==================== mem_initiator_flat
**mem_initiator_flat: register map, names as in the netlist**

(3 px per micron) Other sequential cells in the stronger grey, the rest of the logic in the fainter grey.
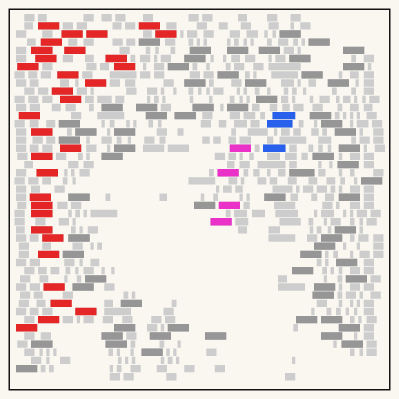
## src/rtl/mem_initiator_if.sv

```systemverilog
// Request/response and memory-strobe bundle for mem_initiator.
// req_valid/req_ready: a request transfers on a rising edge where both are 1; rsp_valid is a one-cycle pulse.
interface mem_initiator_if;
  logic        req_valid;
  logic        req_ready;
  logic        req_write;
  logic [31:0] req_addr;
  logic [31:0] req_data;
  logic        rsp_valid;
  logic [31:0] rsp_data;
  logic        rsp_fault;
  logic        mem_read;
  logic        mem_write;
  logic [31:0] mem_addr;
  logic [31:0] mem_data;
  logic [31:0] mem_rdata;

  modport master (
    input  req_valid, req_write, req_addr, req_data, mem_rdata,
    output req_ready, rsp_valid, rsp_data, rsp_fault,
           mem_read, mem_write, mem_addr, mem_data
  );

  modport slave (
    output req_valid, req_write, req_addr, req_data, mem_rdata,
    input  req_ready, rsp_valid, rsp_data, rsp_fault,
           mem_read, mem_write, mem_addr, mem_data
  );
endinterface

```

## src/rtl/mem_initiator.sv

```systemverilog
// Bus master for a single-port synchronous word memory: one outstanding load/store at a time.
// Define MEM_ALIGN_CHECK_EN to fault requests whose byte address is not word aligned.
module mem_initiator #(
  parameter int READ_LATENCY = 1,
  parameter int MEM_WORDS    = 1024
) (
  input  logic             clk,
  input  logic             rst,
  mem_initiator_if.master  bus,
  output logic [2:0]       state_dbg
);

  typedef enum logic [2:0] {
    IDLE = 3'd0,
    RD   = 3'd1,
    CAP  = 3'd2,
    WR   = 3'd3,
    RESP = 3'd4
  } state_t;

  localparam logic [3:0]  LAT_LOAD = 4'(READ_LATENCY - 1);
  localparam logic [31:0] WORDS    = 32'(MEM_WORDS);

  state_t      state, state_d;
  logic [3:0]  cnt, cnt_d;
  logic        accept, range_fault, align_fault, req_fault;
  logic        req_ready_d, rsp_valid_d, rsp_fault_d, mem_read_d, mem_write_d;
  logic [31:0] rsp_data_d, mem_addr_d, mem_data_d;

  assign accept      = bus.req_valid && bus.req_ready;
  // Full 30-bit word index compare so high address bits can never alias into range.
  assign range_fault = {2'b00, bus.req_addr[31:2]} >= WORDS;
`ifdef MEM_ALIGN_CHECK_EN
  assign align_fault = |bus.req_addr[1:0];
`else
  assign align_fault = 1'b0;
`endif
  assign req_fault   = range_fault || align_fault;
  assign state_dbg   = state;

  always_ff @(posedge clk) begin
    if (rst) begin
      state         <= IDLE;
      cnt           <= 4'd0;
      bus.req_ready <= 1'b1;
      bus.rsp_valid <= 1'b0;
      bus.rsp_fault <= 1'b0;
      bus.rsp_data  <= 32'd0;
      bus.mem_read  <= 1'b0;
      bus.mem_write <= 1'b0;
      bus.mem_addr  <= 32'd0;
      bus.mem_data  <= 32'd0;
    end else begin
      state         <= state_d;
      cnt           <= cnt_d;
      bus.req_ready <= req_ready_d;
      bus.rsp_valid <= rsp_valid_d;
      bus.rsp_fault <= rsp_fault_d;
      bus.rsp_data  <= rsp_data_d;
      bus.mem_read  <= mem_read_d;
      bus.mem_write <= mem_write_d;
      bus.mem_addr  <= mem_addr_d;
      bus.mem_data  <= mem_data_d;
    end
  end

  always_comb begin
    state_d = state;
    cnt_d   = cnt;
    case (state)
      IDLE: begin
        if (accept) begin
          if (req_fault) begin
            state_d = RESP;
          end else if (bus.req_write) begin
            state_d = WR;
          end else begin
            state_d = RD;
            cnt_d   = LAT_LOAD;
          end
        end
      end
      RD: begin
        if (cnt == 4'd0) state_d = CAP;
        else             cnt_d   = cnt - 4'd1;
      end
      CAP:     state_d = RESP;
      WR:      state_d = RESP;
      RESP:    state_d = IDLE;
      default: state_d = IDLE;
    endcase
  end

  // Outputs are registered, so they are decoded from the state being entered.
  always_comb begin
    req_ready_d = (state_d == IDLE);
    mem_read_d  = (state_d == RD);
    mem_write_d = (state_d == WR);
    rsp_valid_d = (state_d == RESP);
    rsp_fault_d = (state == IDLE) && accept && req_fault;
    mem_addr_d  = bus.mem_addr;
    mem_data_d  = bus.mem_data;
    rsp_data_d  = bus.rsp_data;
    if (state == IDLE && accept) begin
      mem_addr_d = bus.req_addr;
      mem_data_d = bus.req_data;
    end
    if (state == CAP) begin
      rsp_data_d = bus.mem_rdata;
    end else if (state_d == RESP) begin
      rsp_data_d = 32'd0;
    end
  end

endmodule

```

## src/flat_wrapper.sv

```systemverilog
// flat-port wrapper written by rule: the top's interface ports become plain ports
module mem_initiator_flat 
#(
  parameter int READ_LATENCY = 1,
  parameter int MEM_WORDS    = 1024
)
  (clk, rst, state_dbg, bus_req_valid, bus_req_write, bus_req_addr, bus_req_data, bus_mem_rdata, bus_req_ready, bus_rsp_valid, bus_rsp_data, bus_rsp_fault, bus_mem_read, bus_mem_write, bus_mem_addr, bus_mem_data);
  mem_initiator_if bus_i ();
  input  logic clk;
  input  logic rst;
  output logic [2:0] state_dbg;
  input wire logic [$bits(bus_i.req_valid)-1:0] bus_req_valid;
  input wire logic [$bits(bus_i.req_write)-1:0] bus_req_write;
  input wire logic [$bits(bus_i.req_addr)-1:0] bus_req_addr;
  input wire logic [$bits(bus_i.req_data)-1:0] bus_req_data;
  input wire logic [$bits(bus_i.mem_rdata)-1:0] bus_mem_rdata;
  output wire logic [$bits(bus_i.req_ready)-1:0] bus_req_ready;
  output wire logic [$bits(bus_i.rsp_valid)-1:0] bus_rsp_valid;
  output wire logic [$bits(bus_i.rsp_data)-1:0] bus_rsp_data;
  output wire logic [$bits(bus_i.rsp_fault)-1:0] bus_rsp_fault;
  output wire logic [$bits(bus_i.mem_read)-1:0] bus_mem_read;
  output wire logic [$bits(bus_i.mem_write)-1:0] bus_mem_write;
  output wire logic [$bits(bus_i.mem_addr)-1:0] bus_mem_addr;
  output wire logic [$bits(bus_i.mem_data)-1:0] bus_mem_data;
  assign bus_i.req_valid = bus_req_valid;
  assign bus_i.req_write = bus_req_write;
  assign bus_i.req_addr = bus_req_addr;
  assign bus_i.req_data = bus_req_data;
  assign bus_i.mem_rdata = bus_mem_rdata;
  assign bus_req_ready = bus_i.req_ready;
  assign bus_rsp_valid = bus_i.rsp_valid;
  assign bus_rsp_data = bus_i.rsp_data;
  assign bus_rsp_fault = bus_i.rsp_fault;
  assign bus_mem_read = bus_i.mem_read;
  assign bus_mem_write = bus_i.mem_write;
  assign bus_mem_addr = bus_i.mem_addr;
  assign bus_mem_data = bus_i.mem_data;
  mem_initiator #(.READ_LATENCY(READ_LATENCY), .MEM_WORDS(MEM_WORDS)) u_core (.clk(clk), .rst(rst), .bus(bus_i), .state_dbg(state_dbg));
endmodule
```

## config.mk

```make
export PLATFORM = sky130hd
export DESIGN_NAME = mem_initiator_flat
export DESIGN_NICKNAME = d
export VERILOG_FILES = /design/src/rtl/mem_initiator_if.sv /design/src/rtl/mem_initiator.sv /design/src/flat_wrapper.sv
export SDC_FILE = /design/constraint.sdc
export NUM_CORES = 1
export LEC_CHECK = 0
export CAP_MARGIN = 10
export CELL_PAD_IN_SITES_DETAIL_PLACEMENT = 1
export CELL_PAD_IN_SITES_GLOBAL_PLACEMENT = 1
export CORE_UTILIZATION = 24
export DETAILED_ROUTE_END_ITERATION = 10
export HOLD_SLACK_MARGIN = 0.06
export PLACE_DENSITY = 0.81
export SYNTH_ARGS = -nofsm -noshare
export SYNTH_HDL_FRONTEND = slang
export SYNTH_SLANG_ARGS = --single-unit
```

## constraint.sdc

```tcl
create_clock -name clk -period 1.8 [get_ports clk]
set_input_delay 0.27 -clock clk [delete_from_list [all_inputs] [get_ports clk]]
set_output_delay 0.27 -clock clk [all_outputs]
set_load 0.03 [all_outputs]
```

==> job_summary.md <==
## Synthesis and layout report

| Metric | Value |
|---|---|
| Clk sink count | 108 |
| GR Util met3 | 0.0582 |
| Synthesized netlist cell count | 412 |
| Status | complete, but fails checks |
| Final setup viols | 19 |
| Logic share of the area | 0.232 |
| DP Area | 6120 sq um |
| TritonCTS Buffers | 9 |
| CTS tree | done |
| Non-CTS inverters | 3 |
| Clock-cell share | 0.0485 |
| Gr usage total | 0.169 |
| Reg2Reg Setup Slack | -0.06 ns |
| Yosys cell count | 412 |
| Final WS setup | -0.0672 ns |
| Dominant combinational family | simple AND/OR/NAND/NOR gates |
| Crit-path max FO | 3 |
| Combinational power | 0.987 mW |
| YS chip area | 3710 sq um |
| Worst Path Buf+Inv | 2 |
| Pre-Repair DR Iteration Count | 4 |
| Power per cell area | 865 nW/um^2 |
| Core area | 15100 sq um |
| Final non-filler cell total | 815 |
| GR Layer Usage met1 | 0.179 |
| Minimum clock period after layout | 1.87 ns |
| Failing checks | setup timing |
| Non-clk bufs | 228 |
| DR top layer | met4 |
| Worst slew margin | 0.694 |
| CP Capture Type | flip-flop |
| Tightest Pin Transition | 0.455 ns |
| Clock Buffer Count | 10 |
| Seq area share | 0.334 |
| Post-CTS sizing | 16 |
| First-pass GRT wire length | 21200 microns |
| CP Capture Point | u_core.state_dbg[1] |
| Fin Hold WS | 0.300 ns |
About 'register map, names as in the netlist' of mem_initiator_flat:
[blue] `u_core.state_dbg` | sequential cells: 3
[magenta] `u_core.cnt` | sequential cells: 4 | where: centre
[red] `u_core.bus.rsp_data` | sequential cells: 32 | where: a column on the left


==================== apu_resp_buffer
==> config.mk <==
export PLATFORM = sky130hd
export DESIGN_NAME = apu_resp_buffer
export DESIGN_NICKNAME = d
export VERILOG_FILES = /design/src/rtl/apu_resp_pkg.sv /design/src/rtl/apu_resp_fifo.sv /design/src/rtl/apu_resp_buffer.sv
export SDC_FILE = /design/constraint.sdc
export NUM_CORES = 1
export LEC_CHECK = 0
export CORE_MARGIN = 2
export CORE_UTILIZATION = 35
export CTS_CLUSTER_SIZE = 14
export DETAILED_ROUTE_END_ITERATION = 8
export HOLD_SLACK_MARGIN = 0.12
export SLEW_MARGIN = 20
export SYNTH_ARGS = -nofsm -noshare
export SYNTH_HDL_FRONTEND = slang
export SYNTH_HIERARCHICAL = 1
export SYNTH_SLANG_ARGS = --single-unit
==> constraint.sdc <==
create_clock -name clk -period 5.45 [get_ports clk]
set_input_delay 0.545 -clock clk [delete_from_list [all_inputs] [get_ports clk]]
set_output_delay 0.545 -clock clk [all_outputs]
set_load 0.1 [all_outputs]
==> src/rtl/apu_resp_pkg.sv <==
// Shared response type and DEPTH bounds for the APU response buffer.
package apu_resp_pkg;

  localparam int RESP_ID_W    = 9;
  localparam int RESP_DATA_W  = 32;
  localparam int RESP_FLAGS_W = 5;

  localparam int DEPTH_MIN = 2;
  localparam int DEPTH_MAX = 16;

  typedef struct packed {
    logic [RESP_DATA_W-1:0]  data;
    logic [RESP_FLAGS_W-1:0] flags;
    logic [RESP_ID_W-1:0]    id;
  } resp_t;

endpackage

==> src/rtl/apu_resp_fifo.sv <==
// In-order response storage with modulo-DEPTH pointers (any DEPTH >= 2).
module apu_resp_fifo #(
  parameter int WIDTH = 46,
  parameter int DEPTH = 4
) (
  input  logic                       clk,
  input  logic                       rst_n,
  input  logic                       push,
  input  logic                       pop,
  input  logic [WIDTH-1:0]           wdata,
  output logic [WIDTH-1:0]           rdata,
  output logic                       full,
  output logic                       empty,
  output logic [$clog2(DEPTH+1)-1:0] count
);

  localparam int PW = $clog2(DEPTH);
  localparam int CW = $clog2(DEPTH+1);

  logic [WIDTH-1:0] mem [DEPTH];
  logic [PW-1:0]    wptr;
  logic [PW-1:0]    rptr;
  logic [CW-1:0]    cnt;

  function automatic logic [PW-1:0] wrap_inc(input logic [PW-1:0] p);
    return (p == PW'(DEPTH-1)) ? '0 : p + PW'(1);
  endfunction

  always_ff @(posedge clk) begin
    if (push) mem[wptr] <= wdata;
  end

  always_ff @(posedge clk) begin
    if (!rst_n) begin
      wptr <= '0;
      rptr <= '0;
      cnt  <= '0;
    end else begin
      if (push) wptr <= wrap_inc(wptr);
      if (pop)  rptr <= wrap_inc(rptr);
      if (push && !pop)      cnt <= cnt + CW'(1);
      else if (pop && !push) cnt <= cnt - CW'(1);
    end
  end

  assign rdata = mem[rptr];
  assign full  = (cnt == CW'(DEPTH));
  assign empty = (cnt == '0);
  assign count = cnt;

  always_ff @(posedge clk) begin
    if (rst_n) begin
      assert (!(push && full && !pop)) else $error("apu_resp_fifo: push while full");
      assert (!(pop && empty)) else $error("apu_resp_fifo: pop while empty");
    end
  end

endmodule

==> src/rtl/apu_resp_buffer.sv <==
// Credit-gated APU request path with in-order response FIFO.
// Optional same-cycle bypass when compiled with APU_RESP_BUFFER_BYPASS_EN.
module apu_resp_buffer
  import apu_resp_pkg::*;
#(
  parameter int ID_WIDTH        = 9,
  parameter int DATA_WIDTH      = 32,
  parameter int FLAGS_OUT_WIDTH = 5,
  parameter int DEPTH           = 4
) (
  input  logic                       clk,
  input  logic                       rst_n,
  input  logic                       apu_req_i,
  output logic                       apu_gnt_o,
  output logic                       fpu_req_o,
  input  logic                       fpu_gnt_i,
  input  logic                       fpu_rvalid_i,
  input  logic [DATA_WIDTH-1:0]      fpu_rdata_i,
  input  logic [FLAGS_OUT_WIDTH-1:0] fpu_rflags_i,
  input  logic [ID_WIDTH-1:0]        fpu_rID_i,
  output logic                       apu_rvalid_o,
  input  logic                       apu_rready_i,
  output logic [DATA_WIDTH-1:0]      apu_rdata_o,
  output logic [FLAGS_OUT_WIDTH-1:0] apu_rflags_o,
  output logic [ID_WIDTH-1:0]        apu_rID_o,
  output logic [$clog2(DEPTH+1)-1:0] credits_o
);

  localparam int CW = $clog2(DEPTH+1);
  localparam int RW = DATA_WIDTH + FLAGS_OUT_WIDTH + ID_WIDTH;

  logic [CW-1:0] credits;
  logic          credit_avail;
  logic          issue;
  logic          pop;
  logic          bypass;
  logic          fifo_push;
  logic          fifo_pop;
  logic          fifo_full;
  logic          fifo_empty;
  logic [CW-1:0] fifo_count;
  logic [RW-1:0] wdata;
  logic [RW-1:0] head;
  logic [RW-1:0] resp_out;

  assign credit_avail = (credits != '0);
  assign fpu_req_o    = apu_req_i & credit_avail;
  assign apu_gnt_o    = fpu_gnt_i & credit_avail;
  assign issue        = apu_req_i & apu_gnt_o;
  assign pop          = apu_rvalid_o & apu_rready_i;

  assign wdata = {fpu_rdata_i, fpu_rflags_i, fpu_rID_i};

`ifdef APU_RESP_BUFFER_BYPASS_EN
  assign bypass = fifo_empty & fpu_rvalid_i & apu_rready_i;
`else
  assign bypass = 1'b0;
`endif

  // A bypassed response is consumed straight from the FPU, so the FIFO only pops real entries.
  assign fifo_push = fpu_rvalid_i & ~bypass;
  assign fifo_pop  = pop & ~fifo_empty;

  apu_resp_fifo #(
    .WIDTH (RW),
    .DEPTH (DEPTH)
  ) u_fifo (
    .clk   (clk),
    .rst_n (rst_n),
    .push  (fifo_push),
    .pop   (fifo_pop),
    .wdata (wdata),
    .rdata (head),
    .full  (fifo_full),
    .empty (fifo_empty),
    .count (fifo_count)
  );

  always_comb begin
    apu_rvalid_o = ~fifo_empty;
    resp_out     = fifo_empty ? '0 : head;
`ifdef APU_RESP_BUFFER_BYPASS_EN
    if (bypass) begin
      apu_rvalid_o = 1'b1;
      resp_out     = wdata;
    end
`endif
  end

  assign {apu_rdata_o, apu_rflags_o, apu_rID_o} = resp_out;
  assign credits_o = credits;

  always_ff @(posedge clk) begin
    if (!rst_n) begin
      credits <= CW'(DEPTH);
    end else if (issue && !pop) begin
      credits <= credits - CW'(1);
    end else if (pop && !issue) begin
      credits <= credits + CW'(1);
    end
  end

  always_ff @(posedge clk) begin
    if (rst_n) begin
      assert (DEPTH >= DEPTH_MIN && DEPTH <= DEPTH_MAX) else $error("apu_resp_buffer: DEPTH out of range");
      assert (!(pop && !issue && credits == CW'(DEPTH))) else $error("apu_resp_buffer: credit overflow");
      assert (int'(fifo_count) + int'(credits) <= DEPTH) else $error("apu_resp_buffer: occupancy exceeds credit pool");
      assert (!(fifo_push && fifo_full && !fifo_pop)) else $error("apu_resp_buffer: response overflow");
    end
  end

endmodule

**apu_resp_buffer: local utilization**

(2 px per micron) 15 x 15 tiles, from dark purple (low) to yellow (high), 0 to 100% covered.
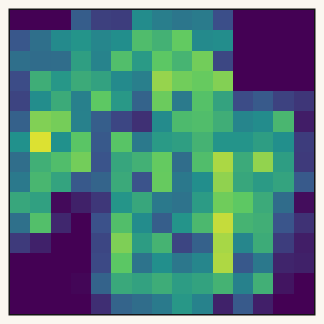
fullest tile: 95%
nearly empty tiles: 16%
tiles over 75% full: 9.3%
mean over tiles: 40%
emptiest ninth of the die: south-west

==> job_summary.md <==
## Synthesis and layout report

| Metric | Value |
|---|---|
| Status | finished clean |
| Non-clk bufs | 110 |
| Worst EP arrival | 3.25 ns |
| Pre-Repair DR Iteration Count | 4 |
| Comb area | 1740 sq um |
| Worst hold path type | reg -> reg |
| ANT cells | 0 |
| Share of layout cells above drive strength 1 | 0.171 |
| Pre-CTS setup slack | 1.99 ns |
| Finished Core Util | 0.440 |
| Post-synthesis cell area | 7670 sq um |
| CTS Root Cell | clkbuf_16 |
| Die height | 152 microns |
| DR top layer | met4 |
| Reg-to-reg startpoint | u_fifo/count[0] |
| Largest Register | u_fifo/mem |
| Worst slew margin | 0.339 |
| Final setup viols | 0 |
| CTS tree | done |
| Vias in the first global route | 4004 |
| Setup TNS | 0 ns |
| Met3 wire len | 686 microns |
| TritonCTS Buffers | 17 |
| DP Cell Count | 733 |
| Design Area, Final | 9540 sq um |
| Critical path type | reg -> out |
**apu_resp_buffer: port wiring**

(2 px per micron)
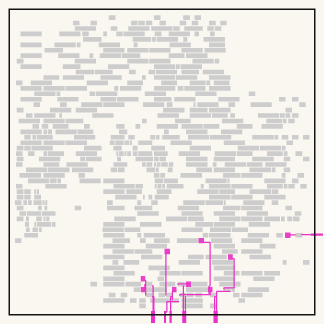
[magenta] `apu_rID_o` | bits: 9 | direction: output | edge: 8 south, 1 east | end cells: 9 | wire: 221 microns


==================== fila_reader
`src/rtl/fila_pkg.sv`:
```
// Shared definitions for the FILA queue and its reader.
package fila_pkg;

   localparam int QUEUE_DEPTH = 8;
   localparam int DATA_W      = 8;
   localparam int LEN_W       = 4;
   localparam int CNT_W       = 3;

   typedef enum logic [2:0] {
      IDLE,
      REQUEST,
      WAIT_DATA,
      SHIFT,
      GAP
   } reader_state_t;

endpackage

```
`src/rtl/fila_shift_tx.sv`:
```
// 8-bit parallel-in serial-out shifter, MSB first, with a bit counter.
module fila_shift_tx
   import fila_pkg::*;
(
   input  logic              clock_10KHz,
   input  logic              reset,
   input  logic              load,
   input  logic              shift,
   input  logic [DATA_W-1:0] data,
   output logic              msb,
   output logic              last_bit
);

   logic [DATA_W-1:0] shreg;
   logic [CNT_W-1:0]  bit_cnt;

   // Load a fresh byte, or move the next bit into the MSB position.
   // NOTE: non-blocking assignments so every flop samples pre-edge values.
   always_ff @(posedge clock_10KHz or negedge reset) begin
      if (!reset) begin
         // NOTE: the data register is cleared too, so a discarded byte never resurfaces.
         shreg   <= '0;
         bit_cnt <= '0;
      end else if (load) begin
         shreg   <= data;
         bit_cnt <= CNT_W'(DATA_W - 1);
      end else if (shift) begin
         shreg   <= {shreg[DATA_W-2:0], 1'b0};
         bit_cnt <= bit_cnt - 1'b1;
      end
   end

   assign msb      = shreg[DATA_W-1];
   assign last_bit = (bit_cnt == '0);

endmodule

```
`src/rtl/fila_reader.sv`:
```
// Consumer end of the FILA queue: pops a byte, waits for it to settle,
// then streams it MSB-first over a per-bit valid/ready link.
module fila_reader
   import fila_pkg::*;
#(
   parameter int DEQ_LATENCY = 3,
   parameter int GAP_CYCLES  = 2
) (
   input  logic              clock_10KHz,
   input  logic              reset,
   input  logic              enable_in,
   input  logic [LEN_W-1:0]  len_in,
   input  logic [DATA_W-1:0] data_in,
   output logic              dequeue_out,
   output logic              ser_data_out,
   output logic              ser_valid_out,
   input  logic              ser_ready_in,
   output logic              busy_out,
   output logic [7:0]        byte_count_out
);

   reader_state_t    state, state_next;
   logic [CNT_W-1:0] wait_cnt;
   logic [CNT_W-1:0] gap_cnt;
   logic [7:0]       byte_count;
   logic             dequeue_q;
   logic             load_byte;
   logic             shift_bit;
   logic             byte_done;
   logic             tx_msb;
   logic             tx_last_bit;

   fila_shift_tx u_shift_tx (
      .clock_10KHz (clock_10KHz),
      .reset       (reset),
      .load        (load_byte),
      .shift       (shift_bit),
      .data        (data_in),
      .msb         (tx_msb),
      .last_bit    (tx_last_bit)
   );

   // Next-state decode and the one-cycle strobes that steer the datapath.
   always_comb begin
      // NOTE: every signal gets a default first so no path infers a latch.
      state_next = state;
      load_byte  = 1'b0;
      shift_bit  = 1'b0;
      byte_done  = 1'b0;
      case (state)
         IDLE:      if (enable_in && len_in != '0) state_next = REQUEST;
         REQUEST:   state_next = WAIT_DATA;
         WAIT_DATA: begin
            // The count reaches zero on this edge: the popped byte has settled.
            if (wait_cnt <= CNT_W'(1)) begin
               load_byte  = 1'b1;
               state_next = SHIFT;
            end
         end
         SHIFT: begin
            if (ser_ready_in) begin
               shift_bit = 1'b1;
               if (tx_last_bit) begin
                  byte_done  = 1'b1;
                  state_next = GAP;
               end
            end
         end
         GAP:       if (gap_cnt == '0) state_next = IDLE;
         default:   state_next = IDLE;
      endcase
   end

   // State register, settle/gap counters, byte counter and the pop pulse.
   always_ff @(posedge clock_10KHz or negedge reset) begin
      if (!reset) begin
         state      <= IDLE;
         wait_cnt   <= '0;
         gap_cnt    <= '0;
         byte_count <= '0;
         dequeue_q  <= 1'b0;
      end else begin
         state     <= state_next;
         // Registered so the pop is a clean single pulse aligned with REQUEST.
         dequeue_q <= (state_next == REQUEST);

         if (state == REQUEST) begin
            wait_cnt <= CNT_W'(DEQ_LATENCY - 1);
         end else if (state == WAIT_DATA && wait_cnt != '0) begin
            wait_cnt <= wait_cnt - 1'b1;
         end

         if (byte_done) begin
            gap_cnt    <= CNT_W'(GAP_CYCLES - 1);
            byte_count <= byte_count + 1'b1;
         end else if (state == GAP && gap_cnt != '0) begin
            gap_cnt <= gap_cnt - 1'b1;
         end
      end
   end

   assign dequeue_out    = dequeue_q;
   assign ser_valid_out  = (state == SHIFT);
   assign ser_data_out   = (state == SHIFT) && tx_msb;
   assign busy_out       = (state != IDLE);
   assign byte_count_out = byte_count;

endmodule
```
`config.mk`:
```
export PLATFORM = sky130hd
export DESIGN_NAME = fila_reader
export DESIGN_NICKNAME = d
export VERILOG_FILES = /design/src/rtl/fila_pkg.sv /design/src/rtl/fila_shift_tx.sv /design/src/rtl/fila_reader.sv
export SDC_FILE = /design/constraint.sdc
export NUM_CORES = 1
export LEC_CHECK = 0
export CORE_MARGIN = 5
export CORE_UTILIZATION = 38
export CTS_BUF_LIST = sky130_fd_sc_hd__clkbuf_8
export DETAILED_ROUTE_END_ITERATION = 10
export PLACE_DENSITY = 0.6
export SETUP_SLACK_MARGIN = 0.15
export SYNTH_ARGS = -nofsm -noshare
export SYNTH_HDL_FRONTEND = slang
export SYNTH_SLANG_ARGS = --single-unit
```
`constraint.sdc`:
```
create_clock -name clock_10KHz -period 2.55 [get_ports clock_10KHz]
set_input_delay 0.3825 -clock clock_10KHz [delete_from_list [all_inputs] [get_ports clock_10KHz]]
set_output_delay 0.3825 -clock clock_10KHz [all_outputs]
set_load 0.02 [all_outputs]
```
**fila_reader: selected gate families**

(6 px per micron)
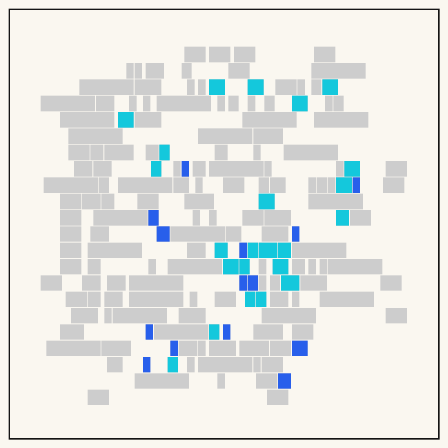
[cyan] inverting AOI/OAI gates | cells: 23
[blue] NOR gates | cells: 14

==> job_summary.md <==
## Synthesis and layout report

| Metric | Value |
|---|---|
| Status | finished clean |
| Max-cap violation count | 0 |
| CP Capture Type | output pin |
| Worst Path Buf+Inv | 2 |
| CP Launch Type | flip-flop |
| Post-CTS setup buffers | 0 |
| Via count | 1189 |
| Psw | 0.676 mW |
| Clk buf depth | 2 |
| CTS Root Cell | clkbuf_8 |
| DR top layer | met4 |
| CTS tree | done |
| Die area | 5090 sq um |
| Syn_nets | 167 |
| GR Layer Usage met1 | 0.172 |
| Share of layout cells above drive strength 1 | 0.0632 |
| XORs/XNORs by Area | 0.0551 |
| Internal | 1.13 mW |
| Busiest grt layer | met2 |
| DP Area | 1750 sq um |
| ANT cells | 0 |
| Max Clock Freq | 0.445 GHz |
| Hold Violations, Final | 0 |
| Fin nets | 198 |
| Syn avg cell area | 10.0 sq um |
| Synthesized netlist cell count | 143 |
| Largest class | flip-flops and latches |
| Minimum clock period after layout | 2.25 ns |
| Reg-to-reg startpoint | gap_cnt[0] |
| Final WS setup | 0.304 ns |
| Comb pwr share | 0.387 |
| Most frequent cells in the layout | dfrtp_1, clkdlybuf4s50_1, nand2_1, inv_1 |
| CP Depth | 4 |
| Total gr overflow | 0 |
| Seq pwr | 0.734 mW |
| FFs w/ async S/R, synth | 1.00 |

==================== silife_grid_sync_edge_peer
**silife_grid_sync_edge_peer: local utilization**

(2 px per micron) 11 x 12 tiles, from dark purple (low) to yellow (high), 0 to 100% covered.
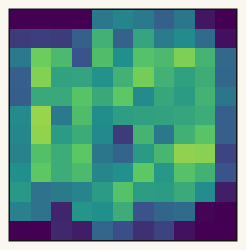
**silife_grid_sync_edge_peer: selected gate families**

(4 px per micron)
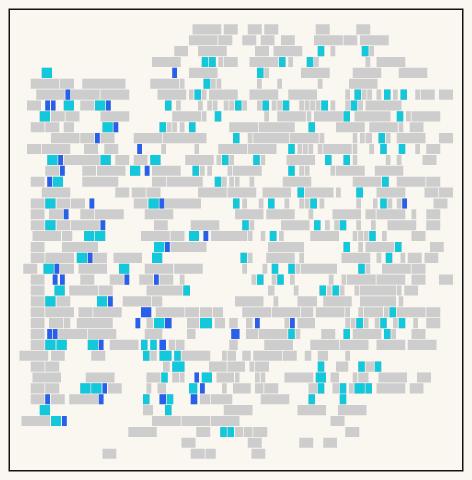
===== config.mk =====
export PLATFORM = sky130hd
export DESIGN_NAME = silife_grid_sync_edge_peer
export DESIGN_NICKNAME = d
export VERILOG_FILES = /design/src/rtl/silife_grid_sync_edge_peer.sv
export SDC_FILE = /design/constraint.sdc
export NUM_CORES = 1
export LEC_CHECK = 0
export CORE_AREA = 2 2 111 113
export CTS_CLUSTER_SIZE = 20
export DETAILED_ROUTE_END_ITERATION = 8
export DIE_AREA = 0 0 113 115
export GPL_ROUTABILITY_DRIVEN = 0
export SYNTH_ARGS = -nofsm -noshare
export SYNTH_HDL_FRONTEND = slang
export SYNTH_SLANG_ARGS = --single-unit

===== constraint.sdc =====
create_clock -name i_sync_clk -period 4.6 [get_ports i_sync_clk]
set_input_delay 0.69 -clock i_sync_clk [delete_from_list [all_inputs] [get_ports i_sync_clk]]
set_output_delay 0.69 -clock i_sync_clk [all_outputs]
set_load 0.02 [all_outputs]

===== src/rtl/silife_grid_sync_edge_peer.sv =====
`default_nettype none
// ============================================================================
// Module      : silife_grid_sync_edge_peer
// Description : Far-end peer of the grid edge sync link. Runs directly in the
//               sync clock domain. Each frame receives WIDTH edge cells plus a
//               corner bit, and returns the local cells and corner in the same
//               frame. Complete frames are committed to parallel outputs.
//               Frames that are too short or too long raise sticky flags.
// Ports       : i_sync_clk    - frame bit clock (posedge)
//               reset         - synchronous, active-high
//               i_sync_active - frame enable from the initiator
//               i_sync_in     - serial data from the neighbour
//               o_sync_out    - serial data to the neighbour (sampled on negedge)
//               i_cells       - local edge cells, captured at frame start
//               i_corner      - local corner, captured at frame start
//               i_err_clear   - clears both sticky error flags
//               o_cells       - cells of the last good frame
//               o_corner      - corner of the last good frame
//               o_frame_valid - one-cycle pulse after a good commit
//               o_busy        - frame in progress (RX or CORNER)
//               o_err_short   - sticky: active dropped before corner bit
//               o_err_long    - sticky: active held past corner bit
//               o_frame_count - good-frame counter, wraps
// Revision    : 1.0 - initial release
// ============================================================================
module silife_grid_sync_edge_peer #(
  parameter int WIDTH = 32
) (
  input  logic             i_sync_clk,
  input  logic             reset,
  input  logic             i_sync_active,
  input  logic             i_sync_in,
  output logic             o_sync_out,
  input  logic [WIDTH-1:0] i_cells,
  input  logic             i_corner,
  input  logic             i_err_clear,
  output logic [WIDTH-1:0] o_cells,
  output logic             o_corner,
  output logic             o_frame_valid,
  output logic             o_busy,
  output logic             o_err_short,
  output logic             o_err_long,
  output logic [7:0]       o_frame_count
);

  localparam int IDX_W = $clog2(WIDTH + 1);
  localparam logic [IDX_W-1:0] LAST_IDX = IDX_W'(WIDTH - 1);

  typedef enum logic [1:0] {
    IDLE   = 2'd0,
    RX     = 2'd1,
    CORNER = 2'd2,
    DONE   = 2'd3
  } state_t;

  state_t           state_q, state_d;
  logic [IDX_W-1:0] idx_q, idx_d;
  logic [WIDTH:0]   tx_sr_q, tx_sr_d;
  logic [WIDTH-1:0] rx_sr_q, rx_sr_d;
  logic             sync_out_q, sync_out_d;
  logic [WIDTH-1:0] cells_q, cells_d;
  logic             corner_q, corner_d;
  logic             valid_q, valid_d;
  logic             busy_q, busy_d;
  logic             err_short_q, err_short_d;
  logic             err_long_q, err_long_d;
  logic [7:0]       count_q, count_d;
  logic             set_short, set_long;

  always_comb begin
    state_d    = state_q;
    idx_d      = idx_q;
    tx_sr_d    = tx_sr_q;
    rx_sr_d    = rx_sr_q;
    sync_out_d = 1'b0;
    cells_d    = cells_q;
    corner_d   = corner_q;
    valid_d    = 1'b0;
    busy_d     = 1'b0;
    count_d    = count_q;
    set_short  = 1'b0;
    set_long   = 1'b0;

    if (!i_sync_active) begin
      state_d = IDLE;
      idx_d   = '0;
      // Partial frame is dropped; committed outputs are left untouched.
      if (state_q == RX || state_q == CORNER) set_short = 1'b1;
    end else begin
      case (state_q)
        IDLE: begin
          tx_sr_d    = {i_corner, i_cells};
          sync_out_d = i_cells[0];
          // Shift in at the top so bit 0 lands at index 0 after WIDTH bits.
          rx_sr_d    = WIDTH'({i_sync_in, rx_sr_q} >> 1);
          idx_d      = IDX_W'(1);
          state_d    = (WIDTH == 1) ? CORNER : RX;
          busy_d     = 1'b1;
        end
        RX: begin
          rx_sr_d    = WIDTH'({i_sync_in, rx_sr_q} >> 1);
          // tx_sr[1] holds the bit for the current index; bit 0 went out at start.
          sync_out_d = tx_sr_q[1];
          tx_sr_d    = tx_sr_q >> 1;
          idx_d      = idx_q + 1'b1;
          if (idx_q == LAST_IDX) state_d = CORNER;
          busy_d     = 1'b1;
        end
        CORNER: begin
          cells_d    = rx_sr_q;
          corner_d   = i_sync_in;
          valid_d    = 1'b1;
          count_d    = count_q + 8'd1;
          sync_out_d = tx_sr_q[1];
          state_d    = DONE;
        end
        default: begin
          set_long = 1'b1;
        end
      endcase
    end

    // A new error in the same cycle as a clear request survives the clear.
    err_short_d = set_short | (err_short_q & ~i_err_clear);
    err_long_d  = set_long  | (err_long_q  & ~i_err_clear);
  end

  always_ff @(posedge i_sync_clk) begin
    if (reset) begin
      state_q     <= IDLE;
      idx_q       <= '0;
      tx_sr_q     <= '0;
      rx_sr_q     <= '0;
      sync_out_q  <= 1'b0;
      cells_q     <= '0;
      corner_q    <= 1'b0;
      valid_q     <= 1'b0;
      busy_q      <= 1'b0;
      err_short_q <= 1'b0;
      err_long_q  <= 1'b0;
      count_q     <= '0;
    end else begin
      state_q     <= state_d;
      idx_q       <= idx_d;
      tx_sr_q     <= tx_sr_d;
      rx_sr_q     <= rx_sr_d;
      sync_out_q  <= sync_out_d;
      cells_q     <= cells_d;
      corner_q    <= corner_d;
      valid_q     <= valid_d;
      busy_q      <= busy_d;
      err_short_q <= err_short_d;
      err_long_q  <= err_long_d;
      count_q     <= count_d;
    end
  end

  assign o_sync_out    = sync_out_q;
  assign o_cells       = cells_q;
  assign o_corner      = corner_q;
  assign o_frame_valid = valid_q;
  assign o_busy        = busy_q;
  assign o_err_short   = err_short_q;
  assign o_err_long    = err_long_q;
  assign o_frame_count = count_q;

endmodule
`default_nettype wire


==> job_summary.md <==
## Synthesis and layout report

| Metric | Value |
|---|---|
| Hold-critical path endpoint | o_cells[31] |
| Total gr overflow | 0 |
| Sequential share of the synthesized area | 0.513 |
| ANT cells | 0 |
| CP Capture Type | flip-flop |
| TritonCTS Buffers | 17 |
| Cycle use final | 0.558 |
| Clk sink count | 118 |
| Status | complete, but fails checks |
| VDD IR max | 0.240 mV |
| Crit path required time | 4.89 ns |
| Reg-to-reg startpoint | state_q[0] |
| Die height | 115 microns |
| AO/OA Area Share | 0.158 |
| Yosys top cell by area | dfxtp_1 |
| Non-clk bufs | 87 |
| Max stage delay on crit path | 0.68 ns |
| Failing checks | DRC |
| Hold buffer count at CTS | 0 |
| Max-cap violation count | 0 |
| Reg2reg path depth | 6 |
| Setup TNS | 0 ns |
| Clock Buffer Count | 22 |
| Combinational power | 0.183 mW |
| Filler instances | 1152 |
| Final non-filler cell total | 763 |
| DRC Markers | 7 |
| Critical path type | reg -> reg |
| WL final | 9540 microns |
## Picture notes: 'local utilization' of silife_grid_sync_edge_peer
emptiest ninth of the die: south-east
nearly empty tiles: 8.3%
fullest tile: 84%
mean over tiles: 45%
tiles over 75% full: 6.1%

## Picture notes: 'selected gate families' of silife_grid_sync_edge_peer
[blue] NOR gates | cells: 44
[cyan] inverting AOI/OAI gates | cells: 124 | where: widely spread


==================== serial_rev_deser
**serial_rev_deser: clock nets**

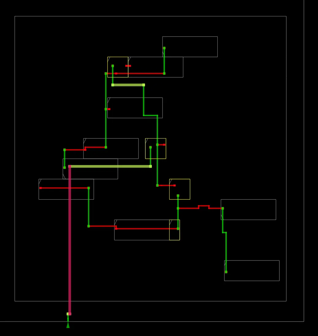
**serial_rev_deser: local utilization**

(6 px per micron) 8 x 9 tiles, from dark purple (low) to yellow (high), 0 to 100% covered.
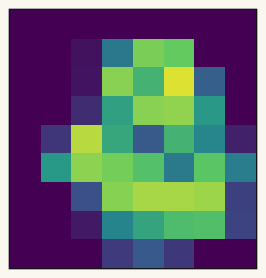
$ cat config.mk
export PLATFORM = sky130hd
export DESIGN_NAME = serial_rev_deser
export DESIGN_NICKNAME = d
export VERILOG_FILES = /design/src/rtl/serial_rev_deser.sv
export SDC_FILE = /design/constraint.sdc
export NUM_CORES = 1
export LEC_CHECK = 0
export CORE_AREA = 2 2 39 41
export DETAILED_ROUTE_END_ITERATION = 8
export DIE_AREA = 0 0 41 43
export PLACE_DENSITY = 0.61
export SYNTH_ARGS = -nofsm -noshare
export SYNTH_HDL_FRONTEND = slang
export SYNTH_SLANG_ARGS = --single-unit
$ cat constraint.sdc
create_clock -name clk -period 1.2 [get_ports clk]
set_input_delay 0.24 -clock clk [delete_from_list [all_inputs] [get_ports clk]]
set_output_delay 0.24 -clock clk [all_outputs]
set_load 0.03 [all_outputs]
$ cat src/rtl/serial_rev_deser.sv
// Serial-to-parallel receiver: rebuilds a DATA_WIDTH-bit word from a 1-bit stream in
// either bit order and presents it on a registered valid/ready output with overrun flagging.
module serial_rev_deser #(
  parameter int DATA_WIDTH = 3,
  parameter bit MSB_FIRST  = 1'b0
) (
  input  logic                  clk,
  input  logic                  resetn,
  input  logic                  din,
  input  logic                  din_en,
  input  logic                  clear,
  output logic [DATA_WIDTH-1:0] dout,
  output logic                  dout_valid,
  input  logic                  dout_ready,
  output logic                  overrun
);

  localparam int CW = (DATA_WIDTH > 1) ? $clog2(DATA_WIDTH) : 1;
  localparam logic [CW-1:0] LAST = CW'(DATA_WIDTH - 1);

  logic [CW-1:0]         cnt;
  logic [DATA_WIDTH-1:0] partial;
  logic [CW-1:0]         pos;
  logic [DATA_WIDTH-1:0] assembled;
  logic                  last_bit;
  logic                  complete;

  // The word in progress plus the bit arriving this edge; on the last bit this is the full word.
  always_comb begin
    pos       = MSB_FIRST ? (LAST - cnt) : cnt;
    assembled = partial;
    assembled[pos] = din;
    last_bit  = (cnt == LAST);
    complete  = din_en && !clear && last_bit;
  end

  always_ff @(posedge clk) begin
    if (!resetn) begin
      cnt        <= '0;
      partial    <= '0;
      dout       <= '0;
      dout_valid <= 1'b0;
      overrun    <= 1'b0;
    end else begin
      overrun <= 1'b0;

      if (clear) begin
        cnt     <= '0;
        partial <= '0;
      end else if (din_en) begin
        if (last_bit) begin
          cnt     <= '0;
          partial <= '0;
        end else begin
          cnt     <= cnt + 1'b1;
          partial <= assembled;
        end
      end

      // A completed word can only land if the output slot is free or being consumed now.
      if (complete) begin
        if (dout_valid && !dout_ready) begin
          overrun <= 1'b1;
        end else begin
          dout       <= assembled;
          dout_valid <= 1'b1;
        end
      end else if (dout_valid && dout_ready) begin
        dout_valid <= 1'b0;
      end
    end
  end

endmodule
==> job_summary.md <==
## Synthesis and layout report

| Metric | Value |
|---|---|
| Die x size | 41 microns |
| Worst setup path startpoint | clear |
| Clock-cell share | 0.0464 |
| Dominant combinational family | simple AND/OR/NAND/NOR gates |
| Iteration-0 DRC Markers | 8 |
| Setup Skew | 0.00594 ns |
| VDD IR max | 0.399 mV |
| HP Start | dout[1] |
| IO Count | 11 |
| Status | finished clean |
| Hold Violations, Final | 0 |
| Max Slew Vio Count | 0 |
| Finished Core Util | 0.410 |
| ANT nets after route | 0 |
| Gr usage total | 0.112 |
| CP Capture Type | flip-flop |
| Largest net degree at the start of global routing | 8 |
| Seq pwr | 0.305 mW |
| Highest-power group | sequential cells |
| Busiest grt layer | met2 |
| Die height | 43 microns |
## Picture notes: 'clock nets' of serial_rev_deser
Late-Pin Clk Latency: 0.25 ns
Clock Buffer Count: 4
TritonCTS Buffers: 3
clk sink count: 9
registers: 9

## Picture notes: 'local utilization' of serial_rev_deser
tiles over 75% full: 18%
fullest tile: 95%
emptiest ninth of the die: north-west


==================== op_scheduler_flat
## src/rtl/op_scheduler_pkg.sv

```systemverilog
// sched_pkg: shared FSM states, opcode indices and default data width for schedulers
package sched_pkg;
  typedef enum logic [1:0] {IDLE, ISSUE, WAIT, RESP} state_t;
  localparam logic [1:0] OP_ADD = 2'd0;
  localparam logic [1:0] OP_SUB = 2'd1;
  localparam logic [1:0] OP_MUL = 2'd2;
  localparam logic [1:0] OP_DIV = 2'd3;
  localparam int DATA_W = 64;
endpackage

```

## src/rtl/op_scheduler_if.sv

```systemverilog
// op_scheduler_if: requester and shared-unit signals; master is the client side, slave the scheduler
interface op_scheduler_if #(
  parameter int NUM_REQ = 4,
  parameter int DATA_W = 64
);
  localparam int SW = NUM_REQ > 1 ? $clog2(NUM_REQ) : 1;
  logic [NUM_REQ-1:0] req, ack, working;
  logic [NUM_REQ*DATA_W-1:0] req_a, req_b;
  logic [DATA_W-1:0] result, unit_a, unit_b, unit_result;
  logic [SW-1:0] unit_sel;
  logic busy, unit_start, unit_done, timeout_err;
  modport master (
    output req, req_a, req_b, unit_done, unit_result,
    input ack, result, working, busy, unit_start, unit_sel, unit_a, unit_b, timeout_err
  );
  modport slave (
    input req, req_a, req_b, unit_done, unit_result,
    output ack, result, working, busy, unit_start, unit_sel, unit_a, unit_b, timeout_err
  );
endinterface

```

## src/rtl/op_scheduler_rr_pick.sv

```systemverilog
// rr_pick: combinational round-robin picker, first set req bit at or after ptr
module rr_pick #(
  parameter int N = 4,
  parameter int W = 2
) (
  input  logic [N-1:0] req,
  input  logic [W-1:0] ptr,
  output logic [W-1:0] grant,
  output logic         any_req
);
  assign any_req = |req;
  always_comb begin
    grant = '0;
    for (int i = N - 1; i >= 0; i--)
      if (req[(int'(ptr) + i) % N]) grant = W'((int'(ptr) + i) % N);
  end
endmodule

```

## src/rtl/op_scheduler.sv

```systemverilog
// op_scheduler: round-robin owner of one shared arithmetic unit with a timeout guard
module op_scheduler #(
  parameter int NUM_REQ = 4,
  parameter int DATA_W = sched_pkg::DATA_W,
  parameter int TIMEOUT = 255
) (
  input logic clk,
  input logic rst,
  op_scheduler_if.slave bus
);
  import sched_pkg::*;
  localparam int SW = NUM_REQ > 1 ? $clog2(NUM_REQ) : 1;
  state_t state;
  logic [SW-1:0] rr_ptr, pick;
  logic any_req;
  logic [15:0] cnt;
  logic [NUM_REQ-1:0] grant_oh;
  rr_pick #(.N(NUM_REQ), .W(SW)) u_pick (
    .req(bus.req), .ptr(rr_ptr), .grant(pick), .any_req(any_req)
  );
  // unit_sel doubles as the grant register so opcode and owner can never diverge
  assign grant_oh = NUM_REQ'(1) << bus.unit_sel;
  assign bus.busy = state != IDLE;
  assign bus.working = bus.busy ? grant_oh : '0;
  always_ff @(posedge clk) begin
    if (rst) begin
      state <= IDLE;
      rr_ptr <= '0;
      cnt <= '0;
      bus.unit_sel <= '0;
      bus.unit_a <= '0;
      bus.unit_b <= '0;
      bus.unit_start <= 1'b0;
      bus.ack <= '0;
      bus.result <= '0;
      bus.timeout_err <= 1'b0;
    end else begin
      bus.unit_start <= 1'b0;
      bus.ack <= '0;
      bus.result <= '0;
      case (state)
        IDLE: if (any_req) begin
          bus.unit_sel <= pick;
          bus.unit_a <= bus.req_a[int'(pick)*DATA_W +: DATA_W];
          bus.unit_b <= bus.req_b[int'(pick)*DATA_W +: DATA_W];
          cnt <= '0;
          bus.unit_start <= 1'b1;
          state <= ISSUE;
        end
        ISSUE: state <= WAIT;
        WAIT: if (bus.unit_done) begin
          bus.result <= bus.unit_result;
          bus.ack <= grant_oh;
          state <= RESP;
        end else if (cnt == 16'(TIMEOUT - 1)) begin
          bus.timeout_err <= 1'b1;
          bus.ack <= grant_oh;
          state <= RESP;
        end else cnt <= cnt + 16'd1;
        RESP: begin
          rr_ptr <= bus.unit_sel == SW'(NUM_REQ - 1) ? '0 : bus.unit_sel + 1'b1;
          state <= IDLE;
        end
        default: state <= IDLE;
      endcase
    end
  end
endmodule

```

## src/flat_wrapper.sv

```systemverilog
// flat-port wrapper written by rule: the top's interface ports become plain ports
module op_scheduler_flat import sched_pkg::*;
#(
  parameter int NUM_REQ = 4,
  parameter int DATA_W = sched_pkg::DATA_W,
  parameter int TIMEOUT = 255
)
  (clk, rst, bus_req, bus_req_a, bus_req_b, bus_unit_done, bus_unit_result, bus_ack, bus_result, bus_working, bus_busy, bus_unit_start, bus_unit_sel, bus_unit_a, bus_unit_b, bus_timeout_err);
  op_scheduler_if #(.NUM_REQ(NUM_REQ), .DATA_W(DATA_W)) bus_i ();
  input logic clk;
  input logic rst;
  input wire logic [$bits(bus_i.req)-1:0] bus_req;
  input wire logic [$bits(bus_i.req_a)-1:0] bus_req_a;
  input wire logic [$bits(bus_i.req_b)-1:0] bus_req_b;
  input wire logic [$bits(bus_i.unit_done)-1:0] bus_unit_done;
  input wire logic [$bits(bus_i.unit_result)-1:0] bus_unit_result;
  output wire logic [$bits(bus_i.ack)-1:0] bus_ack;
  output wire logic [$bits(bus_i.result)-1:0] bus_result;
  output wire logic [$bits(bus_i.working)-1:0] bus_working;
  output wire logic [$bits(bus_i.busy)-1:0] bus_busy;
  output wire logic [$bits(bus_i.unit_start)-1:0] bus_unit_start;
  output wire logic [$bits(bus_i.unit_sel)-1:0] bus_unit_sel;
  output wire logic [$bits(bus_i.unit_a)-1:0] bus_unit_a;
  output wire logic [$bits(bus_i.unit_b)-1:0] bus_unit_b;
  output wire logic [$bits(bus_i.timeout_err)-1:0] bus_timeout_err;
  assign bus_i.req = bus_req;
  assign bus_i.req_a = bus_req_a;
  assign bus_i.req_b = bus_req_b;
  assign bus_i.unit_done = bus_unit_done;
  assign bus_i.unit_result = bus_unit_result;
  assign bus_ack = bus_i.ack;
  assign bus_result = bus_i.result;
  assign bus_working = bus_i.working;
  assign bus_busy = bus_i.busy;
  assign bus_unit_start = bus_i.unit_start;
  assign bus_unit_sel = bus_i.unit_sel;
  assign bus_unit_a = bus_i.unit_a;
  assign bus_unit_b = bus_i.unit_b;
  assign bus_timeout_err = bus_i.timeout_err;
  op_scheduler #(.NUM_REQ(NUM_REQ), .DATA_W(DATA_W), .TIMEOUT(TIMEOUT)) u_core (.clk(clk), .rst(rst), .bus(bus_i));
endmodule
```

## config.mk

```make
export PLATFORM = sky130hd
export DESIGN_NAME = op_scheduler_flat
export DESIGN_NICKNAME = d
export VERILOG_FILES = /design/src/rtl/op_scheduler_pkg.sv /design/src/rtl/op_scheduler_if.sv /design/src/rtl/op_scheduler_rr_pick.sv /design/src/rtl/op_scheduler.sv /design/src/flat_wrapper.sv
export SDC_FILE = /design/constraint.sdc
export NUM_CORES = 1
export LEC_CHECK = 0
export CAP_MARGIN = 15
export CORE_AREA = 5 5 305 307
export DETAILED_ROUTE_END_ITERATION = 10
export DIE_AREA = 0 0 310 312
export REMOVE_ABC_BUFFERS = 1
export SLEW_MARGIN = 20
export SYNTH_ARGS = -nofsm -noshare
export SYNTH_HDL_FRONTEND = slang
export SYNTH_SLANG_ARGS = --single-unit
```

## constraint.sdc

```tcl
create_clock -name clk -period 2.6 [get_ports clk]
set_input_delay 0.78 -clock clk [delete_from_list [all_inputs] [get_ports clk]]
set_output_delay 0.78 -clock clk [all_outputs]
set_load 0.01 [all_outputs]
```

**op_scheduler_flat: port wiring**

(1 px per micron)
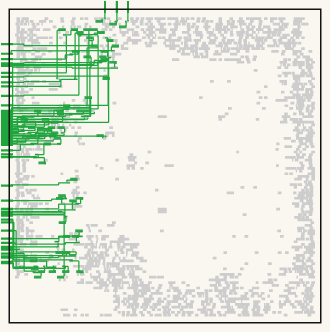
[green] `bus_result` | bits: 64 | direction: output | edge: 61 west, 3 north | end cells: 64 | wire: 5160 microns

**op_scheduler_flat: clock nets**

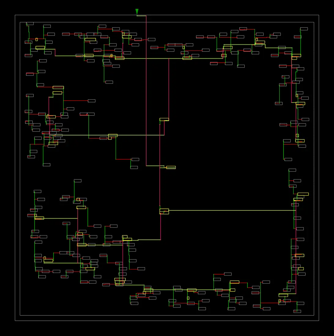
Setup Skew: 0.0113 ns
Late-Pin Clk Latency: 0.59 ns
registers: 220
Clk power: 4.47 mW
clk sink count: 220

==> job_summary.md <==
## Synthesis and layout report

| Metric | Value |
|---|---|
| Vias per cell | 3.77 |
| GR Layer Usage met1 | 0.159 |
| Worst EP arrival | 1.68 ns |
| Yosys simple share | 0.125 |
| Area fraction in mux cells | 0.250 |
| Final non-filler cell total | 3039 |
| CP Launch Type | flip-flop |
| Status | finished clean |
| WL final | 73900 microns |
| Die area | 96700 sq um |
| H-Tree Depth | 1 |
| Initial antenna violation count | 37 |
| Most used DFF post-synth | dfxtp_1 |
| Largest net degree at the start of global routing | 66 |
| Non-CTS inverters | 13 |
| DP Cell Count | 2982 |
| Syn avg cell area | 10.2 sq um |
| ANT nets after route | 0 |
| Register bit total from synthesis | 220 |
| CP cell instances | inv_1 > ha_1 > nor2b_1 > dlygate4sd2_1 |
| Cycle use final | 0.946 |
| Worst slew margin | 0.488 |
| Max Slew Vio Count | 0 |
| Power per cell area | 721 nW/um^2 |
| Largest class | buffers |
| DP Area | 20200 sq um |
| CP Capture Point | bus_working[2] |
| Die x size | 310 microns |
| VDD IR max | 0.548 mV |
| TritonCTS Buffers | 30 |
| Reg-to-reg startpoint | u_core.state[0] |
| Max-cap violation count | 0 |
| Fin Hold WS | 0.460 ns |
| GR Util met3 | 0.0702 |
| Crit-path max FO | 6 |
| Synth warn | 0 |
| Share of layout cells above drive strength 1 | 0.0806 |
| Hold Crit Depth | 2 |
| DRC Markers | 0 |
| Yosys top cell by area | dfxtp_1 |
| Init Core Util | 0.116 |
| Synth-to-Final Area Change | 104% |
| Met2 wire length | 35200 microns |
| FFs w/ async S/R, synth | 0 |

==================== mul_div_unit
**mul_div_unit: register map, names as in the netlist**

(1 px per micron) Other sequential cells in the stronger grey, the rest of the logic in the fainter grey.
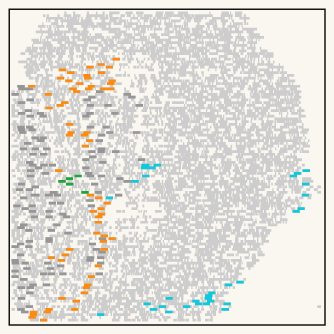
**mul_div_unit: selected gate families**

(1.5 px per micron)
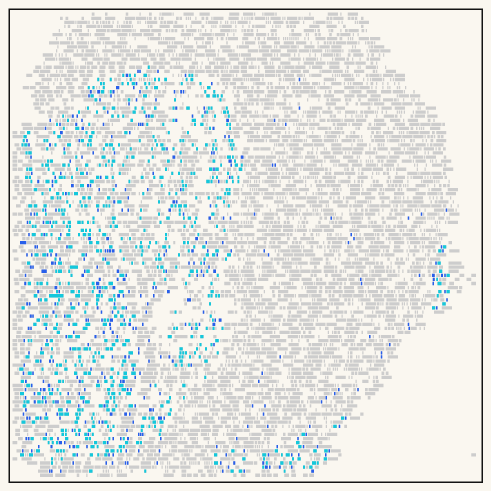
==> src/rtl/mul_div_unit.sv <==
// mul_div_unit
// Iterative multiply/divide unit owning the HI/LO register pair (EXE stage).
// MULT/MULTU complete in one MUL cycle followed by a WB cycle.
// DIV/DIVU use restoring radix-2 division, one quotient bit per cycle over
// WIDTH cycles, followed by a WB cycle.
// MTHI/MTLO writes are accepted in any state.
//
// Ports:
//   clk        rising-edge clock
//   rst        synchronous active-high reset
//   start      one-cycle launch pulse, honoured only in IDLE
//   ALU2Op     00 MULTU, 01 MULT, 10 DIVU, 11 DIV
//   RHLWr      HI/LO direct write request
//   RHLSel_Wr  00 MTLO, 01 MTHI, 10 result path (no direct write)
//   flush      cancels any in-flight operation
//   A, B       rs / rt operands
//   HI, LO     architectural HI/LO registers
//   busy       high while not IDLE
//   done       one-cycle pulse in the WB cycle (suppressed by flush)
module mul_div_unit #(
    parameter int WIDTH = 32
) (
    input  logic             clk,
    input  logic             rst,
    input  logic             start,
    input  logic [1:0]       ALU2Op,
    input  logic             RHLWr,
    input  logic [1:0]       RHLSel_Wr,
    input  logic             flush,
    input  logic [WIDTH-1:0] A,
    input  logic [WIDTH-1:0] B,
    output logic [WIDTH-1:0] HI,
    output logic [WIDTH-1:0] LO,
    output logic             busy,
    output logic             done
);

    localparam int DW = 2 * WIDTH;
    localparam int CW = $clog2(WIDTH);

    typedef enum logic [1:0] {
        S_IDLE = 2'd0,
        S_MUL  = 2'd1,
        S_DIV  = 2'd2,
        S_WB   = 2'd3
    } state_t;

    state_t           state_q, state_d;
    logic [CW-1:0]    cnt_q, cnt_d;
    // a_q holds |A|; during division it doubles as the dividend/quotient
    // shifter: dividend bits leave at the top, quotient bits enter at the bottom.
    logic [WIDTH-1:0] a_q, a_d;
    logic [WIDTH-1:0] b_q, b_d;
    logic [WIDTH-1:0] rem_q, rem_d;
    logic [DW-1:0]    prod_q, prod_d;
    logic             negq_q, negq_d;
    logic             negr_q, negr_d;
    logic             div_q, div_d;
    logic [WIDTH-1:0] hi_q, hi_d;
    logic [WIDTH-1:0] lo_q, lo_d;

    logic [WIDTH:0]   rem_sh;
    logic             q_bit;
    logic signed [DW-1:0] wb_prod;
    logic [WIDTH-1:0] wb_hi, wb_lo;
    logic             sign_a, sign_b;

    // Magnitude of a value that is negative when neg is set. The most
    // negative value maps onto itself, which is its correct unsigned magnitude.
    function automatic logic [WIDTH-1:0] cond_neg(input logic [WIDTH-1:0] x,
                                                  input logic neg);
        logic signed [WIDTH-1:0] sx;
        sx = signed'(x);
        return neg ? unsigned'(-sx) : x;
    endfunction

    always_comb begin
        state_d = state_q;
        cnt_d   = cnt_q;
        a_d     = a_q;
        b_d     = b_q;
        rem_d   = rem_q;
        prod_d  = prod_q;
        negq_d  = negq_q;
        negr_d  = negr_q;
        div_d   = div_q;
        hi_d    = hi_q;
        lo_d    = lo_q;

        sign_a = ALU2Op[0] & A[WIDTH-1];
        sign_b = ALU2Op[0] & B[WIDTH-1];

        // One restoring-division step. A zero divisor always "fits", which
        // yields an all-ones quotient and leaves |A| as the remainder.
        rem_sh = {rem_q, a_q[WIDTH-1]};
        q_bit  = (rem_sh >= {1'b0, b_q});

        wb_prod = negq_q ? -signed'(prod_q) : signed'(prod_q);
        if (div_q) begin
            wb_hi = cond_neg(rem_q, negr_q);
            wb_lo = cond_neg(a_q, negq_q);
        end else begin
            wb_hi = wb_prod[DW-1:WIDTH];
            wb_lo = wb_prod[WIDTH-1:0];
        end

        case (state_q)
            S_IDLE: begin
                if (start && !flush) begin
                    a_d     = cond_neg(A, sign_a);
                    b_d     = cond_neg(B, sign_b);
                    negq_d  = sign_a ^ sign_b;
                    negr_d  = sign_a;
                    div_d   = ALU2Op[1];
                    cnt_d   = '0;
                    rem_d   = '0;
                    state_d = ALU2Op[1] ? S_DIV : S_MUL;
                end
            end
            S_MUL: begin
                prod_d  = DW'(a_q) * DW'(b_q);
                state_d = S_WB;
            end
            S_DIV: begin
                rem_d = q_bit ? (rem_sh[WIDTH-1:0] - b_q) : rem_sh[WIDTH-1:0];
                a_d   = {a_q[WIDTH-2:0], q_bit};
                cnt_d = cnt_q + CW'(1);
                if (cnt_q == CW'(WIDTH - 1)) begin
                    state_d = S_WB;
                end
            end
            S_WB: begin
                if (!flush) begin
                    hi_d = wb_hi;
                    lo_d = wb_lo;
                end
                state_d = S_IDLE;
            end
            default: state_d = S_IDLE;
        endcase

        if (flush) begin
            state_d = S_IDLE;
        end

        // Direct writes take priority over the WB result for their target.
        if (RHLWr && RHLSel_Wr == 2'b01) begin
            hi_d = A;
        end
        if (RHLWr && RHLSel_Wr == 2'b00) begin
            lo_d = A;
        end
    end

    always_ff @(posedge clk) begin
        if (rst) begin
            state_q <= S_IDLE;
            cnt_q   <= '0;
            a_q     <= '0;
            b_q     <= '0;
            rem_q   <= '0;
            prod_q  <= '0;
            negq_q  <= 1'b0;
            negr_q  <= 1'b0;
            div_q   <= 1'b0;
            hi_q    <= '0;
            lo_q    <= '0;
        end else begin
            state_q <= state_d;
            cnt_q   <= cnt_d;
            a_q     <= a_d;
            b_q     <= b_d;
            rem_q   <= rem_d;
            prod_q  <= prod_d;
            negq_q  <= negq_d;
            negr_q  <= negr_d;
            div_q   <= div_d;
            hi_q    <= hi_d;
            lo_q    <= lo_d;
        end
    end

    assign HI   = hi_q;
    assign LO   = lo_q;
    assign busy = (state_q != S_IDLE);
    assign done = (state_q == S_WB) && !flush;

endmodule
==> config.mk <==
export PLATFORM = sky130hd
export DESIGN_NAME = mul_div_unit
export DESIGN_NICKNAME = d
export VERILOG_FILES = /design/src/rtl/mul_div_unit.sv
export SDC_FILE = /design/constraint.sdc
export NUM_CORES = 2
export LEC_CHECK = 0
export CORE_UTILIZATION = 50
export DETAILED_ROUTE_END_ITERATION = 12
export GPL_TIMING_DRIVEN = 1
export HOLD_SLACK_MARGIN = 0.06
export PLACE_DENSITY = 0.67
export SYNTH_ARGS = -nofsm -noshare
export SYNTH_HDL_FRONTEND = slang
export SYNTH_SLANG_ARGS = --single-unit
==> constraint.sdc <==
create_clock -name clk -period 10.6 [get_ports clk]
set_clock_uncertainty 0.15 [all_clocks]
set_input_delay 2.12 -clock clk [delete_from_list [all_inputs] [get_ports clk]]
set_output_delay 2.12 -clock clk [all_outputs]
set_load 0.1 [all_outputs]
==> job_summary.md <==
## Synthesis and layout report

| Metric | Value |
|---|---|
| Seq area share | 0.0903 |
| Late-Pin Clk Latency | 0.61 ns |
| Clk buf depth | 3 |
| Max Clock Freq | 0.114 GHz |
| Status | finished clean |
| Top-count cell post-synth | inv_1 |
| Seq pwr | 0.997 mW |
| Via count | 40.1k |
| Clk sink count | 234 |
| RD Place Congestion | 0.992 |
| RSZ-0062 raised after global routing | no |
| Setup TNS | 0 ns |
| Busiest grt layer | met1 |
| CP Launch Type | flip-flop |
| TritonCTS Buffers | 29 |
| Met2 wire length | 64800 microns |
| Finished Core Util | 0.538 |
| Cycle use final | 0.827 |
| Reg2Reg Setup Slack | 1.83 ns |
| Final WS setup | 1.83 ns |
| Internal | 2.16 mW |
| Init Core Util | 0.505 |
| Die area | 98800 sq um |
| Tightest Pin Transition | 1.19 ns |
| Hold buffer count at CTS | 0 |
| YS chip area | 48800 sq um |
| Max Slew Vio Count | 0 |
| LEAKAGE | 24.3 nW |
| Met3 wire len | 15400 microns |
About 'register map, names as in the netlist' of mul_div_unit:
[orange] `prod_q` | sequential cells: 64 | where: a column on the left
[green] `cnt_q` | sequential cells: 5 | where: west
[cyan] `b_q` | sequential cells: 32
not coloured: 133

About 'selected gate families' of mul_div_unit:
[cyan] inverting AOI/OAI gates | cells: 716
[blue] NOR gates | cells: 423


==================== prio_arbiter
<file path="src/rtl/prio_arbiter.sv">
// prio_arbiter: registered N-way priority arbiter with valid/ready grant handshake.
// mode = 0 selects fixed priority (highest index wins); mode = 1 selects round-robin,
// searching downward from a pointer that moves just below the last accepted winner.
module prio_arbiter #(
    parameter int unsigned N = 8,
    localparam int unsigned W = $clog2(N)
) (
    input  logic         clk,
    input  logic         rst,
    input  logic [N-1:0] req,
    input  logic         mode,
    input  logic         grant_ready,
    output logic         grant_valid,
    output logic [W-1:0] grant_idx,
    output logic [N-1:0] grant_onehot,
    output logic         busy_all
);

    typedef enum logic {StIdle, StGrant} state_e;

    state_e         r_state;
    logic [W-1:0]   r_ptr;
    logic           r_valid;
    logic [W-1:0]   r_idx;
    logic [N-1:0]   r_onehot;
    logic           r_busy;

    logic           w_accept;
    logic [W-1:0]   w_ptr_next;
    logic [W-1:0]   w_cand;
    logic           w_found;
    logic [W-1:0]   w_win_idx;
    logic [N-1:0]   w_win_onehot;

    // Accept only counts while a grant is actually presented.
    assign w_accept = (r_state == StGrant) && grant_ready;

    // Pointer seen by an arbitration on this edge: moves below the accepted winner in RR mode.
    always_comb begin
        w_ptr_next = r_ptr;
        if (w_accept && mode) begin
            w_ptr_next = (r_idx == '0) ? W'(N - 1) : r_idx - W'(1);
        end
    end

    // Winner selection; loops run lowest-priority first so the highest-priority hit wins.
    always_comb begin
        w_found   = 1'b0;
        w_win_idx = '0;
        w_cand    = '0;
        if (!mode) begin
            for (int i = 0; i < int'(N); i++) begin
                if (req[i]) begin
                    w_found   = 1'b1;
                    w_win_idx = W'(i);
                end
            end
        end else begin
            // Search order is ptr, ptr-1, ..., 0, N-1, ..., ptr+1; k is the distance from ptr.
            for (int k = int'(N) - 1; k >= 0; k--) begin
                if (w_ptr_next >= W'(k)) begin
                    w_cand = w_ptr_next - W'(k);
                end else begin
                    w_cand = w_ptr_next + W'(int'(N) - k);
                end
                if (req[w_cand]) begin
                    w_found   = 1'b1;
                    w_win_idx = w_cand;
                end
            end
        end
    end

    // One-hot form of the winner, all zero when nothing is requested.
    always_comb begin
        w_win_onehot = '0;
        for (int i = 0; i < int'(N); i++) begin
            w_win_onehot[i] = w_found && (w_win_idx == W'(i));
        end
    end

    // Grant FSM: arbitrate every cycle in idle, hold in grant until accepted, then re-arbitrate.
    always_ff @(posedge clk or posedge rst) begin
        if (rst) begin
            r_state  <= StIdle;
            r_ptr    <= W'(N - 1);
            r_valid  <= 1'b0;
            r_idx    <= '0;
            r_onehot <= '0;
            r_busy   <= 1'b0;
        end else begin
            case (r_state)
                StIdle: begin
                    r_valid  <= w_found;
                    r_idx    <= w_win_idx;
                    r_onehot <= w_win_onehot;
                    r_busy   <= &req;
                    r_state  <= w_found ? StGrant : StIdle;
                end
                StGrant: begin
                    if (w_accept) begin
                        r_ptr    <= w_ptr_next;
                        r_valid  <= w_found;
                        r_idx    <= w_win_idx;
                        r_onehot <= w_win_onehot;
                        r_busy   <= &req;
                        r_state  <= w_found ? StGrant : StIdle;
                    end
                end
                default: r_state <= StIdle;
            endcase
        end
    end

    assign grant_valid  = r_valid;
    assign grant_idx    = r_idx;
    assign grant_onehot = r_onehot;
    assign busy_all     = r_busy;

endmodule
</file>
<file path="config.mk">
export PLATFORM = sky130hd
export DESIGN_NAME = prio_arbiter
export DESIGN_NICKNAME = d
export VERILOG_FILES = /design/src/rtl/prio_arbiter.sv
export SDC_FILE = /design/constraint.sdc
export NUM_CORES = 1
export LEC_CHECK = 0
export ABC_CLOCK_PERIOD_IN_PS = 5600
export CAP_MARGIN = 0
export CORE_MARGIN = 1
export CORE_UTILIZATION = 61
export CTS_BUF_LIST = sky130_fd_sc_hd__clkbuf_4
export DETAILED_ROUTE_END_ITERATION = 10
export GPL_ROUTABILITY_DRIVEN = 1
export PLACE_DENSITY = 0.95
export RECOVER_POWER = 50
export SYNTH_ARGS = -nofsm -noshare
export SYNTH_HDL_FRONTEND = slang
export SYNTH_SLANG_ARGS = --single-unit
</file>
<file path="constraint.sdc">
create_clock -name clk -period 5.6 [get_ports clk]
set_input_delay 0.56 -clock clk [delete_from_list [all_inputs] [get_ports clk]]
set_output_delay 0.56 -clock clk [all_outputs]
set_load 0.05 [all_outputs]
</file>
==> job_summary.md <==
## Synthesis and layout report

| Metric | Value |
|---|---|
| Area fraction in mux cells | 0.178 |
| Busiest grt layer | met2 |
| Clock Buffer Count | 3 |
| Minimum clock period after layout | 4.31 ns |
| Tap cells | 31 |
| Max reg flops | 8 |
| Yosys simple share | 0.212 |
| Registers | 17 |
| Reg2reg path depth | 14 |
| YS chip area | 1800 sq um |
| Tightest Pin Transition | 0.646 ns |
| Wirelength per Cell | 17.9 microns |
| Seq area share | 0.212 |
| IO Count | 25 |
| Status | finished clean |
| Met3 wire len | 492 microns |
| Final setup viols | 0 |
| Hold Violations, Final | 0 |
| Synthesized netlist cell count | 221 |
| Non-CTS inverters | 13 |
| Max stage delay on crit path | 0.69 ns |
| Reg2Reg Setup Slack | 1.62 ns |
| Die height | 56.4 microns |
| Logic share of the area | 0.604 |
| Die x size | 56.4 microns |
| Tool Warnings | 28 |
| Cycle use final | 0.770 |
| Setup TNS | 0 ns |
| Clock Power Share | 0.049 |
| Seq pwr | 0.193 mW |
| Row cnt | 19 |
| GR met2 Demand/Resource | 0.476 |
| Share of layout cells above drive strength 1 | 0.107 |
| Synth top area cells | dfrtp_1, mux2i_1, nand2_1, dfstp_2, mux4_2 |
| Combinational power | 1.11 mW |
| Tot Pwr | 1.37 mW |
**prio_arbiter: port wiring**

(6 px per micron)
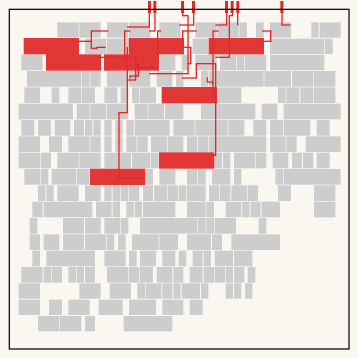
[red] `grant_onehot` | bits: 8 | direction: output | edge: north | end cells: 8 | wire: 171 microns

**prio_arbiter: selected gate families**

(8 px per micron)
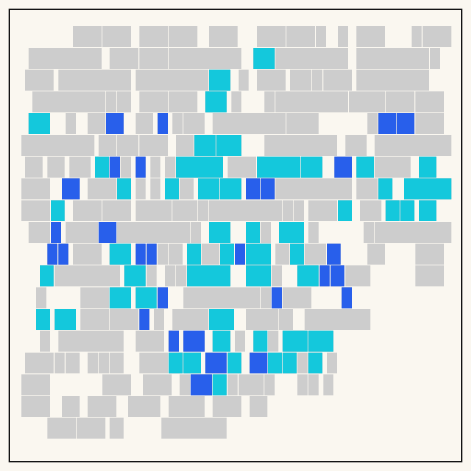
[cyan] inverting AOI/OAI gates | cells: 52
[blue] NOR gates | cells: 29


==================== mem_arbiter
**mem_arbiter: local utilization**

(3 px per micron) 10 x 10 tiles, from dark purple (low) to yellow (high), 0 to 100% covered.
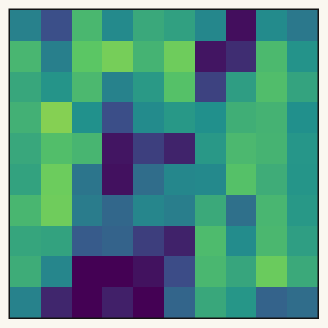
**mem_arbiter: selected gate families**

(4 px per micron)
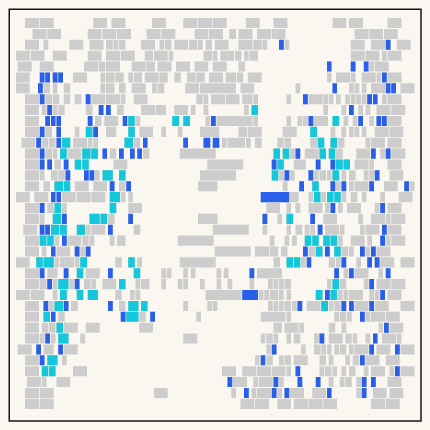
## src/rtl/mem_pkg.sv

```systemverilog
// Types and helpers shared by the unified instruction/data memory arbiter.
// Lane strobes, alignment rules and load extension are kept here so every user agrees on them.
package mem_pkg;

   typedef enum logic [2:0] {
      RESP_NONE = 3'd0,
      RESP_IF   = 3'd1,
      RESP_LD   = 3'd2,
      RESP_ST   = 3'd3,
      RESP_ERR  = 3'd4
   } resp_sel_e;

   localparam logic [1:0] SZ_B = 2'd0;
   localparam logic [1:0] SZ_H = 2'd1;
   localparam logic [1:0] SZ_W = 2'd2;

   function automatic logic [3:0] lane_strobe(input logic [1:0] size, input logic [1:0] addr_lo);
      logic [3:0] strobe;
      case (size)
         SZ_B:    strobe = 4'b0001 << addr_lo;
         SZ_H:    strobe = 4'b0011 << addr_lo;
         SZ_W:    strobe = 4'b1111;
         default: strobe = 4'b0000;
      endcase
      return strobe;
   endfunction

   // Size 3 is reported as an error alongside the genuinely misaligned cases.
   function automatic logic access_bad(input logic [1:0] size, input logic [1:0] addr_lo);
      logic bad;
      case (size)
         SZ_B:    bad = 1'b0;
         SZ_H:    bad = addr_lo[0];
         SZ_W:    bad = |addr_lo;
         default: bad = 1'b1;
      endcase
      return bad;
   endfunction

   function automatic logic [31:0] load_extend(input logic [31:0] word,
                                               input logic [1:0]  size,
                                               input logic        is_unsigned,
                                               input logic [1:0]  addr_lo);
      logic [31:0] shifted;
      logic [31:0] result;
      shifted = word >> {addr_lo, 3'b000};
      case (size)
         SZ_B:    result = is_unsigned ? {24'h0, shifted[7:0]}
                                       : {{24{shifted[7]}}, shifted[7:0]};
         SZ_H:    result = is_unsigned ? {16'h0, shifted[15:0]}
                                       : {{16{shifted[15]}}, shifted[15:0]};
         default: result = word;
      endcase
      return result;
   endfunction

endpackage

```

## src/rtl/lsu_align.sv

```systemverilog
// Combinational byte-lane handling for the load/store port: store placement and strobes,
// alignment check, and load extraction/extension of the returned RAM word.
module lsu_align
   import mem_pkg::*;
(
   input  logic [1:0]  i_st_size,
   input  logic [1:0]  i_st_addr_lo,
   input  logic [31:0] i_st_wdata,
   output logic        o_bad,
   output logic [3:0]  o_strobe,
   output logic [31:0] o_wdata,
   input  logic [1:0]  i_ld_size,
   input  logic        i_ld_unsigned,
   input  logic [1:0]  i_ld_addr_lo,
   input  logic [31:0] i_ld_word,
   output logic [31:0] o_ld_data
);

   // Request side uses the live d_* inputs; response side uses the values latched at grant.
   assign o_bad     = access_bad(i_st_size, i_st_addr_lo);
   assign o_strobe  = lane_strobe(i_st_size, i_st_addr_lo);
   assign o_wdata   = i_st_wdata << {i_st_addr_lo, 3'b000};
   assign o_ld_data = load_extend(i_ld_word, i_ld_size, i_ld_unsigned, i_ld_addr_lo);

endmodule

```

## src/rtl/mem_arbiter.sv

```systemverilog
// Shares one single-port word RAM between instruction fetch and load/store.
// Data has priority; fetch is forced through after STARVE_MAX consecutive losses.
module mem_arbiter
   import mem_pkg::*;
#(
   parameter int ADDR_W     = 12,
   parameter int STARVE_MAX = 3
) (
   input  logic              clk,
   input  logic              rst_n,
   input  logic              if_req,
   input  logic [31:0]       if_addr,
   output logic              if_gnt,
   output logic              if_rvalid,
   output logic [31:0]       if_rdata,
   input  logic              d_req,
   input  logic              d_we,
   input  logic [1:0]        d_size,
   input  logic              d_unsigned,
   input  logic [31:0]       d_addr,
   input  logic [31:0]       d_wdata,
   output logic              d_gnt,
   output logic              d_rvalid,
   output logic [31:0]       d_rdata,
   output logic              d_err,
   output logic              ram_en,
   output logic [3:0]        ram_we,
   output logic [ADDR_W-1:0] ram_addr,
   output logic [31:0]       ram_wdata,
   input  logic [31:0]       ram_rdata
);

   localparam int CNT_W = (STARVE_MAX < 2) ? 1 : $clog2(STARVE_MAX + 1);
   localparam logic [CNT_W-1:0] STARVE_LIM = CNT_W'(STARVE_MAX);

   logic [CNT_W-1:0] r_starve_cnt;
   resp_sel_e        r_resp_sel;
   logic [1:0]       r_ld_size;
   logic             r_ld_unsigned;
   logic [1:0]       r_ld_addr_lo;

   logic             w_d_win;
   logic             w_if_win;
   logic             w_bad;
   logic [3:0]       w_strobe;
   logic [31:0]      w_st_wdata;
   logic [31:0]      w_ld_data;
   logic [CNT_W-1:0] w_starve_next;
   resp_sel_e        w_resp_next;
   logic             w_unused;

   assign w_unused = ^{if_addr[31:ADDR_W+2], if_addr[1:0], d_addr[31:ADDR_W+2]};

   // Grants depend only on the requests and the starvation count, never on responses.
   assign w_d_win  = d_req && !(if_req && (r_starve_cnt == STARVE_LIM));
   assign w_if_win = if_req && !w_d_win;
   assign d_gnt    = w_d_win;
   assign if_gnt   = w_if_win;

   lsu_align u_align (
      .i_st_size     (d_size),
      .i_st_addr_lo  (d_addr[1:0]),
      .i_st_wdata    (d_wdata),
      .o_bad         (w_bad),
      .o_strobe      (w_strobe),
      .o_wdata       (w_st_wdata),
      .i_ld_size     (r_ld_size),
      .i_ld_unsigned (r_ld_unsigned),
      .i_ld_addr_lo  (r_ld_addr_lo),
      .i_ld_word     (ram_rdata),
      .o_ld_data     (w_ld_data)
   );

   always_comb begin
      ram_en    = 1'b0;
      ram_we    = 4'b0000;
      ram_addr  = '0;
      ram_wdata = '0;
      if (w_d_win) begin
         if (!w_bad) begin
            ram_en   = 1'b1;
            ram_addr = d_addr[ADDR_W+1:2];
            if (d_we) begin
               ram_we    = w_strobe;
               ram_wdata = w_st_wdata;
            end
         end
      end else if (w_if_win) begin
         ram_en   = 1'b1;
         ram_addr = if_addr[ADDR_W+1:2];
      end
   end

   always_comb begin
      w_resp_next = RESP_NONE;
      if (w_d_win) begin
         if (w_bad) begin
            w_resp_next = RESP_ERR;
         end else if (d_we) begin
            w_resp_next = RESP_ST;
         end else begin
            w_resp_next = RESP_LD;
         end
      end else if (w_if_win) begin
         w_resp_next = RESP_IF;
      end
   end

   always_comb begin
      w_starve_next = '0;
      if (if_req && !w_if_win) begin
         w_starve_next = (r_starve_cnt == STARVE_LIM) ? r_starve_cnt : r_starve_cnt + 1'b1;
      end
   end

   // A reset during an access discards its tag, so no response ever reaches either port.
   always_ff @(posedge clk or negedge rst_n) begin
      if (!rst_n) begin
         r_starve_cnt  <= '0;
         r_resp_sel    <= RESP_NONE;
         r_ld_size     <= SZ_B;
         r_ld_unsigned <= 1'b0;
         r_ld_addr_lo  <= 2'b00;
      end else begin
         r_starve_cnt <= w_starve_next;
         r_resp_sel   <= w_resp_next;
         if (w_d_win) begin
            r_ld_size     <= d_size;
            r_ld_unsigned <= d_unsigned;
            r_ld_addr_lo  <= d_addr[1:0];
         end
      end
   end

   assign if_rvalid = (r_resp_sel == RESP_IF);
   assign if_rdata  = if_rvalid ? ram_rdata : 32'h0;
   assign d_rvalid  = (r_resp_sel == RESP_LD) || (r_resp_sel == RESP_ST) ||
                      (r_resp_sel == RESP_ERR);
   assign d_err     = (r_resp_sel == RESP_ERR);
   assign d_rdata   = (r_resp_sel == RESP_LD) ? w_ld_data : 32'h0;

endmodule

```

## config.mk

```make
export PLATFORM = sky130hd
export DESIGN_NAME = mem_arbiter
export DESIGN_NICKNAME = d
export VERILOG_FILES = /design/src/rtl/mem_pkg.sv /design/src/rtl/lsu_align.sv /design/src/rtl/mem_arbiter.sv
export SDC_FILE = /design/constraint.sdc
export NUM_CORES = 1
export LEC_CHECK = 0
export ABC_AREA = 1
export CAP_MARGIN = 20
export CORE_MARGIN = 1
export CORE_UTILIZATION = 29
export CTS_CLUSTER_DIAMETER = 50
export CTS_CLUSTER_SIZE = 28
export DETAILED_ROUTE_END_ITERATION = 10
export PLACE_DENSITY = 0.75
export SLEW_MARGIN = 20
export SYNTH_ARGS = -nofsm -noshare
export SYNTH_HDL_FRONTEND = slang
export SYNTH_HIERARCHICAL = 1
export SYNTH_SLANG_ARGS = --single-unit
```

## constraint.sdc

```tcl
create_clock -name clk -period 4.36 [get_ports clk]
set_input_delay 0.436 -clock clk [delete_from_list [all_inputs] [get_ports clk]]
set_output_delay 0.436 -clock clk [all_outputs]
set_load 0.01 [all_outputs]
```

==> job_summary.md <==
## Synthesis and layout report

| Metric | Value |
|---|---|
| WL final | 12700 microns |
| GR Layer Usage met1 | 0.241 |
| DR top layer | met4 |
| CP Capture Point | ram_we[2] |
| CP top delay family | buffers and inverters |
| Max-cap violation count | 0 |
| Setup TNS | 0 ns |
| Wirelength per Cell | 13.8 microns |
| Switching Share | 0.442 |
| Status | finished clean |
| Late-Pin Clk Latency | 0.23 ns |
| Highest-power group | combinational logic |
| Worst flop-to-flop path endpoint | r_ld_addr_lo[0] |
| CP Launch Type | input port |
| Comb pwr share | 0.699 |
| Die height | 103 microns |
| Yosys simple share | 0.544 |
| Pre-Repair DR Iteration Count | 5 |
About 'local utilization' of mem_arbiter:
fullest tile: 81%
mean over tiles: 47%
tiles over 75% full: 6.0%
emptiest ninth of the die: south
nearly empty tiles: 4.0%

About 'selected gate families' of mem_arbiter:
[blue] NOR gates | cells: 146 | where: widely spread
[cyan] inverting AOI/OAI gates | cells: 79


==================== tbird_button_conditioner_flat
$ cat src/rtl/tbird_button_conditioner_if.sv
// Pushbutton bundle between the board pins and the tbird turn-signal FSM.
// The slave side is the conditioner; the master side owns the raw buttons.
`default_nettype none

interface tbird_button_conditioner_if;
  logic right_raw_n;
  logic left_raw_n;
  logic hazard_raw_n;
  logic right_button;
  logic left_button;
  logic hazard_button;
  logic right_press;
  logic left_press;
  logic hazard_press;
  logic turn_conflict;

  modport master (
    output right_raw_n, left_raw_n, hazard_raw_n,
    input  right_button, left_button, hazard_button,
    input  right_press, left_press, hazard_press, turn_conflict
  );

  modport slave (
    input  right_raw_n, left_raw_n, hazard_raw_n,
    output right_button, left_button, hazard_button,
    output right_press, left_press, hazard_press, turn_conflict
  );
endinterface

`default_nettype wire

$ cat src/rtl/tbird_button_conditioner.sv
// Synchronises, debounces and arbitrates the RIGHT/LEFT/HAZARD pushbuttons
// into clean active-low levels and one-cycle press pulses for the tbird FSM.
`default_nettype none

module tbird_button_conditioner #(
  parameter int DEBOUNCE_CYCLES = 1000000
) (
  input  wire logic clock,
  input  wire logic reset,
  tbird_button_conditioner_if.slave btn
);

  localparam int CNT_W = $clog2(DEBOUNCE_CYCLES);
  localparam logic [CNT_W-1:0] CNT_LAST = CNT_W'(DEBOUNCE_CYCLES - 1);

  typedef enum logic [1:0] {
    RELEASED      = 2'd0,
    CHECK_PRESS   = 2'd1,
    PRESSED       = 2'd2,
    CHECK_RELEASE = 2'd3
  } db_state_e;

  // Bit order throughout: 0 = RIGHT, 1 = LEFT, 2 = HAZARD.
  logic [2:0] raw_n;
  logic [2:0] sync1_q;
  logic [2:0] sync2_q;
  logic [2:0] level;
  logic [2:0] rise;
  logic       conflict;

  assign raw_n = {btn.hazard_raw_n, btn.left_raw_n, btn.right_raw_n};

  always_ff @(posedge clock) begin
    if (reset) begin
      sync1_q <= 3'b111;
      sync2_q <= 3'b111;
    end else begin
      sync1_q <= raw_n;
      sync2_q <= sync1_q;
    end
  end

  for (genvar i = 0; i < 3; i++) begin : g_btn
    db_state_e        state_q;
    logic [CNT_W-1:0] cnt_q;
    logic             level_q;
    logic             rise_q;
    logic             pressed;

    assign pressed  = ~sync2_q[i];
    assign level[i] = level_q;
    assign rise[i]  = rise_q;

    // level_q tracks (state == PRESSED || state == CHECK_RELEASE), updated on
    // the transitions that change it so it switches on the same edge as state.
    always_ff @(posedge clock) begin
      if (reset) begin
        state_q <= RELEASED;
        cnt_q   <= '0;
        level_q <= 1'b0;
        rise_q  <= 1'b0;
      end else begin
        rise_q <= 1'b0;
        case (state_q)
          RELEASED: begin
            if (pressed) begin
              state_q <= CHECK_PRESS;
              cnt_q   <= '0;
            end
          end
          CHECK_PRESS: begin
            if (!pressed) begin
              state_q <= RELEASED;
              cnt_q   <= '0;
            end else if (cnt_q == CNT_LAST) begin
              state_q <= PRESSED;
              level_q <= 1'b1;
              rise_q  <= 1'b1;
            end else begin
              cnt_q <= cnt_q + CNT_W'(1);
            end
          end
          PRESSED: begin
            if (!pressed) begin
              state_q <= CHECK_RELEASE;
              cnt_q   <= '0;
            end
          end
          CHECK_RELEASE: begin
            if (pressed) begin
              state_q <= PRESSED;
              cnt_q   <= '0;
            end else if (cnt_q == CNT_LAST) begin
              state_q <= RELEASED;
              level_q <= 1'b0;
            end else begin
              cnt_q <= cnt_q + CNT_W'(1);
            end
          end
          default: begin
            state_q <= RELEASED;
            cnt_q   <= '0;
            level_q <= 1'b0;
          end
        endcase
      end
    end
  end

  // Both turn levels read released while LEFT and RIGHT are held together.
  assign conflict          = level[0] & level[1];
  assign btn.turn_conflict = conflict;
  assign btn.right_button  = ~(level[0] & ~level[1]);
  assign btn.left_button   = ~(level[1] & ~level[0]);
  assign btn.hazard_button = ~level[2];
  assign btn.right_press   = rise[0] & ~conflict;
  assign btn.left_press    = rise[1] & ~conflict;
  assign btn.hazard_press  = rise[2];

endmodule

`default_nettype wire

$ cat src/flat_wrapper.sv
// flat-port wrapper written by rule: the top's interface ports become plain ports
module tbird_button_conditioner_flat 
#(
  parameter int DEBOUNCE_CYCLES = 1000000
)
  (clock, reset, btn_right_raw_n, btn_left_raw_n, btn_hazard_raw_n, btn_right_button, btn_left_button, btn_hazard_button, btn_right_press, btn_left_press, btn_hazard_press, btn_turn_conflict);
  tbird_button_conditioner_if btn_i ();
  input  wire logic clock;
  input  wire logic reset;
  input wire logic [$bits(btn_i.right_raw_n)-1:0] btn_right_raw_n;
  input wire logic [$bits(btn_i.left_raw_n)-1:0] btn_left_raw_n;
  input wire logic [$bits(btn_i.hazard_raw_n)-1:0] btn_hazard_raw_n;
  output wire logic [$bits(btn_i.right_button)-1:0] btn_right_button;
  output wire logic [$bits(btn_i.left_button)-1:0] btn_left_button;
  output wire logic [$bits(btn_i.hazard_button)-1:0] btn_hazard_button;
  output wire logic [$bits(btn_i.right_press)-1:0] btn_right_press;
  output wire logic [$bits(btn_i.left_press)-1:0] btn_left_press;
  output wire logic [$bits(btn_i.hazard_press)-1:0] btn_hazard_press;
  output wire logic [$bits(btn_i.turn_conflict)-1:0] btn_turn_conflict;
  assign btn_i.right_raw_n = btn_right_raw_n;
  assign btn_i.left_raw_n = btn_left_raw_n;
  assign btn_i.hazard_raw_n = btn_hazard_raw_n;
  assign btn_right_button = btn_i.right_button;
  assign btn_left_button = btn_i.left_button;
  assign btn_hazard_button = btn_i.hazard_button;
  assign btn_right_press = btn_i.right_press;
  assign btn_left_press = btn_i.left_press;
  assign btn_hazard_press = btn_i.hazard_press;
  assign btn_turn_conflict = btn_i.turn_conflict;
  tbird_button_conditioner #(.DEBOUNCE_CYCLES(DEBOUNCE_CYCLES)) u_core (.clock(clock), .reset(reset), .btn(btn_i));
endmodule
$ cat config.mk
export PLATFORM = sky130hd
export DESIGN_NAME = tbird_button_conditioner_flat
export DESIGN_NICKNAME = d
export VERILOG_FILES = /design/src/rtl/tbird_button_conditioner_if.sv /design/src/rtl/tbird_button_conditioner.sv /design/src/flat_wrapper.sv
export SDC_FILE = /design/constraint.sdc
export NUM_CORES = 1
export LEC_CHECK = 0
export ABC_AREA = 1
export CAP_MARGIN = 0
export CORE_UTILIZATION = 59
export CTS_BUF_LIST = sky130_fd_sc_hd__clkbuf_4 sky130_fd_sc_hd__clkbuf_8
export CTS_CLUSTER_SIZE = 16
export DETAILED_ROUTE_END_ITERATION = 10
export PLACE_DENSITY = 0.76
export SETUP_SLACK_MARGIN = 0.05
export SYNTH_ARGS = -nofsm -noshare
export SYNTH_HDL_FRONTEND = slang
export SYNTH_SLANG_ARGS = --single-unit
$ cat constraint.sdc
create_clock -name clock -period 1.7 [get_ports clock]
set_input_delay 0.51 -clock clock [delete_from_list [all_inputs] [get_ports clock]]
set_output_delay 0.51 -clock clock [all_outputs]
set_load 0.02 [all_outputs]
==> job_summary.md <==
## Synthesis and layout report

| Metric | Value |
|---|---|
| Yosys cell count | 725 |
| Top-area cell share | 0.338 |
| CP Launch Type | flip-flop |
| Late-Pin Clk Latency | 0.37 ns |
| Max stage delay on crit path | 0.36 ns |
| Clock-cell share | 0.0423 |
| Sequential share of power | 0.508 |
| Fin Hold WS | 0.420 ns |
| CP Capture Type | output pin |
| HP Start | u_core.sync1_q[1] |
| Wirelength per Cell | 13.3 microns |
| Fin nets | 771 |
| DP Cell Count | 844 |
| GR Util met3 | 0.0396 |
| AO/OA Area Share | 0.105 |
| Worst hold path type | reg -> reg |
| Final non-filler cell total | 867 |
| Registers | 78 |
| Tightest Pin Transition | 0.384 ns |
| Max Slew Vio Count | 0 |
| Met3 wire len | 718 microns |
| DP Area | 4930 sq um |
| Status | finished clean |
| Clock Power Share | 0.448 |
| Seq. cell area | 1580 sq um |
| Filler instances | 664 |
| CP top delay family | flip-flops |
| Hold Violations, Final | 0 |
| Worst slew margin | 0.744 |
| Reg2reg path depth | 9 |
| Reg2Reg Setup Slack | 0.09 ns |
| Syn avg cell area | 6.38 sq um |
| YS chip area | 4620 sq um |
| XORs/XNORs by Area | 0.0133 |
| Worst Path Buf+Inv | 2 |
| Setup Skew | 0.0142 ns |
| Die area | 8190 sq um |
| Clk sink count | 78 |
| Tap cells | 99 |
| CP Depth | 3 |
| CTS Root Cell | clkbuf_8 |
| Yosys top cell by area | dfxtp_1 |
| Most used DFF post-synth | dfxtp_1 |
| ANT nets after route | 0 |
**tbird_button_conditioner_flat: selected gate families**

(4 px per micron)
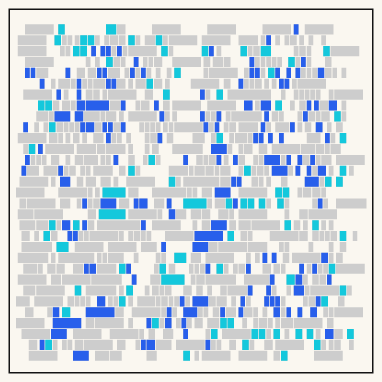
[cyan] inverting AOI/OAI gates | cells: 82 | where: widely spread
[blue] NOR gates | cells: 153 | where: widely spread

**tbird_button_conditioner_flat: local utilization**

(3 px per micron) 9 x 9 tiles, from dark purple (low) to yellow (high), 0 to 100% covered.
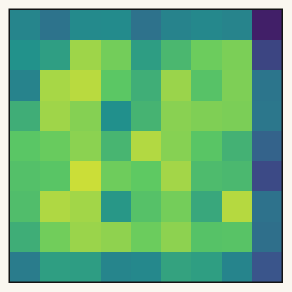
tiles over 75% full: 36%
mean over tiles: 64%
fullest tile: 92%


==================== ifetch_buffer
**ifetch_buffer: port wiring**

(2 px per micron)
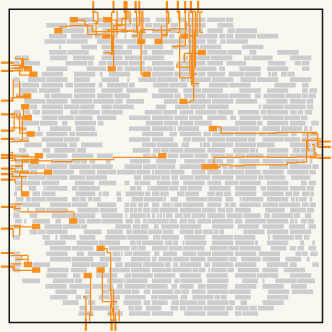
**ifetch_buffer: selected gate families**

(3 px per micron)
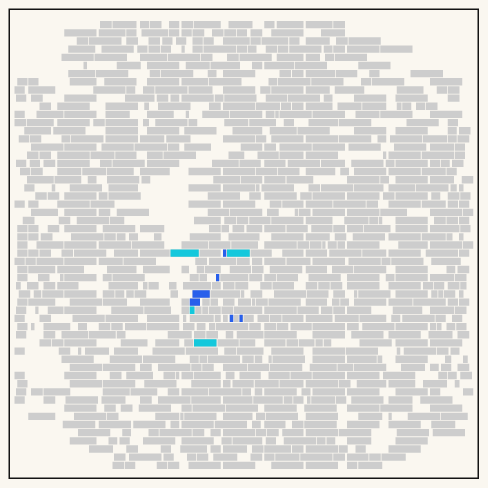
**ifetch_buffer: local utilization**

(2 px per micron) 16 x 16 tiles, from dark purple (low) to yellow (high), 0 to 100% covered.
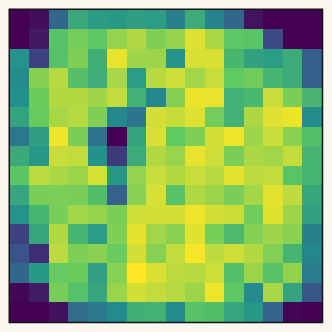
### src/rtl/ifb_pkg.sv
// Shared types and constants for the instruction fetch buffer.
package ifb_pkg;

    localparam int IFB_ADDR_W   = 32;
    localparam int IFB_DATA_W   = 32;
    localparam int IFB_DEPTH    = 4;
    localparam int PTR_W        = $clog2(IFB_DEPTH);
    localparam int IMEM_LATENCY = 1;

    typedef struct packed {
        logic [IFB_ADDR_W-1:0] pc;
        logic [IFB_DATA_W-1:0] instr;
    } fetch_entry_t;

endpackage

### src/rtl/ifb_fifo.sv
// Synchronous FIFO of {pc, instr} entries with flush and async active-high reset.
module ifb_fifo
    import ifb_pkg::*;
#(
    parameter int W     = $bits(fetch_entry_t),
    parameter int DEPTH = IFB_DEPTH
) (
    input  logic                     clk,
    input  logic                     rst,
    input  logic                     push,
    input  logic                     pop,
    input  logic                     flush,
    input  logic [W-1:0]             wdata,
    output logic [W-1:0]             rdata,
    output logic [$clog2(DEPTH):0]   count
);

    localparam int PW = $clog2(DEPTH);
    localparam logic [PW:0] FULL = (PW+1)'(DEPTH);

    logic [W-1:0]  mem [DEPTH];
    logic [PW-1:0] wr_ptr;
    logic [PW-1:0] rd_ptr;
    logic          do_push;
    logic          do_pop;

    assign do_push = push && !flush && (count != FULL);
    assign do_pop  = pop && !flush && (count != '0);
    assign rdata   = mem[rd_ptr];

    always_ff @(posedge clk or posedge rst) begin
        if (rst) begin
            wr_ptr <= '0;
            rd_ptr <= '0;
            count  <= '0;
        end else if (flush) begin
            wr_ptr <= '0;
            rd_ptr <= '0;
            count  <= '0;
        end else begin
            // Power-of-two depth: pointers wrap naturally.
            if (do_push) wr_ptr <= wr_ptr + 1'b1;
            if (do_pop)  rd_ptr <= rd_ptr + 1'b1;
            case ({do_push, do_pop})
                2'b10:   count <= count + 1'b1;
                2'b01:   count <= count - 1'b1;
                default: count <= count;
            endcase
        end
    end

    always_ff @(posedge clk) begin
        if (do_push) mem[wr_ptr] <= wdata;
    end

endmodule

### src/rtl/ifetch_buffer.sv
// Fetch stage: issues imem reads with slot credit, queues {pc, instr} for decode.
// Define IFB_BYPASS_EN to present a response combinationally when the FIFO is empty.
module ifetch_buffer
    import ifb_pkg::*;
#(
    parameter int ADDR_W = IFB_ADDR_W,
    parameter int DATA_W = IFB_DATA_W,
    parameter int DEPTH  = IFB_DEPTH
) (
    input  logic                     clk,
    input  logic                     rst,
    input  logic [ADDR_W-1:0]        pc_in,
    input  logic                     pc_valid,
    output logic                     pc_ready,
    output logic                     imem_req,
    output logic [ADDR_W-1:0]        imem_addr,
    input  logic [DATA_W-1:0]        imem_rdata,
    input  logic                     flush,
    output logic                     if_valid,
    input  logic                     if_ready,
    output logic [DATA_W-1:0]        if_instr,
    output logic [ADDR_W-1:0]        if_pc,
    output logic [$clog2(DEPTH):0]   count
);

    localparam int CW = $clog2(DEPTH) + 1;
    localparam int EW = ADDR_W + DATA_W;
    localparam logic [CW:0] CREDIT_MAX = (CW+1)'(DEPTH);

    logic              inflight;
    logic [ADDR_W-1:0] pc_q;
    logic              resp;
    logic              push;
    logic              pop;
    logic [CW:0]       occ;
    logic [EW-1:0]     wdata;
    logic [EW-1:0]     fifo_rdata;
    logic [EW-1:0]     head;

    // An in-flight request already owns a slot, so a response always fits.
    assign occ       = {1'b0, count} + {{CW{1'b0}}, inflight};
    assign pc_ready  = !flush && (occ < CREDIT_MAX);
    assign imem_req  = pc_valid && pc_ready;
    assign imem_addr = pc_in;

    assign resp  = inflight && !flush;
    assign wdata = {pc_q, imem_rdata};
    assign pop   = (count != '0) && if_ready && !flush;

`ifdef IFB_BYPASS_EN
    logic bypass;
    assign bypass   = resp && (count == '0);
    assign push     = resp && !(bypass && if_ready);
    assign if_valid = (count != '0) || bypass;
    assign head     = bypass ? wdata : fifo_rdata;
`else
    assign push     = resp;
    assign if_valid = (count != '0);
    assign head     = fifo_rdata;
`endif

    assign {if_pc, if_instr} = if_valid ? head : '0;

    always_ff @(posedge clk or posedge rst) begin
        if (rst) begin
            inflight <= 1'b0;
            pc_q     <= '0;
        end else begin
            inflight <= imem_req;
            if (imem_req) pc_q <= pc_in;
        end
    end

    ifb_fifo #(
        .W     (EW),
        .DEPTH (DEPTH)
    ) u_fifo (
        .clk   (clk),
        .rst   (rst),
        .push  (push),
        .pop   (pop),
        .flush (flush),
        .wdata (wdata),
        .rdata (fifo_rdata),
        .count (count)
    );

endmodule

### config.mk
export PLATFORM = sky130hd
export DESIGN_NAME = ifetch_buffer
export DESIGN_NICKNAME = d
export VERILOG_FILES = /design/src/rtl/ifb_pkg.sv /design/src/rtl/ifb_fifo.sv /design/src/rtl/ifetch_buffer.sv
export SDC_FILE = /design/constraint.sdc
export NUM_CORES = 1
export LEC_CHECK = 0
export CAP_MARGIN = 20
export CORE_UTILIZATION = 49
export CTS_BUF_LIST = sky130_fd_sc_hd__clkbuf_8 sky130_fd_sc_hd__clkbuf_16
export CTS_CLUSTER_SIZE = 25
export DETAILED_ROUTE_END_ITERATION = 6
export HOLD_SLACK_MARGIN = 0.02
export PLACE_DENSITY = 0.76
export SETUP_SLACK_MARGIN = 0.15
export SLEW_MARGIN = 20
export SYNTH_ARGS = -nofsm -noshare
export SYNTH_HDL_FRONTEND = slang
export SYNTH_SLANG_ARGS = --single-unit
### constraint.sdc
create_clock -name clk -period 1.9 [get_ports clk]
set_input_delay 0.19 -clock clk [delete_from_list [all_inputs] [get_ports clk]]
set_output_delay 0.19 -clock clk [all_outputs]
set_load 0.005 [all_outputs]
==> job_summary.md <==
## Synthesis and layout report

| Metric | Value |
|---|---|
| Critical path's most frequent cell | buf_6 |
| DR top layer | met4 |
| Status | complete, but fails checks |
| AO/OA Area Share | 0.00442 |
| Syn avg cell area | 20.8 sq um |
| Total gr overflow | 0 |
| Yosys simple share | 0.0462 |
| Slowest CP cell | dfrtp_4 |
| Sequential share of power | 0.364 |
| Met3 wire len | 2060 microns |
| Synth-to-Final Area Change | 46.8% |
| Vias in the first global route | 7154 |
| Late-Pin Clk Latency | 0.56 ns |
| CP Capture Point | if_instr[5] |
| Internal | 16.7 mW |
| GR met2 Demand/Resource | 0.443 |
| TritonCTS Buffers | 30 |
| ANT nets after route | 0 |
| Failing checks | setup timing |
| Reg2reg path depth | 9 |
| Unique cell types | 35 |
| Power per cell area | 1340 nW/um^2 |
| Finished Core Util | 0.743 |
| Final setup viols | 358 |
| Hold Violations, Final | 0 |
| Hold buffer count at CTS | 1 |
| Die area | 24300 sq um |
| DP Area | 13900 sq um |
| Pre-CTS setup slack | -0.187 ns |
| FFs w/ async S/R, synth | 0.135 |
| Non-CTS inverters | 5 |
| Max stage delay on crit path | 0.52 ns |
| Share of layout cells above drive strength 1 | 0.494 |
| Final WS setup | -0.579 ns |
| Minimum clock period after layout | 2.48 ns |
| Init Core Util | 0.506 |
| Iteration-0 DRC Markers | 415 |
| Non-clk bufs | 319 |
| Max-cap violation count | 0 |
| DRC Markers | 0 |
| Die x size | 156 microns |
| Die height | 156 microns |
| Largest net degree at the start of global routing | 34 |
| Max reg flops | 256 |
## Picture notes: 'port wiring' of ifetch_buffer
[orange] `pc_in` | bits: 32 | direction: input | edge: 15 west, 11 north, 3 east, 3 south | end cells: 32 | wire: 1510 microns

## Picture notes: 'selected gate families' of ifetch_buffer
[blue] NOR gates | cells: 6 | where: centre
[cyan] inverting AOI/OAI gates | cells: 4 | where: centre

## Picture notes: 'local utilization' of ifetch_buffer
tiles over 75% full: 54%
nearly empty tiles: 5.1%
fullest tile: 100%


==================== octree_walker
$ cat src/rtl/octree_walker.sv
// Sparse voxel octree descent: walks from the root toward the leaf containing q,
// one memory read in flight at a time, and reports the leaf box, material and depth.
module octree_walker #(
    parameter int                    WIDTH      = 16,
    parameter int                    ADDR_WIDTH = 16,
    parameter logic [ADDR_WIDTH-1:0] ROOT_ADDR  = '0
) (
    input  logic                         clock_i,
    input  logic                         reset_i,
    input  logic                         start_i,
    input  logic [2:0][WIDTH-1:0]        q_i,
    output logic                         done_o,
    output logic                         error_o,
    output logic [2:0][WIDTH-1:0]        l_o,
    output logic [2:0][WIDTH-1:0]        u_o,
    output logic [23:0]                  material_o,
    output logic [$clog2(WIDTH+1)-1:0]   depth_o,
    output logic                         memReqValid_o,
    input  logic                         memReqReady_i,
    output logic [ADDR_WIDTH-1:0]        memReqAddr_o,
    input  logic                         memRespValid_i,
    input  logic [31:0]                  memRespData_i
);
    localparam int DW = $clog2(WIDTH+1);

    typedef enum logic [1:0] {IDLE, LOAD, REQ, WAIT} state_t;

    state_t                state_q, state_d;
    logic [2:0][WIDTH-1:0] qpos_q, qpos_d, l_q, l_d, u_q, u_d;
    logic [ADDR_WIDTH-1:0] addr_q, addr_d;
    logic [DW-1:0]         lvl_q, lvl_d, depth_q, depth_d;
    logic [23:0]           mat_q, mat_d;
    logic                  done_q, done_d, err_q, err_d, drop_q, drop_d;

    logic [WIDTH-1:0]        low_mask;
    logic [2:0][WIDTH-1:0]   qsh;
    logic [2:0]              octant;
    logic                    is_leaf, at_bottom, req_fire;
    logic                    unused_bits;

    assign unused_bits = ^memRespData_i[30:24];
    assign is_leaf     = memRespData_i[31];
    assign at_bottom   = (lvl_q == DW'(WIDTH));

    assign memReqValid_o = (state_q == REQ) && !drop_q;
    assign memReqAddr_o  = addr_q;
    assign req_fire      = memReqValid_o && memReqReady_i;

    // Bits below the current level span the node's extent on each axis.
    always_comb begin
        low_mask = {WIDTH{1'b1}} >> lvl_q;
        for (int i = 0; i < 3; i++) begin
            qsh[i]    = qpos_q[i] << lvl_q;
            octant[i] = qsh[i][WIDTH-1];
        end
    end

    always_comb begin
        state_d = state_q;
        qpos_d  = qpos_q;
        addr_d  = addr_q;
        lvl_d   = lvl_q;
        depth_d = depth_q;
        l_d     = l_q;
        u_d     = u_q;
        mat_d   = mat_q;
        done_d  = done_q;
        err_d   = err_q;
        drop_d  = drop_q;
        if (drop_q && memRespValid_i)
            drop_d = 1'b0;
        if (start_i) begin
            state_d = LOAD;
            qpos_d  = q_i;
            addr_d  = ROOT_ADDR;
            lvl_d   = '0;
            depth_d = '0;
            done_d  = 1'b0;
            err_d   = 1'b0;
            // An accepted read whose response is still to come must be swallowed.
            if ((state_q == WAIT && !memRespValid_i) || (state_q == REQ && req_fire))
                drop_d = 1'b1;
        end else begin
            unique case (state_q)
                IDLE: ;
                LOAD: state_d = REQ;
                REQ:  if (req_fire) state_d = WAIT;
                WAIT: if (memRespValid_i) begin
                    if (is_leaf) begin
                        mat_d = memRespData_i[23:0];
                        for (int i = 0; i < 3; i++) begin
                            l_d[i] = qpos_q[i] & ~low_mask;
                            u_d[i] = qpos_q[i] | low_mask;
                        end
                        depth_d = lvl_q;
                        done_d  = 1'b1;
                        state_d = IDLE;
                    end else if (at_bottom) begin
                        err_d   = 1'b1;
                        done_d  = 1'b1;
                        state_d = IDLE;
                    end else begin
                        addr_d  = memRespData_i[ADDR_WIDTH-1:0] + ADDR_WIDTH'(octant);
                        lvl_d   = lvl_q + DW'(1);
                        state_d = REQ;
                    end
                end
                default: state_d = IDLE;
            endcase
        end
    end

    always_ff @(posedge clock_i) begin
        if (reset_i) begin
            state_q <= IDLE;
            qpos_q  <= '0;
            addr_q  <= ROOT_ADDR;
            lvl_q   <= '0;
            depth_q <= '0;
            l_q     <= '0;
            u_q     <= '0;
            mat_q   <= '0;
            done_q  <= 1'b1;
            err_q   <= 1'b0;
            drop_q  <= 1'b0;
        end else begin
            state_q <= state_d;
            qpos_q  <= qpos_d;
            addr_q  <= addr_d;
            lvl_q   <= lvl_d;
            depth_q <= depth_d;
            l_q     <= l_d;
            u_q     <= u_d;
            mat_q   <= mat_d;
            done_q  <= done_d;
            err_q   <= err_d;
            drop_q  <= drop_d;
        end
    end

    assign done_o     = done_q;
    assign error_o    = err_q;
    assign l_o        = l_q;
    assign u_o        = u_q;
    assign material_o = mat_q;
    assign depth_o    = depth_q;
endmodule

$ cat config.mk
export PLATFORM = sky130hd
export DESIGN_NAME = octree_walker
export DESIGN_NICKNAME = d
export VERILOG_FILES = /design/src/rtl/octree_walker.sv
export SDC_FILE = /design/constraint.sdc
export NUM_CORES = 1
export LEC_CHECK = 0
export CAP_MARGIN = 20
export CORE_MARGIN = 3
export CORE_UTILIZATION = 52
export DETAILED_ROUTE_END_ITERATION = 7
export PLACE_DENSITY = 0.93
export RECOVER_POWER = 50
export SLEW_MARGIN = 15
export SYNTH_ARGS = -nofsm -noshare
export SYNTH_HDL_FRONTEND = slang
export SYNTH_SLANG_ARGS = --single-unit
$ cat constraint.sdc
create_clock -name clock_i -period 7.2 [get_ports clock_i]
set_input_delay 0.72 -clock clock_i [delete_from_list [all_inputs] [get_ports clock_i]]
set_output_delay 0.72 -clock clock_i [all_outputs]
set_load 0.05 [all_outputs]
**octree_walker: local utilization**

(2 px per micron) 13 x 13 tiles, from dark purple (low) to yellow (high), 0 to 100% covered.
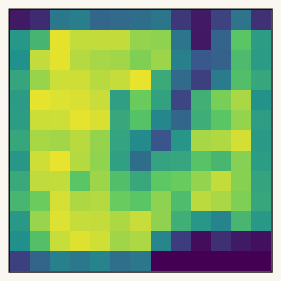
mean over tiles: 62%
nearly empty tiles: 3.6%
tiles over 75% full: 42%
densest ninth of the die: west
fullest tile: 97%

==> job_summary.md <==
## Synthesis and layout report

| Metric | Value |
|---|---|
| Status | complete, but fails checks |
| Failing checks | capacitance limit, slew limit |
| Max Slew Vio Count | 56 |
| Minimum clock period after layout | 4.99 ns |
| Synth-to-Final Area Change | 34.5% |
| Design Area, Final | 10900 sq um |
| IO buf count | 221 |
| Crit path required time | 7.47 ns |
| Synth top area cells | dfxtp_1, nor2_1, mux2i_1, a22oi_1, mux4_2 |
| Most frequent cells in the layout | dfxtp_1, nor2_1, clkdlybuf4s50_1, dlygate4sd3_1, nand2_1 |
| XORs/XNORs by Area | 0.0119 |
| Final setup viols | 0 |
| CP Capture Type | flip-flop |
| Most used DFF post-synth | dfxtp_1 |
| Seq area share | 0.367 |
| Worst setup path startpoint | start_i |
| Tap cells | 184 |
| Adder Area Share | 0.0180 |
| Flip-flops with a built-in enable | 0 |
| CP Launch Type | input port |
| Worst Path Buf+Inv | 3 |
| Highest-power group | sequential cells |
| Worst flop-to-flop path endpoint | memReqAddr_o[10] |
| Vias per cell | 5.84 |
| Tool Warnings | 37 |
| RD Place Congestion | 0.872 |
| Largest net degree at the start of global routing | 93 |
| Clock-cell share | 0.0572 |
| Via count | 7393 |
| Max-cap violation count | 1 |
**octree_walker: clock nets**

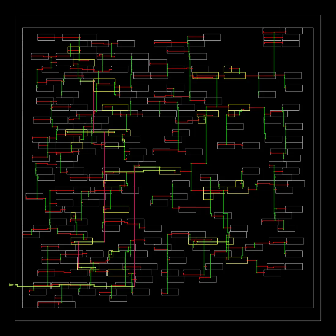
Clk power: 0.999 mW
Setup Skew: 0.00970 ns
TritonCTS Buffers: 17
Late-Pin Clk Latency: 0.43 ns
Clock Buffer Count: 19


==================== multdiv_sequencer
--- src/rtl/multdiv_seq_pkg.sv ---
// Shared types and constants for the multiply/divide issue sequencer.
package multdiv_seq_pkg;

  typedef enum logic [1:0] {
    ST_IDLE  = 2'd0,
    ST_START = 2'd1,
    ST_WAIT  = 2'd2,
    ST_WB    = 2'd3
  } state_e;

  localparam logic [4:0] RSTATUS_REG = 5'd30;
  localparam logic [2:0] EXC_MULT    = 3'd4;
  localparam logic [2:0] EXC_DIV     = 3'd5;

  // Status code written to the status register when an operation faults.
  function automatic logic [2:0] exc_code(input logic is_div);
    return is_div ? EXC_DIV : EXC_MULT;
  endfunction

endpackage

--- src/rtl/multdiv_sequencer_cycle_counter.sv ---
// Up-counter for bounding the result wait; limit_o flags the LIMIT-th enabled cycle.
module cycle_counter #(
  parameter int LIMIT = 64,
  parameter int CW    = $clog2(LIMIT + 1)
) (
  input  logic          clk_i,
  input  logic          rst_ni,
  input  logic          clear_i,
  input  logic          enable_i,
  output logic [CW-1:0] count_o,
  output logic          limit_o
);

  logic [CW-1:0] count_q;

  // count_q holds the number of enabled cycles already completed, so the
  // current cycle is the LIMIT-th one when it equals LIMIT-1.
  assign limit_o = enable_i && (count_q == CW'(LIMIT - 1));
  assign count_o = count_q;

  always_ff @(posedge clk_i or negedge rst_ni) begin
    if (!rst_ni) begin
      count_q <= '0;
    end else if (clear_i) begin
      count_q <= '0;
    end else if (enable_i && !limit_o) begin
      count_q <= count_q + 1'b1;
    end
  end

endmodule

--- src/rtl/multdiv_sequencer.sv ---
// Issues one multiply/divide to the multdiv unit, waits for its result and writes it back.
// Define MULTDIV_TIMEOUT_EN to bound the wait to TIMEOUT_CYCLES and force an exception on expiry.
module multdiv_sequencer
  import multdiv_seq_pkg::*;
#(
  parameter int DATA_W         = 32,
  parameter int TIMEOUT_CYCLES = 64
) (
  input  logic              clock,
  input  logic              reset,
  input  logic              mult_signal,
  input  logic              div_signal,
  input  logic [DATA_W-1:0] data_operandA,
  input  logic [DATA_W-1:0] data_operandB,
  input  logic [4:0]        rd_in,
  output logic              md_ctrl_MULT,
  output logic              md_ctrl_DIV,
  output logic [DATA_W-1:0] md_operandA,
  output logic [DATA_W-1:0] md_operandB,
  input  logic [DATA_W-1:0] md_result,
  input  logic              md_exception,
  input  logic              md_resultRDY,
  output logic              stall,
  output logic              busy,
  output logic              wb_en,
  output logic [4:0]        wb_rd,
  output logic [DATA_W-1:0] wb_data
);

  state_e              state_q;
  logic [DATA_W-1:0]   opa_q, opb_q;
  logic [4:0]          rd_q;
  logic                is_div_q;
  logic                md_mult_q, md_div_q;
  logic                wb_en_q;
  logic [4:0]          wb_rd_q;
  logic [DATA_W-1:0]   wb_data_q;

  logic                req;
  logic                timeout_hit;
  logic                wait_done;
  logic                wb_exc;

  assign req = mult_signal | div_signal;

`ifdef MULTDIV_TIMEOUT_EN
  logic [$clog2(TIMEOUT_CYCLES + 1)-1:0] tmo_count;
  logic                                  unused_tmo_count;

  cycle_counter #(
    .LIMIT (TIMEOUT_CYCLES)
  ) u_timeout (
    .clk_i    (clock),
    .rst_ni   (reset),
    .clear_i  (state_q == ST_START),
    .enable_i (state_q == ST_WAIT),
    .count_o  (tmo_count),
    .limit_o  (timeout_hit)
  );

  assign unused_tmo_count = ^tmo_count;
`else
  localparam int unused_timeout_cycles = TIMEOUT_CYCLES;
  assign timeout_hit = 1'b0;
`endif

  // A real result on the limit cycle takes priority over the timeout.
  assign wait_done = md_resultRDY | timeout_hit;
  assign wb_exc    = md_resultRDY ? md_exception : 1'b1;

  always_ff @(posedge clock or negedge reset) begin
    if (!reset) begin
      state_q   <= ST_IDLE;
      opa_q     <= '0;
      opb_q     <= '0;
      rd_q      <= '0;
      is_div_q  <= 1'b0;
      md_mult_q <= 1'b0;
      md_div_q  <= 1'b0;
      wb_en_q   <= 1'b0;
      wb_rd_q   <= '0;
      wb_data_q <= '0;
    end else begin
      md_mult_q <= 1'b0;
      md_div_q  <= 1'b0;
      wb_en_q   <= 1'b0;
      case (state_q)
        ST_IDLE: begin
          if (req) begin
            opa_q     <= data_operandA;
            opb_q     <= data_operandB;
            rd_q      <= rd_in;
            is_div_q  <= ~mult_signal;
            md_mult_q <= mult_signal;
            md_div_q  <= ~mult_signal;
            state_q   <= ST_START;
          end
        end
        ST_START: begin
          state_q <= ST_WAIT;
        end
        ST_WAIT: begin
          if (wait_done) begin
            // Writes to r0 are dropped unless a fault redirects them to the status register.
            wb_en_q   <= wb_exc | (rd_q != 5'd0);
            wb_rd_q   <= wb_exc ? RSTATUS_REG : rd_q;
            wb_data_q <= wb_exc ? DATA_W'(exc_code(is_div_q)) : md_result;
            state_q   <= ST_WB;
          end
        end
        ST_WB: begin
          wb_rd_q   <= '0;
          wb_data_q <= '0;
          state_q   <= ST_IDLE;
        end
        default: begin
          state_q <= ST_IDLE;
        end
      endcase
    end
  end

  assign md_ctrl_MULT = md_mult_q;
  assign md_ctrl_DIV  = md_div_q;
  assign md_operandA  = opa_q;
  assign md_operandB  = opb_q;
  assign wb_en        = wb_en_q;
  assign wb_rd        = wb_rd_q;
  assign wb_data      = wb_data_q;
  assign busy         = (state_q != ST_IDLE);
  assign stall        = reset & (((state_q == ST_IDLE) & req) |
                                 (state_q == ST_START) |
                                 (state_q == ST_WAIT));

endmodule

--- config.mk ---
export PLATFORM = sky130hd
export DESIGN_NAME = multdiv_sequencer
export DESIGN_NICKNAME = d
export VERILOG_FILES = /design/src/rtl/multdiv_seq_pkg.sv /design/src/rtl/multdiv_sequencer_cycle_counter.sv /design/src/rtl/multdiv_sequencer.sv
export SDC_FILE = /design/constraint.sdc
export NUM_CORES = 1
export LEC_CHECK = 0
export CAP_MARGIN = 20
export CORE_MARGIN = 4
export CORE_UTILIZATION = 34
export CTS_CLUSTER_DIAMETER = 120
export DETAILED_ROUTE_END_ITERATION = 12
export PLACE_DENSITY_LB_ADDON = 0.12
export SLEW_MARGIN = 0
export SYNTH_ARGS = -nofsm -noshare
export SYNTH_HDL_FRONTEND = slang
export SYNTH_SLANG_ARGS = --single-unit
--- constraint.sdc ---
create_clock -name clock -period 1.9 [get_ports clock]
set_clock_uncertainty 0.15 [all_clocks]
set_input_delay 0.285 -clock clock [delete_from_list [all_inputs] [get_ports clock]]
set_output_delay 0.285 -clock clock [all_outputs]
set_load 0.01 [all_outputs]
**multdiv_sequencer: selected gate families**

(4 px per micron)
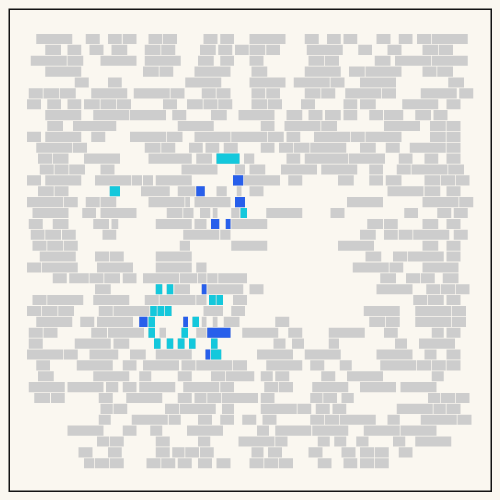
[blue] NOR gates | cells: 10 | where: centre
[cyan] inverting AOI/OAI gates | cells: 20

**multdiv_sequencer: clock nets**

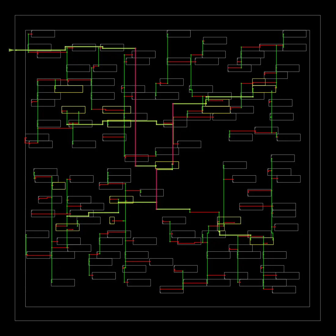
Late-Pin Clk Latency: 0.34 ns
Clock Buffer Count: 11
TritonCTS Buffers: 9

==> job_summary.md <==
## Synthesis and layout report

| Metric | Value |
|---|---|
| CP Launch Type | flip-flop |
| Sequential share of power | 0.350 |
| Logic share of the area | 0.195 |
| Met2 wire length | 5720 microns |
| Seq pwr | 4.05 mW |
| Row cnt | 40 |
| Tot Pwr | 11.6 mW |
| Status | finished clean |
| YS chip area | 4270 sq um |
| Comb area | 1380 sq um |
| Worst hold path type | reg -> reg |
| Tightest Pin Transition | 0.608 ns |
| Non-CTS inverters | 3 |
| Synth-to-Final Area Change | 65.0% |
| Sequential share of the synthesized area | 0.656 |
| MI comb cells | 143 |
| CP top delay family | flip-flops |
| Reg2reg path depth | 6 |
| Flip-flops with a built-in enable | 0 |
| Max Slew Vio Count | 0 |
| Combinational power | 5.33 mW |
| FFs w/ async S/R, synth | 1.00 |

==================== mul_result_collector
--- src/rtl/mul_result_collector.sv ---
// Result collector for the 5-stage pipelined multiplier: credit-gated result FIFO drained over valid/ready.
// Optional macro MUL_RESULT_BYPASS_EN adds a 0-cycle path from res_* to wb_* when the FIFO is empty.
module mul_result_collector #(
    parameter int ARCH_LEN = 32,
    parameter int DEPTH    = 4,
    parameter int TAG_W    = 4
) (
    input  logic                          clk,
    input  logic                          rst,
    input  logic                          issue_valid,
    output logic                          credit_avail,
    input  logic                          res_valid,
    input  logic [TAG_W-1:0]              res_tag,
    input  logic [4:0]                    res_dst_reg,
    input  logic                          res_hi_sel,
    input  logic [2*ARCH_LEN-1:0]         res_data,
    output logic                          wb_valid,
    input  logic                          wb_ready,
    output logic [TAG_W-1:0]              wb_tag,
    output logic [4:0]                    wb_dst_reg,
    output logic [ARCH_LEN-1:0]           wb_data,
    output logic [$clog2(DEPTH):0]        occupancy,
    output logic                          err_overflow,
    output logic                          err_orphan
);
    localparam int PTR_W = $clog2(DEPTH);
    localparam int CNT_W = PTR_W + 1;

    logic [TAG_W-1:0]    tag_mem  [DEPTH];
    logic [4:0]          dst_mem  [DEPTH];
    logic [ARCH_LEN-1:0] data_mem [DEPTH];

    logic [PTR_W-1:0] rd_ptr;
    logic [PTR_W-1:0] wr_ptr;
    logic [CNT_W-1:0] count;
    logic [CNT_W-1:0] inflight;
    logic             overflow_flag;
    logic             orphan_flag;

    logic [ARCH_LEN-1:0] res_half;
    logic [CNT_W:0]      committed;
    logic                fifo_empty;
    logic                fifo_full;
    logic                legal_issue;
    logic                bad_issue;
    logic                push_req;
    logic                bypass_take;
    logic                pop;
    logic                push;
    logic                push_drop;

    assign res_half   = res_hi_sel ? res_data[2*ARCH_LEN-1:ARCH_LEN] : res_data[ARCH_LEN-1:0];
    assign fifo_empty = (count == '0);
    assign fifo_full  = (count == CNT_W'(DEPTH));

    // Every in-flight multiply reserves a FIFO slot, so issue only while slots remain unreserved.
    assign committed    = {1'b0, count} + {1'b0, inflight};
    assign credit_avail = (committed < (CNT_W+1)'(DEPTH));
    assign legal_issue  = issue_valid && credit_avail;
    assign bad_issue    = issue_valid && !credit_avail;

    assign push_req = res_valid && (res_dst_reg != 5'd0);

`ifdef MUL_RESULT_BYPASS_EN
    assign bypass_take = fifo_empty && push_req && wb_ready;
`else
    assign bypass_take = 1'b0;
`endif

    assign pop       = !fifo_empty && wb_ready;
    assign push      = push_req && !bypass_take && (!fifo_full || pop);
    assign push_drop = push_req && fifo_full && !pop;

    always_comb begin
        wb_valid   = 1'b0;
        wb_tag     = '0;
        wb_dst_reg = '0;
        wb_data    = '0;
        if (!fifo_empty) begin
            wb_valid   = 1'b1;
            wb_tag     = tag_mem[rd_ptr];
            wb_dst_reg = dst_mem[rd_ptr];
            wb_data    = data_mem[rd_ptr];
        end
`ifdef MUL_RESULT_BYPASS_EN
        else if (push_req) begin
            wb_valid   = 1'b1;
            wb_tag     = res_tag;
            wb_dst_reg = res_dst_reg;
            wb_data    = res_half;
        end
`endif
    end

    always_ff @(posedge clk) begin
        if (push) begin
            tag_mem[wr_ptr]  <= res_tag;
            dst_mem[wr_ptr]  <= res_dst_reg;
            data_mem[wr_ptr] <= res_half;
        end
    end

    always_ff @(posedge clk or negedge rst) begin
        if (!rst) begin
            rd_ptr        <= '0;
            wr_ptr        <= '0;
            count         <= '0;
            inflight      <= '0;
            overflow_flag <= 1'b0;
            orphan_flag   <= 1'b0;
        end else begin
            // Pointers wrap on their own because DEPTH is a power of two.
            if (push) wr_ptr <= wr_ptr + 1'b1;
            if (pop)  rd_ptr <= rd_ptr + 1'b1;
            count <= count + CNT_W'(push) - CNT_W'(pop);

            // A completion with nothing outstanding must not underflow the counter.
            if (legal_issue && !res_valid)
                inflight <= inflight + 1'b1;
            else if (!legal_issue && res_valid && (inflight != '0))
                inflight <= inflight - 1'b1;

            if (bad_issue || push_drop)
                overflow_flag <= 1'b1;
            if (res_valid && (inflight == '0))
                orphan_flag <= 1'b1;
        end
    end

    assign occupancy    = count;
    assign err_overflow = overflow_flag;
    assign err_orphan   = orphan_flag;

endmodule

--- config.mk ---
export PLATFORM = sky130hd
export DESIGN_NAME = mul_result_collector
export DESIGN_NICKNAME = d
export VERILOG_FILES = /design/src/rtl/mul_result_collector.sv
export SDC_FILE = /design/constraint.sdc
export NUM_CORES = 1
export LEC_CHECK = 0
export ABC_AREA = 1
export ABC_CLOCK_PERIOD_IN_PS = 5310
export CAP_MARGIN = 10
export CORE_AREA = 3 3 118 149
export CTS_BUF_LIST = sky130_fd_sc_hd__clkbuf_4
export CTS_CLUSTER_SIZE = 40
export DETAILED_ROUTE_END_ITERATION = 10
export DIE_AREA = 0 0 121 152
export GPL_TIMING_DRIVEN = 0
export PLACE_DENSITY = 0.75
export SLEW_MARGIN = 20
export SYNTH_ARGS = -nofsm -noshare
export SYNTH_HDL_FRONTEND = slang
export SYNTH_SLANG_ARGS = --single-unit
--- constraint.sdc ---
create_clock -name clk -period 5.31 [get_ports clk]
set_input_delay 1.062 -clock clk [delete_from_list [all_inputs] [get_ports clk]]
set_output_delay 1.062 -clock clk [all_outputs]
set_load 0.1 [all_outputs]
**mul_result_collector: local utilization**

(2 px per micron) 12 x 15 tiles, from dark purple (low) to yellow (high), 0 to 100% covered.
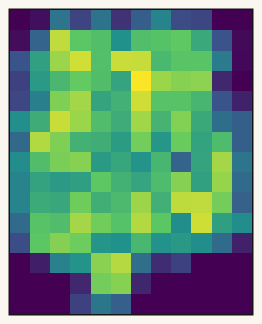
emptiest ninth of the die: south-east
mean over tiles: 49%
fullest tile: 100%
tiles over 75% full: 23%

**mul_result_collector: register map, names as in the netlist**

(2 px per micron) Other sequential cells in the stronger grey, the rest of the logic in the fainter grey.
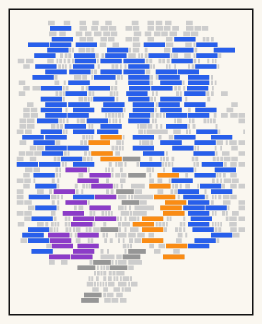
[orange] `tag_mem` | sequential cells: 16
[blue] `data_mem` | sequential cells: 128
[purple] `dst_mem` | sequential cells: 20

**mul_result_collector: port wiring**

(2 px per micron)
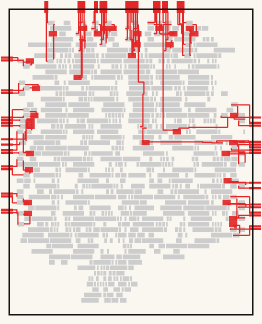
[red] `res_data` | bits: 64 | direction: input | edge: 30 north, 18 west, 16 east | end cells: 32 | wire: 1320 microns

==> job_summary.md <==
## Synthesis and layout report

| Metric | Value |
|---|---|
| RD Place Congestion | 0.748 |
| Status | finished clean |
| CP Capture Type | output pin |
| Critical path type | reg -> out |
| Top-count cell post-synth | nor2_1 |
| First-pass GRT wire length | 27300 microns |
| Pre-Repair DR Iteration Count | 5 |
| RSZ-0062 raised after global routing | no |
| ANT nets after route | 0 |
| Clock Buffer Count | 20 |
| Seq. cell area | 5230 sq um |
| Die height | 152 microns |
| Hold Crit Depth | 1 |
| Registers | 176 |
| CP Capture Point | wb_data[14] |
| Row cnt | 52 |
| Die area | 18400 sq um |
| Die x size | 121 microns |
| Met3 wire len | 1010 microns |
| Adder Area Share | 0.0188 |
| Reg2reg path depth | 10 |


==> notes/layouts.md <==
Pictures saved along the way, in no particular order.

Port wiring.
panel A
(3 px per micron)
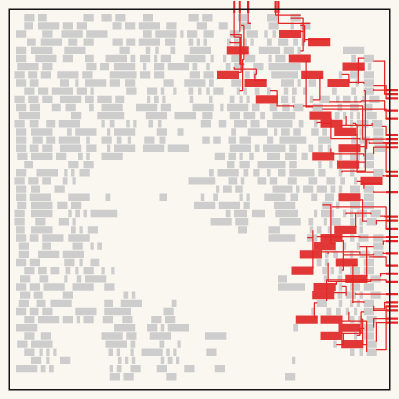
panel B
(8 px per micron)
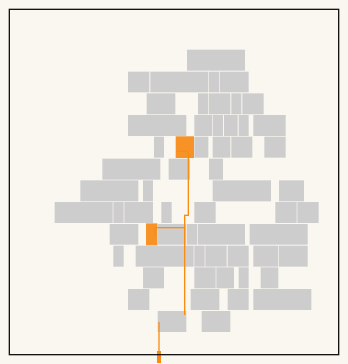
panel C
(4 px per micron)
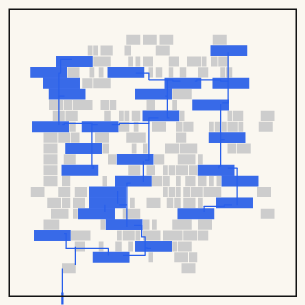
panel D
(3 px per micron)
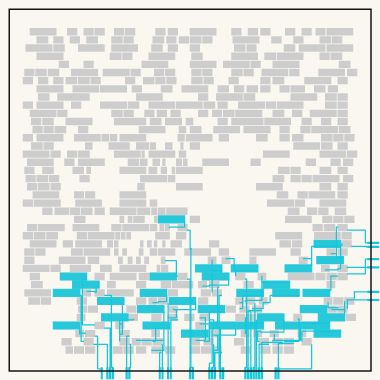
panel E
(1 px per micron)
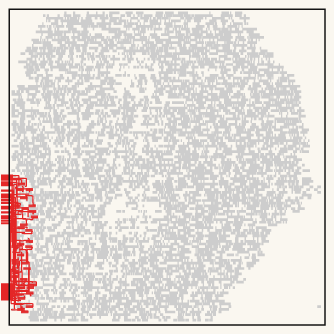
panel F
(3 px per micron)
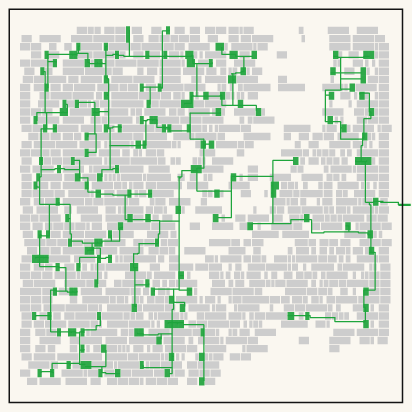
| picture | from |
|---|---|
| panel F | octree_walker |
| panel A | mem_initiator_flat |
| panel B | serial_rev_deser |
| panel D | multdiv_sequencer |
| panel C | fila_reader |
| panel E | mul_div_unit |
Of these, largest die: panel E


==> notes/layouts.md <==
Pictures saved along the way, in no particular order.

Local utilization.
image #1
(2 px per micron) 13 x 13 tiles, from dark purple (low) to yellow (high), 0 to 100% covered.
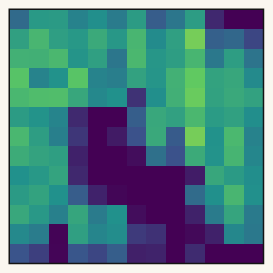
image #2
(1 px per micron) 31 x 31 tiles, from dark purple (low) to yellow (high), 0 to 100% covered.
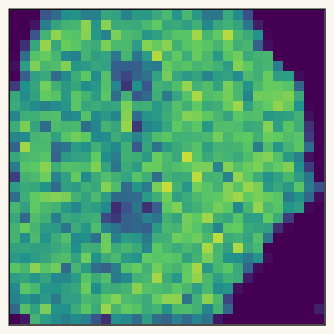
image #3
(4 px per micron) 11 x 11 tiles, from dark purple (low) to yellow (high), 0 to 100% covered.
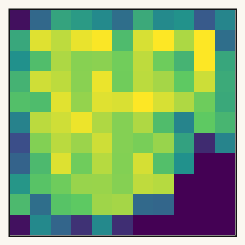
image #4
(4 px per micron) 7 x 7 tiles, from dark purple (low) to yellow (high), 0 to 100% covered.
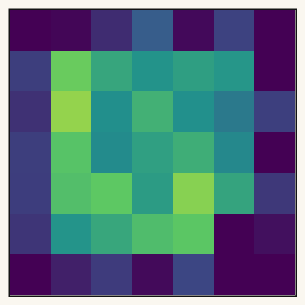
image #5
(2 px per micron) 12 x 12 tiles, from dark purple (low) to yellow (high), 0 to 100% covered.
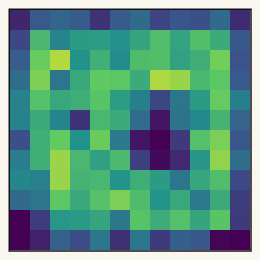
image #6
(1 px per micron) 31 x 31 tiles, from dark purple (low) to yellow (high), 0 to 100% covered.
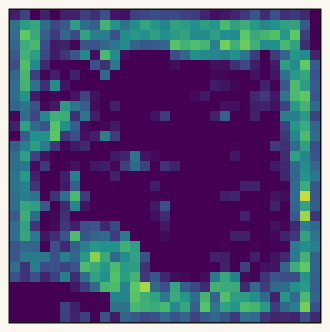
op_scheduler_flat -> image #6
mem_initiator_flat -> image #1
multdiv_sequencer -> image #5
fila_reader -> image #4
mul_div_unit -> image #2
prio_arbiter -> image #3

Key to image #6:
mean over tiles: 20%
densest ninth of the die: north-east
nearly empty tiles: 39%
fullest tile: 91%

Power is estimated from default activity; no workload was simulated.
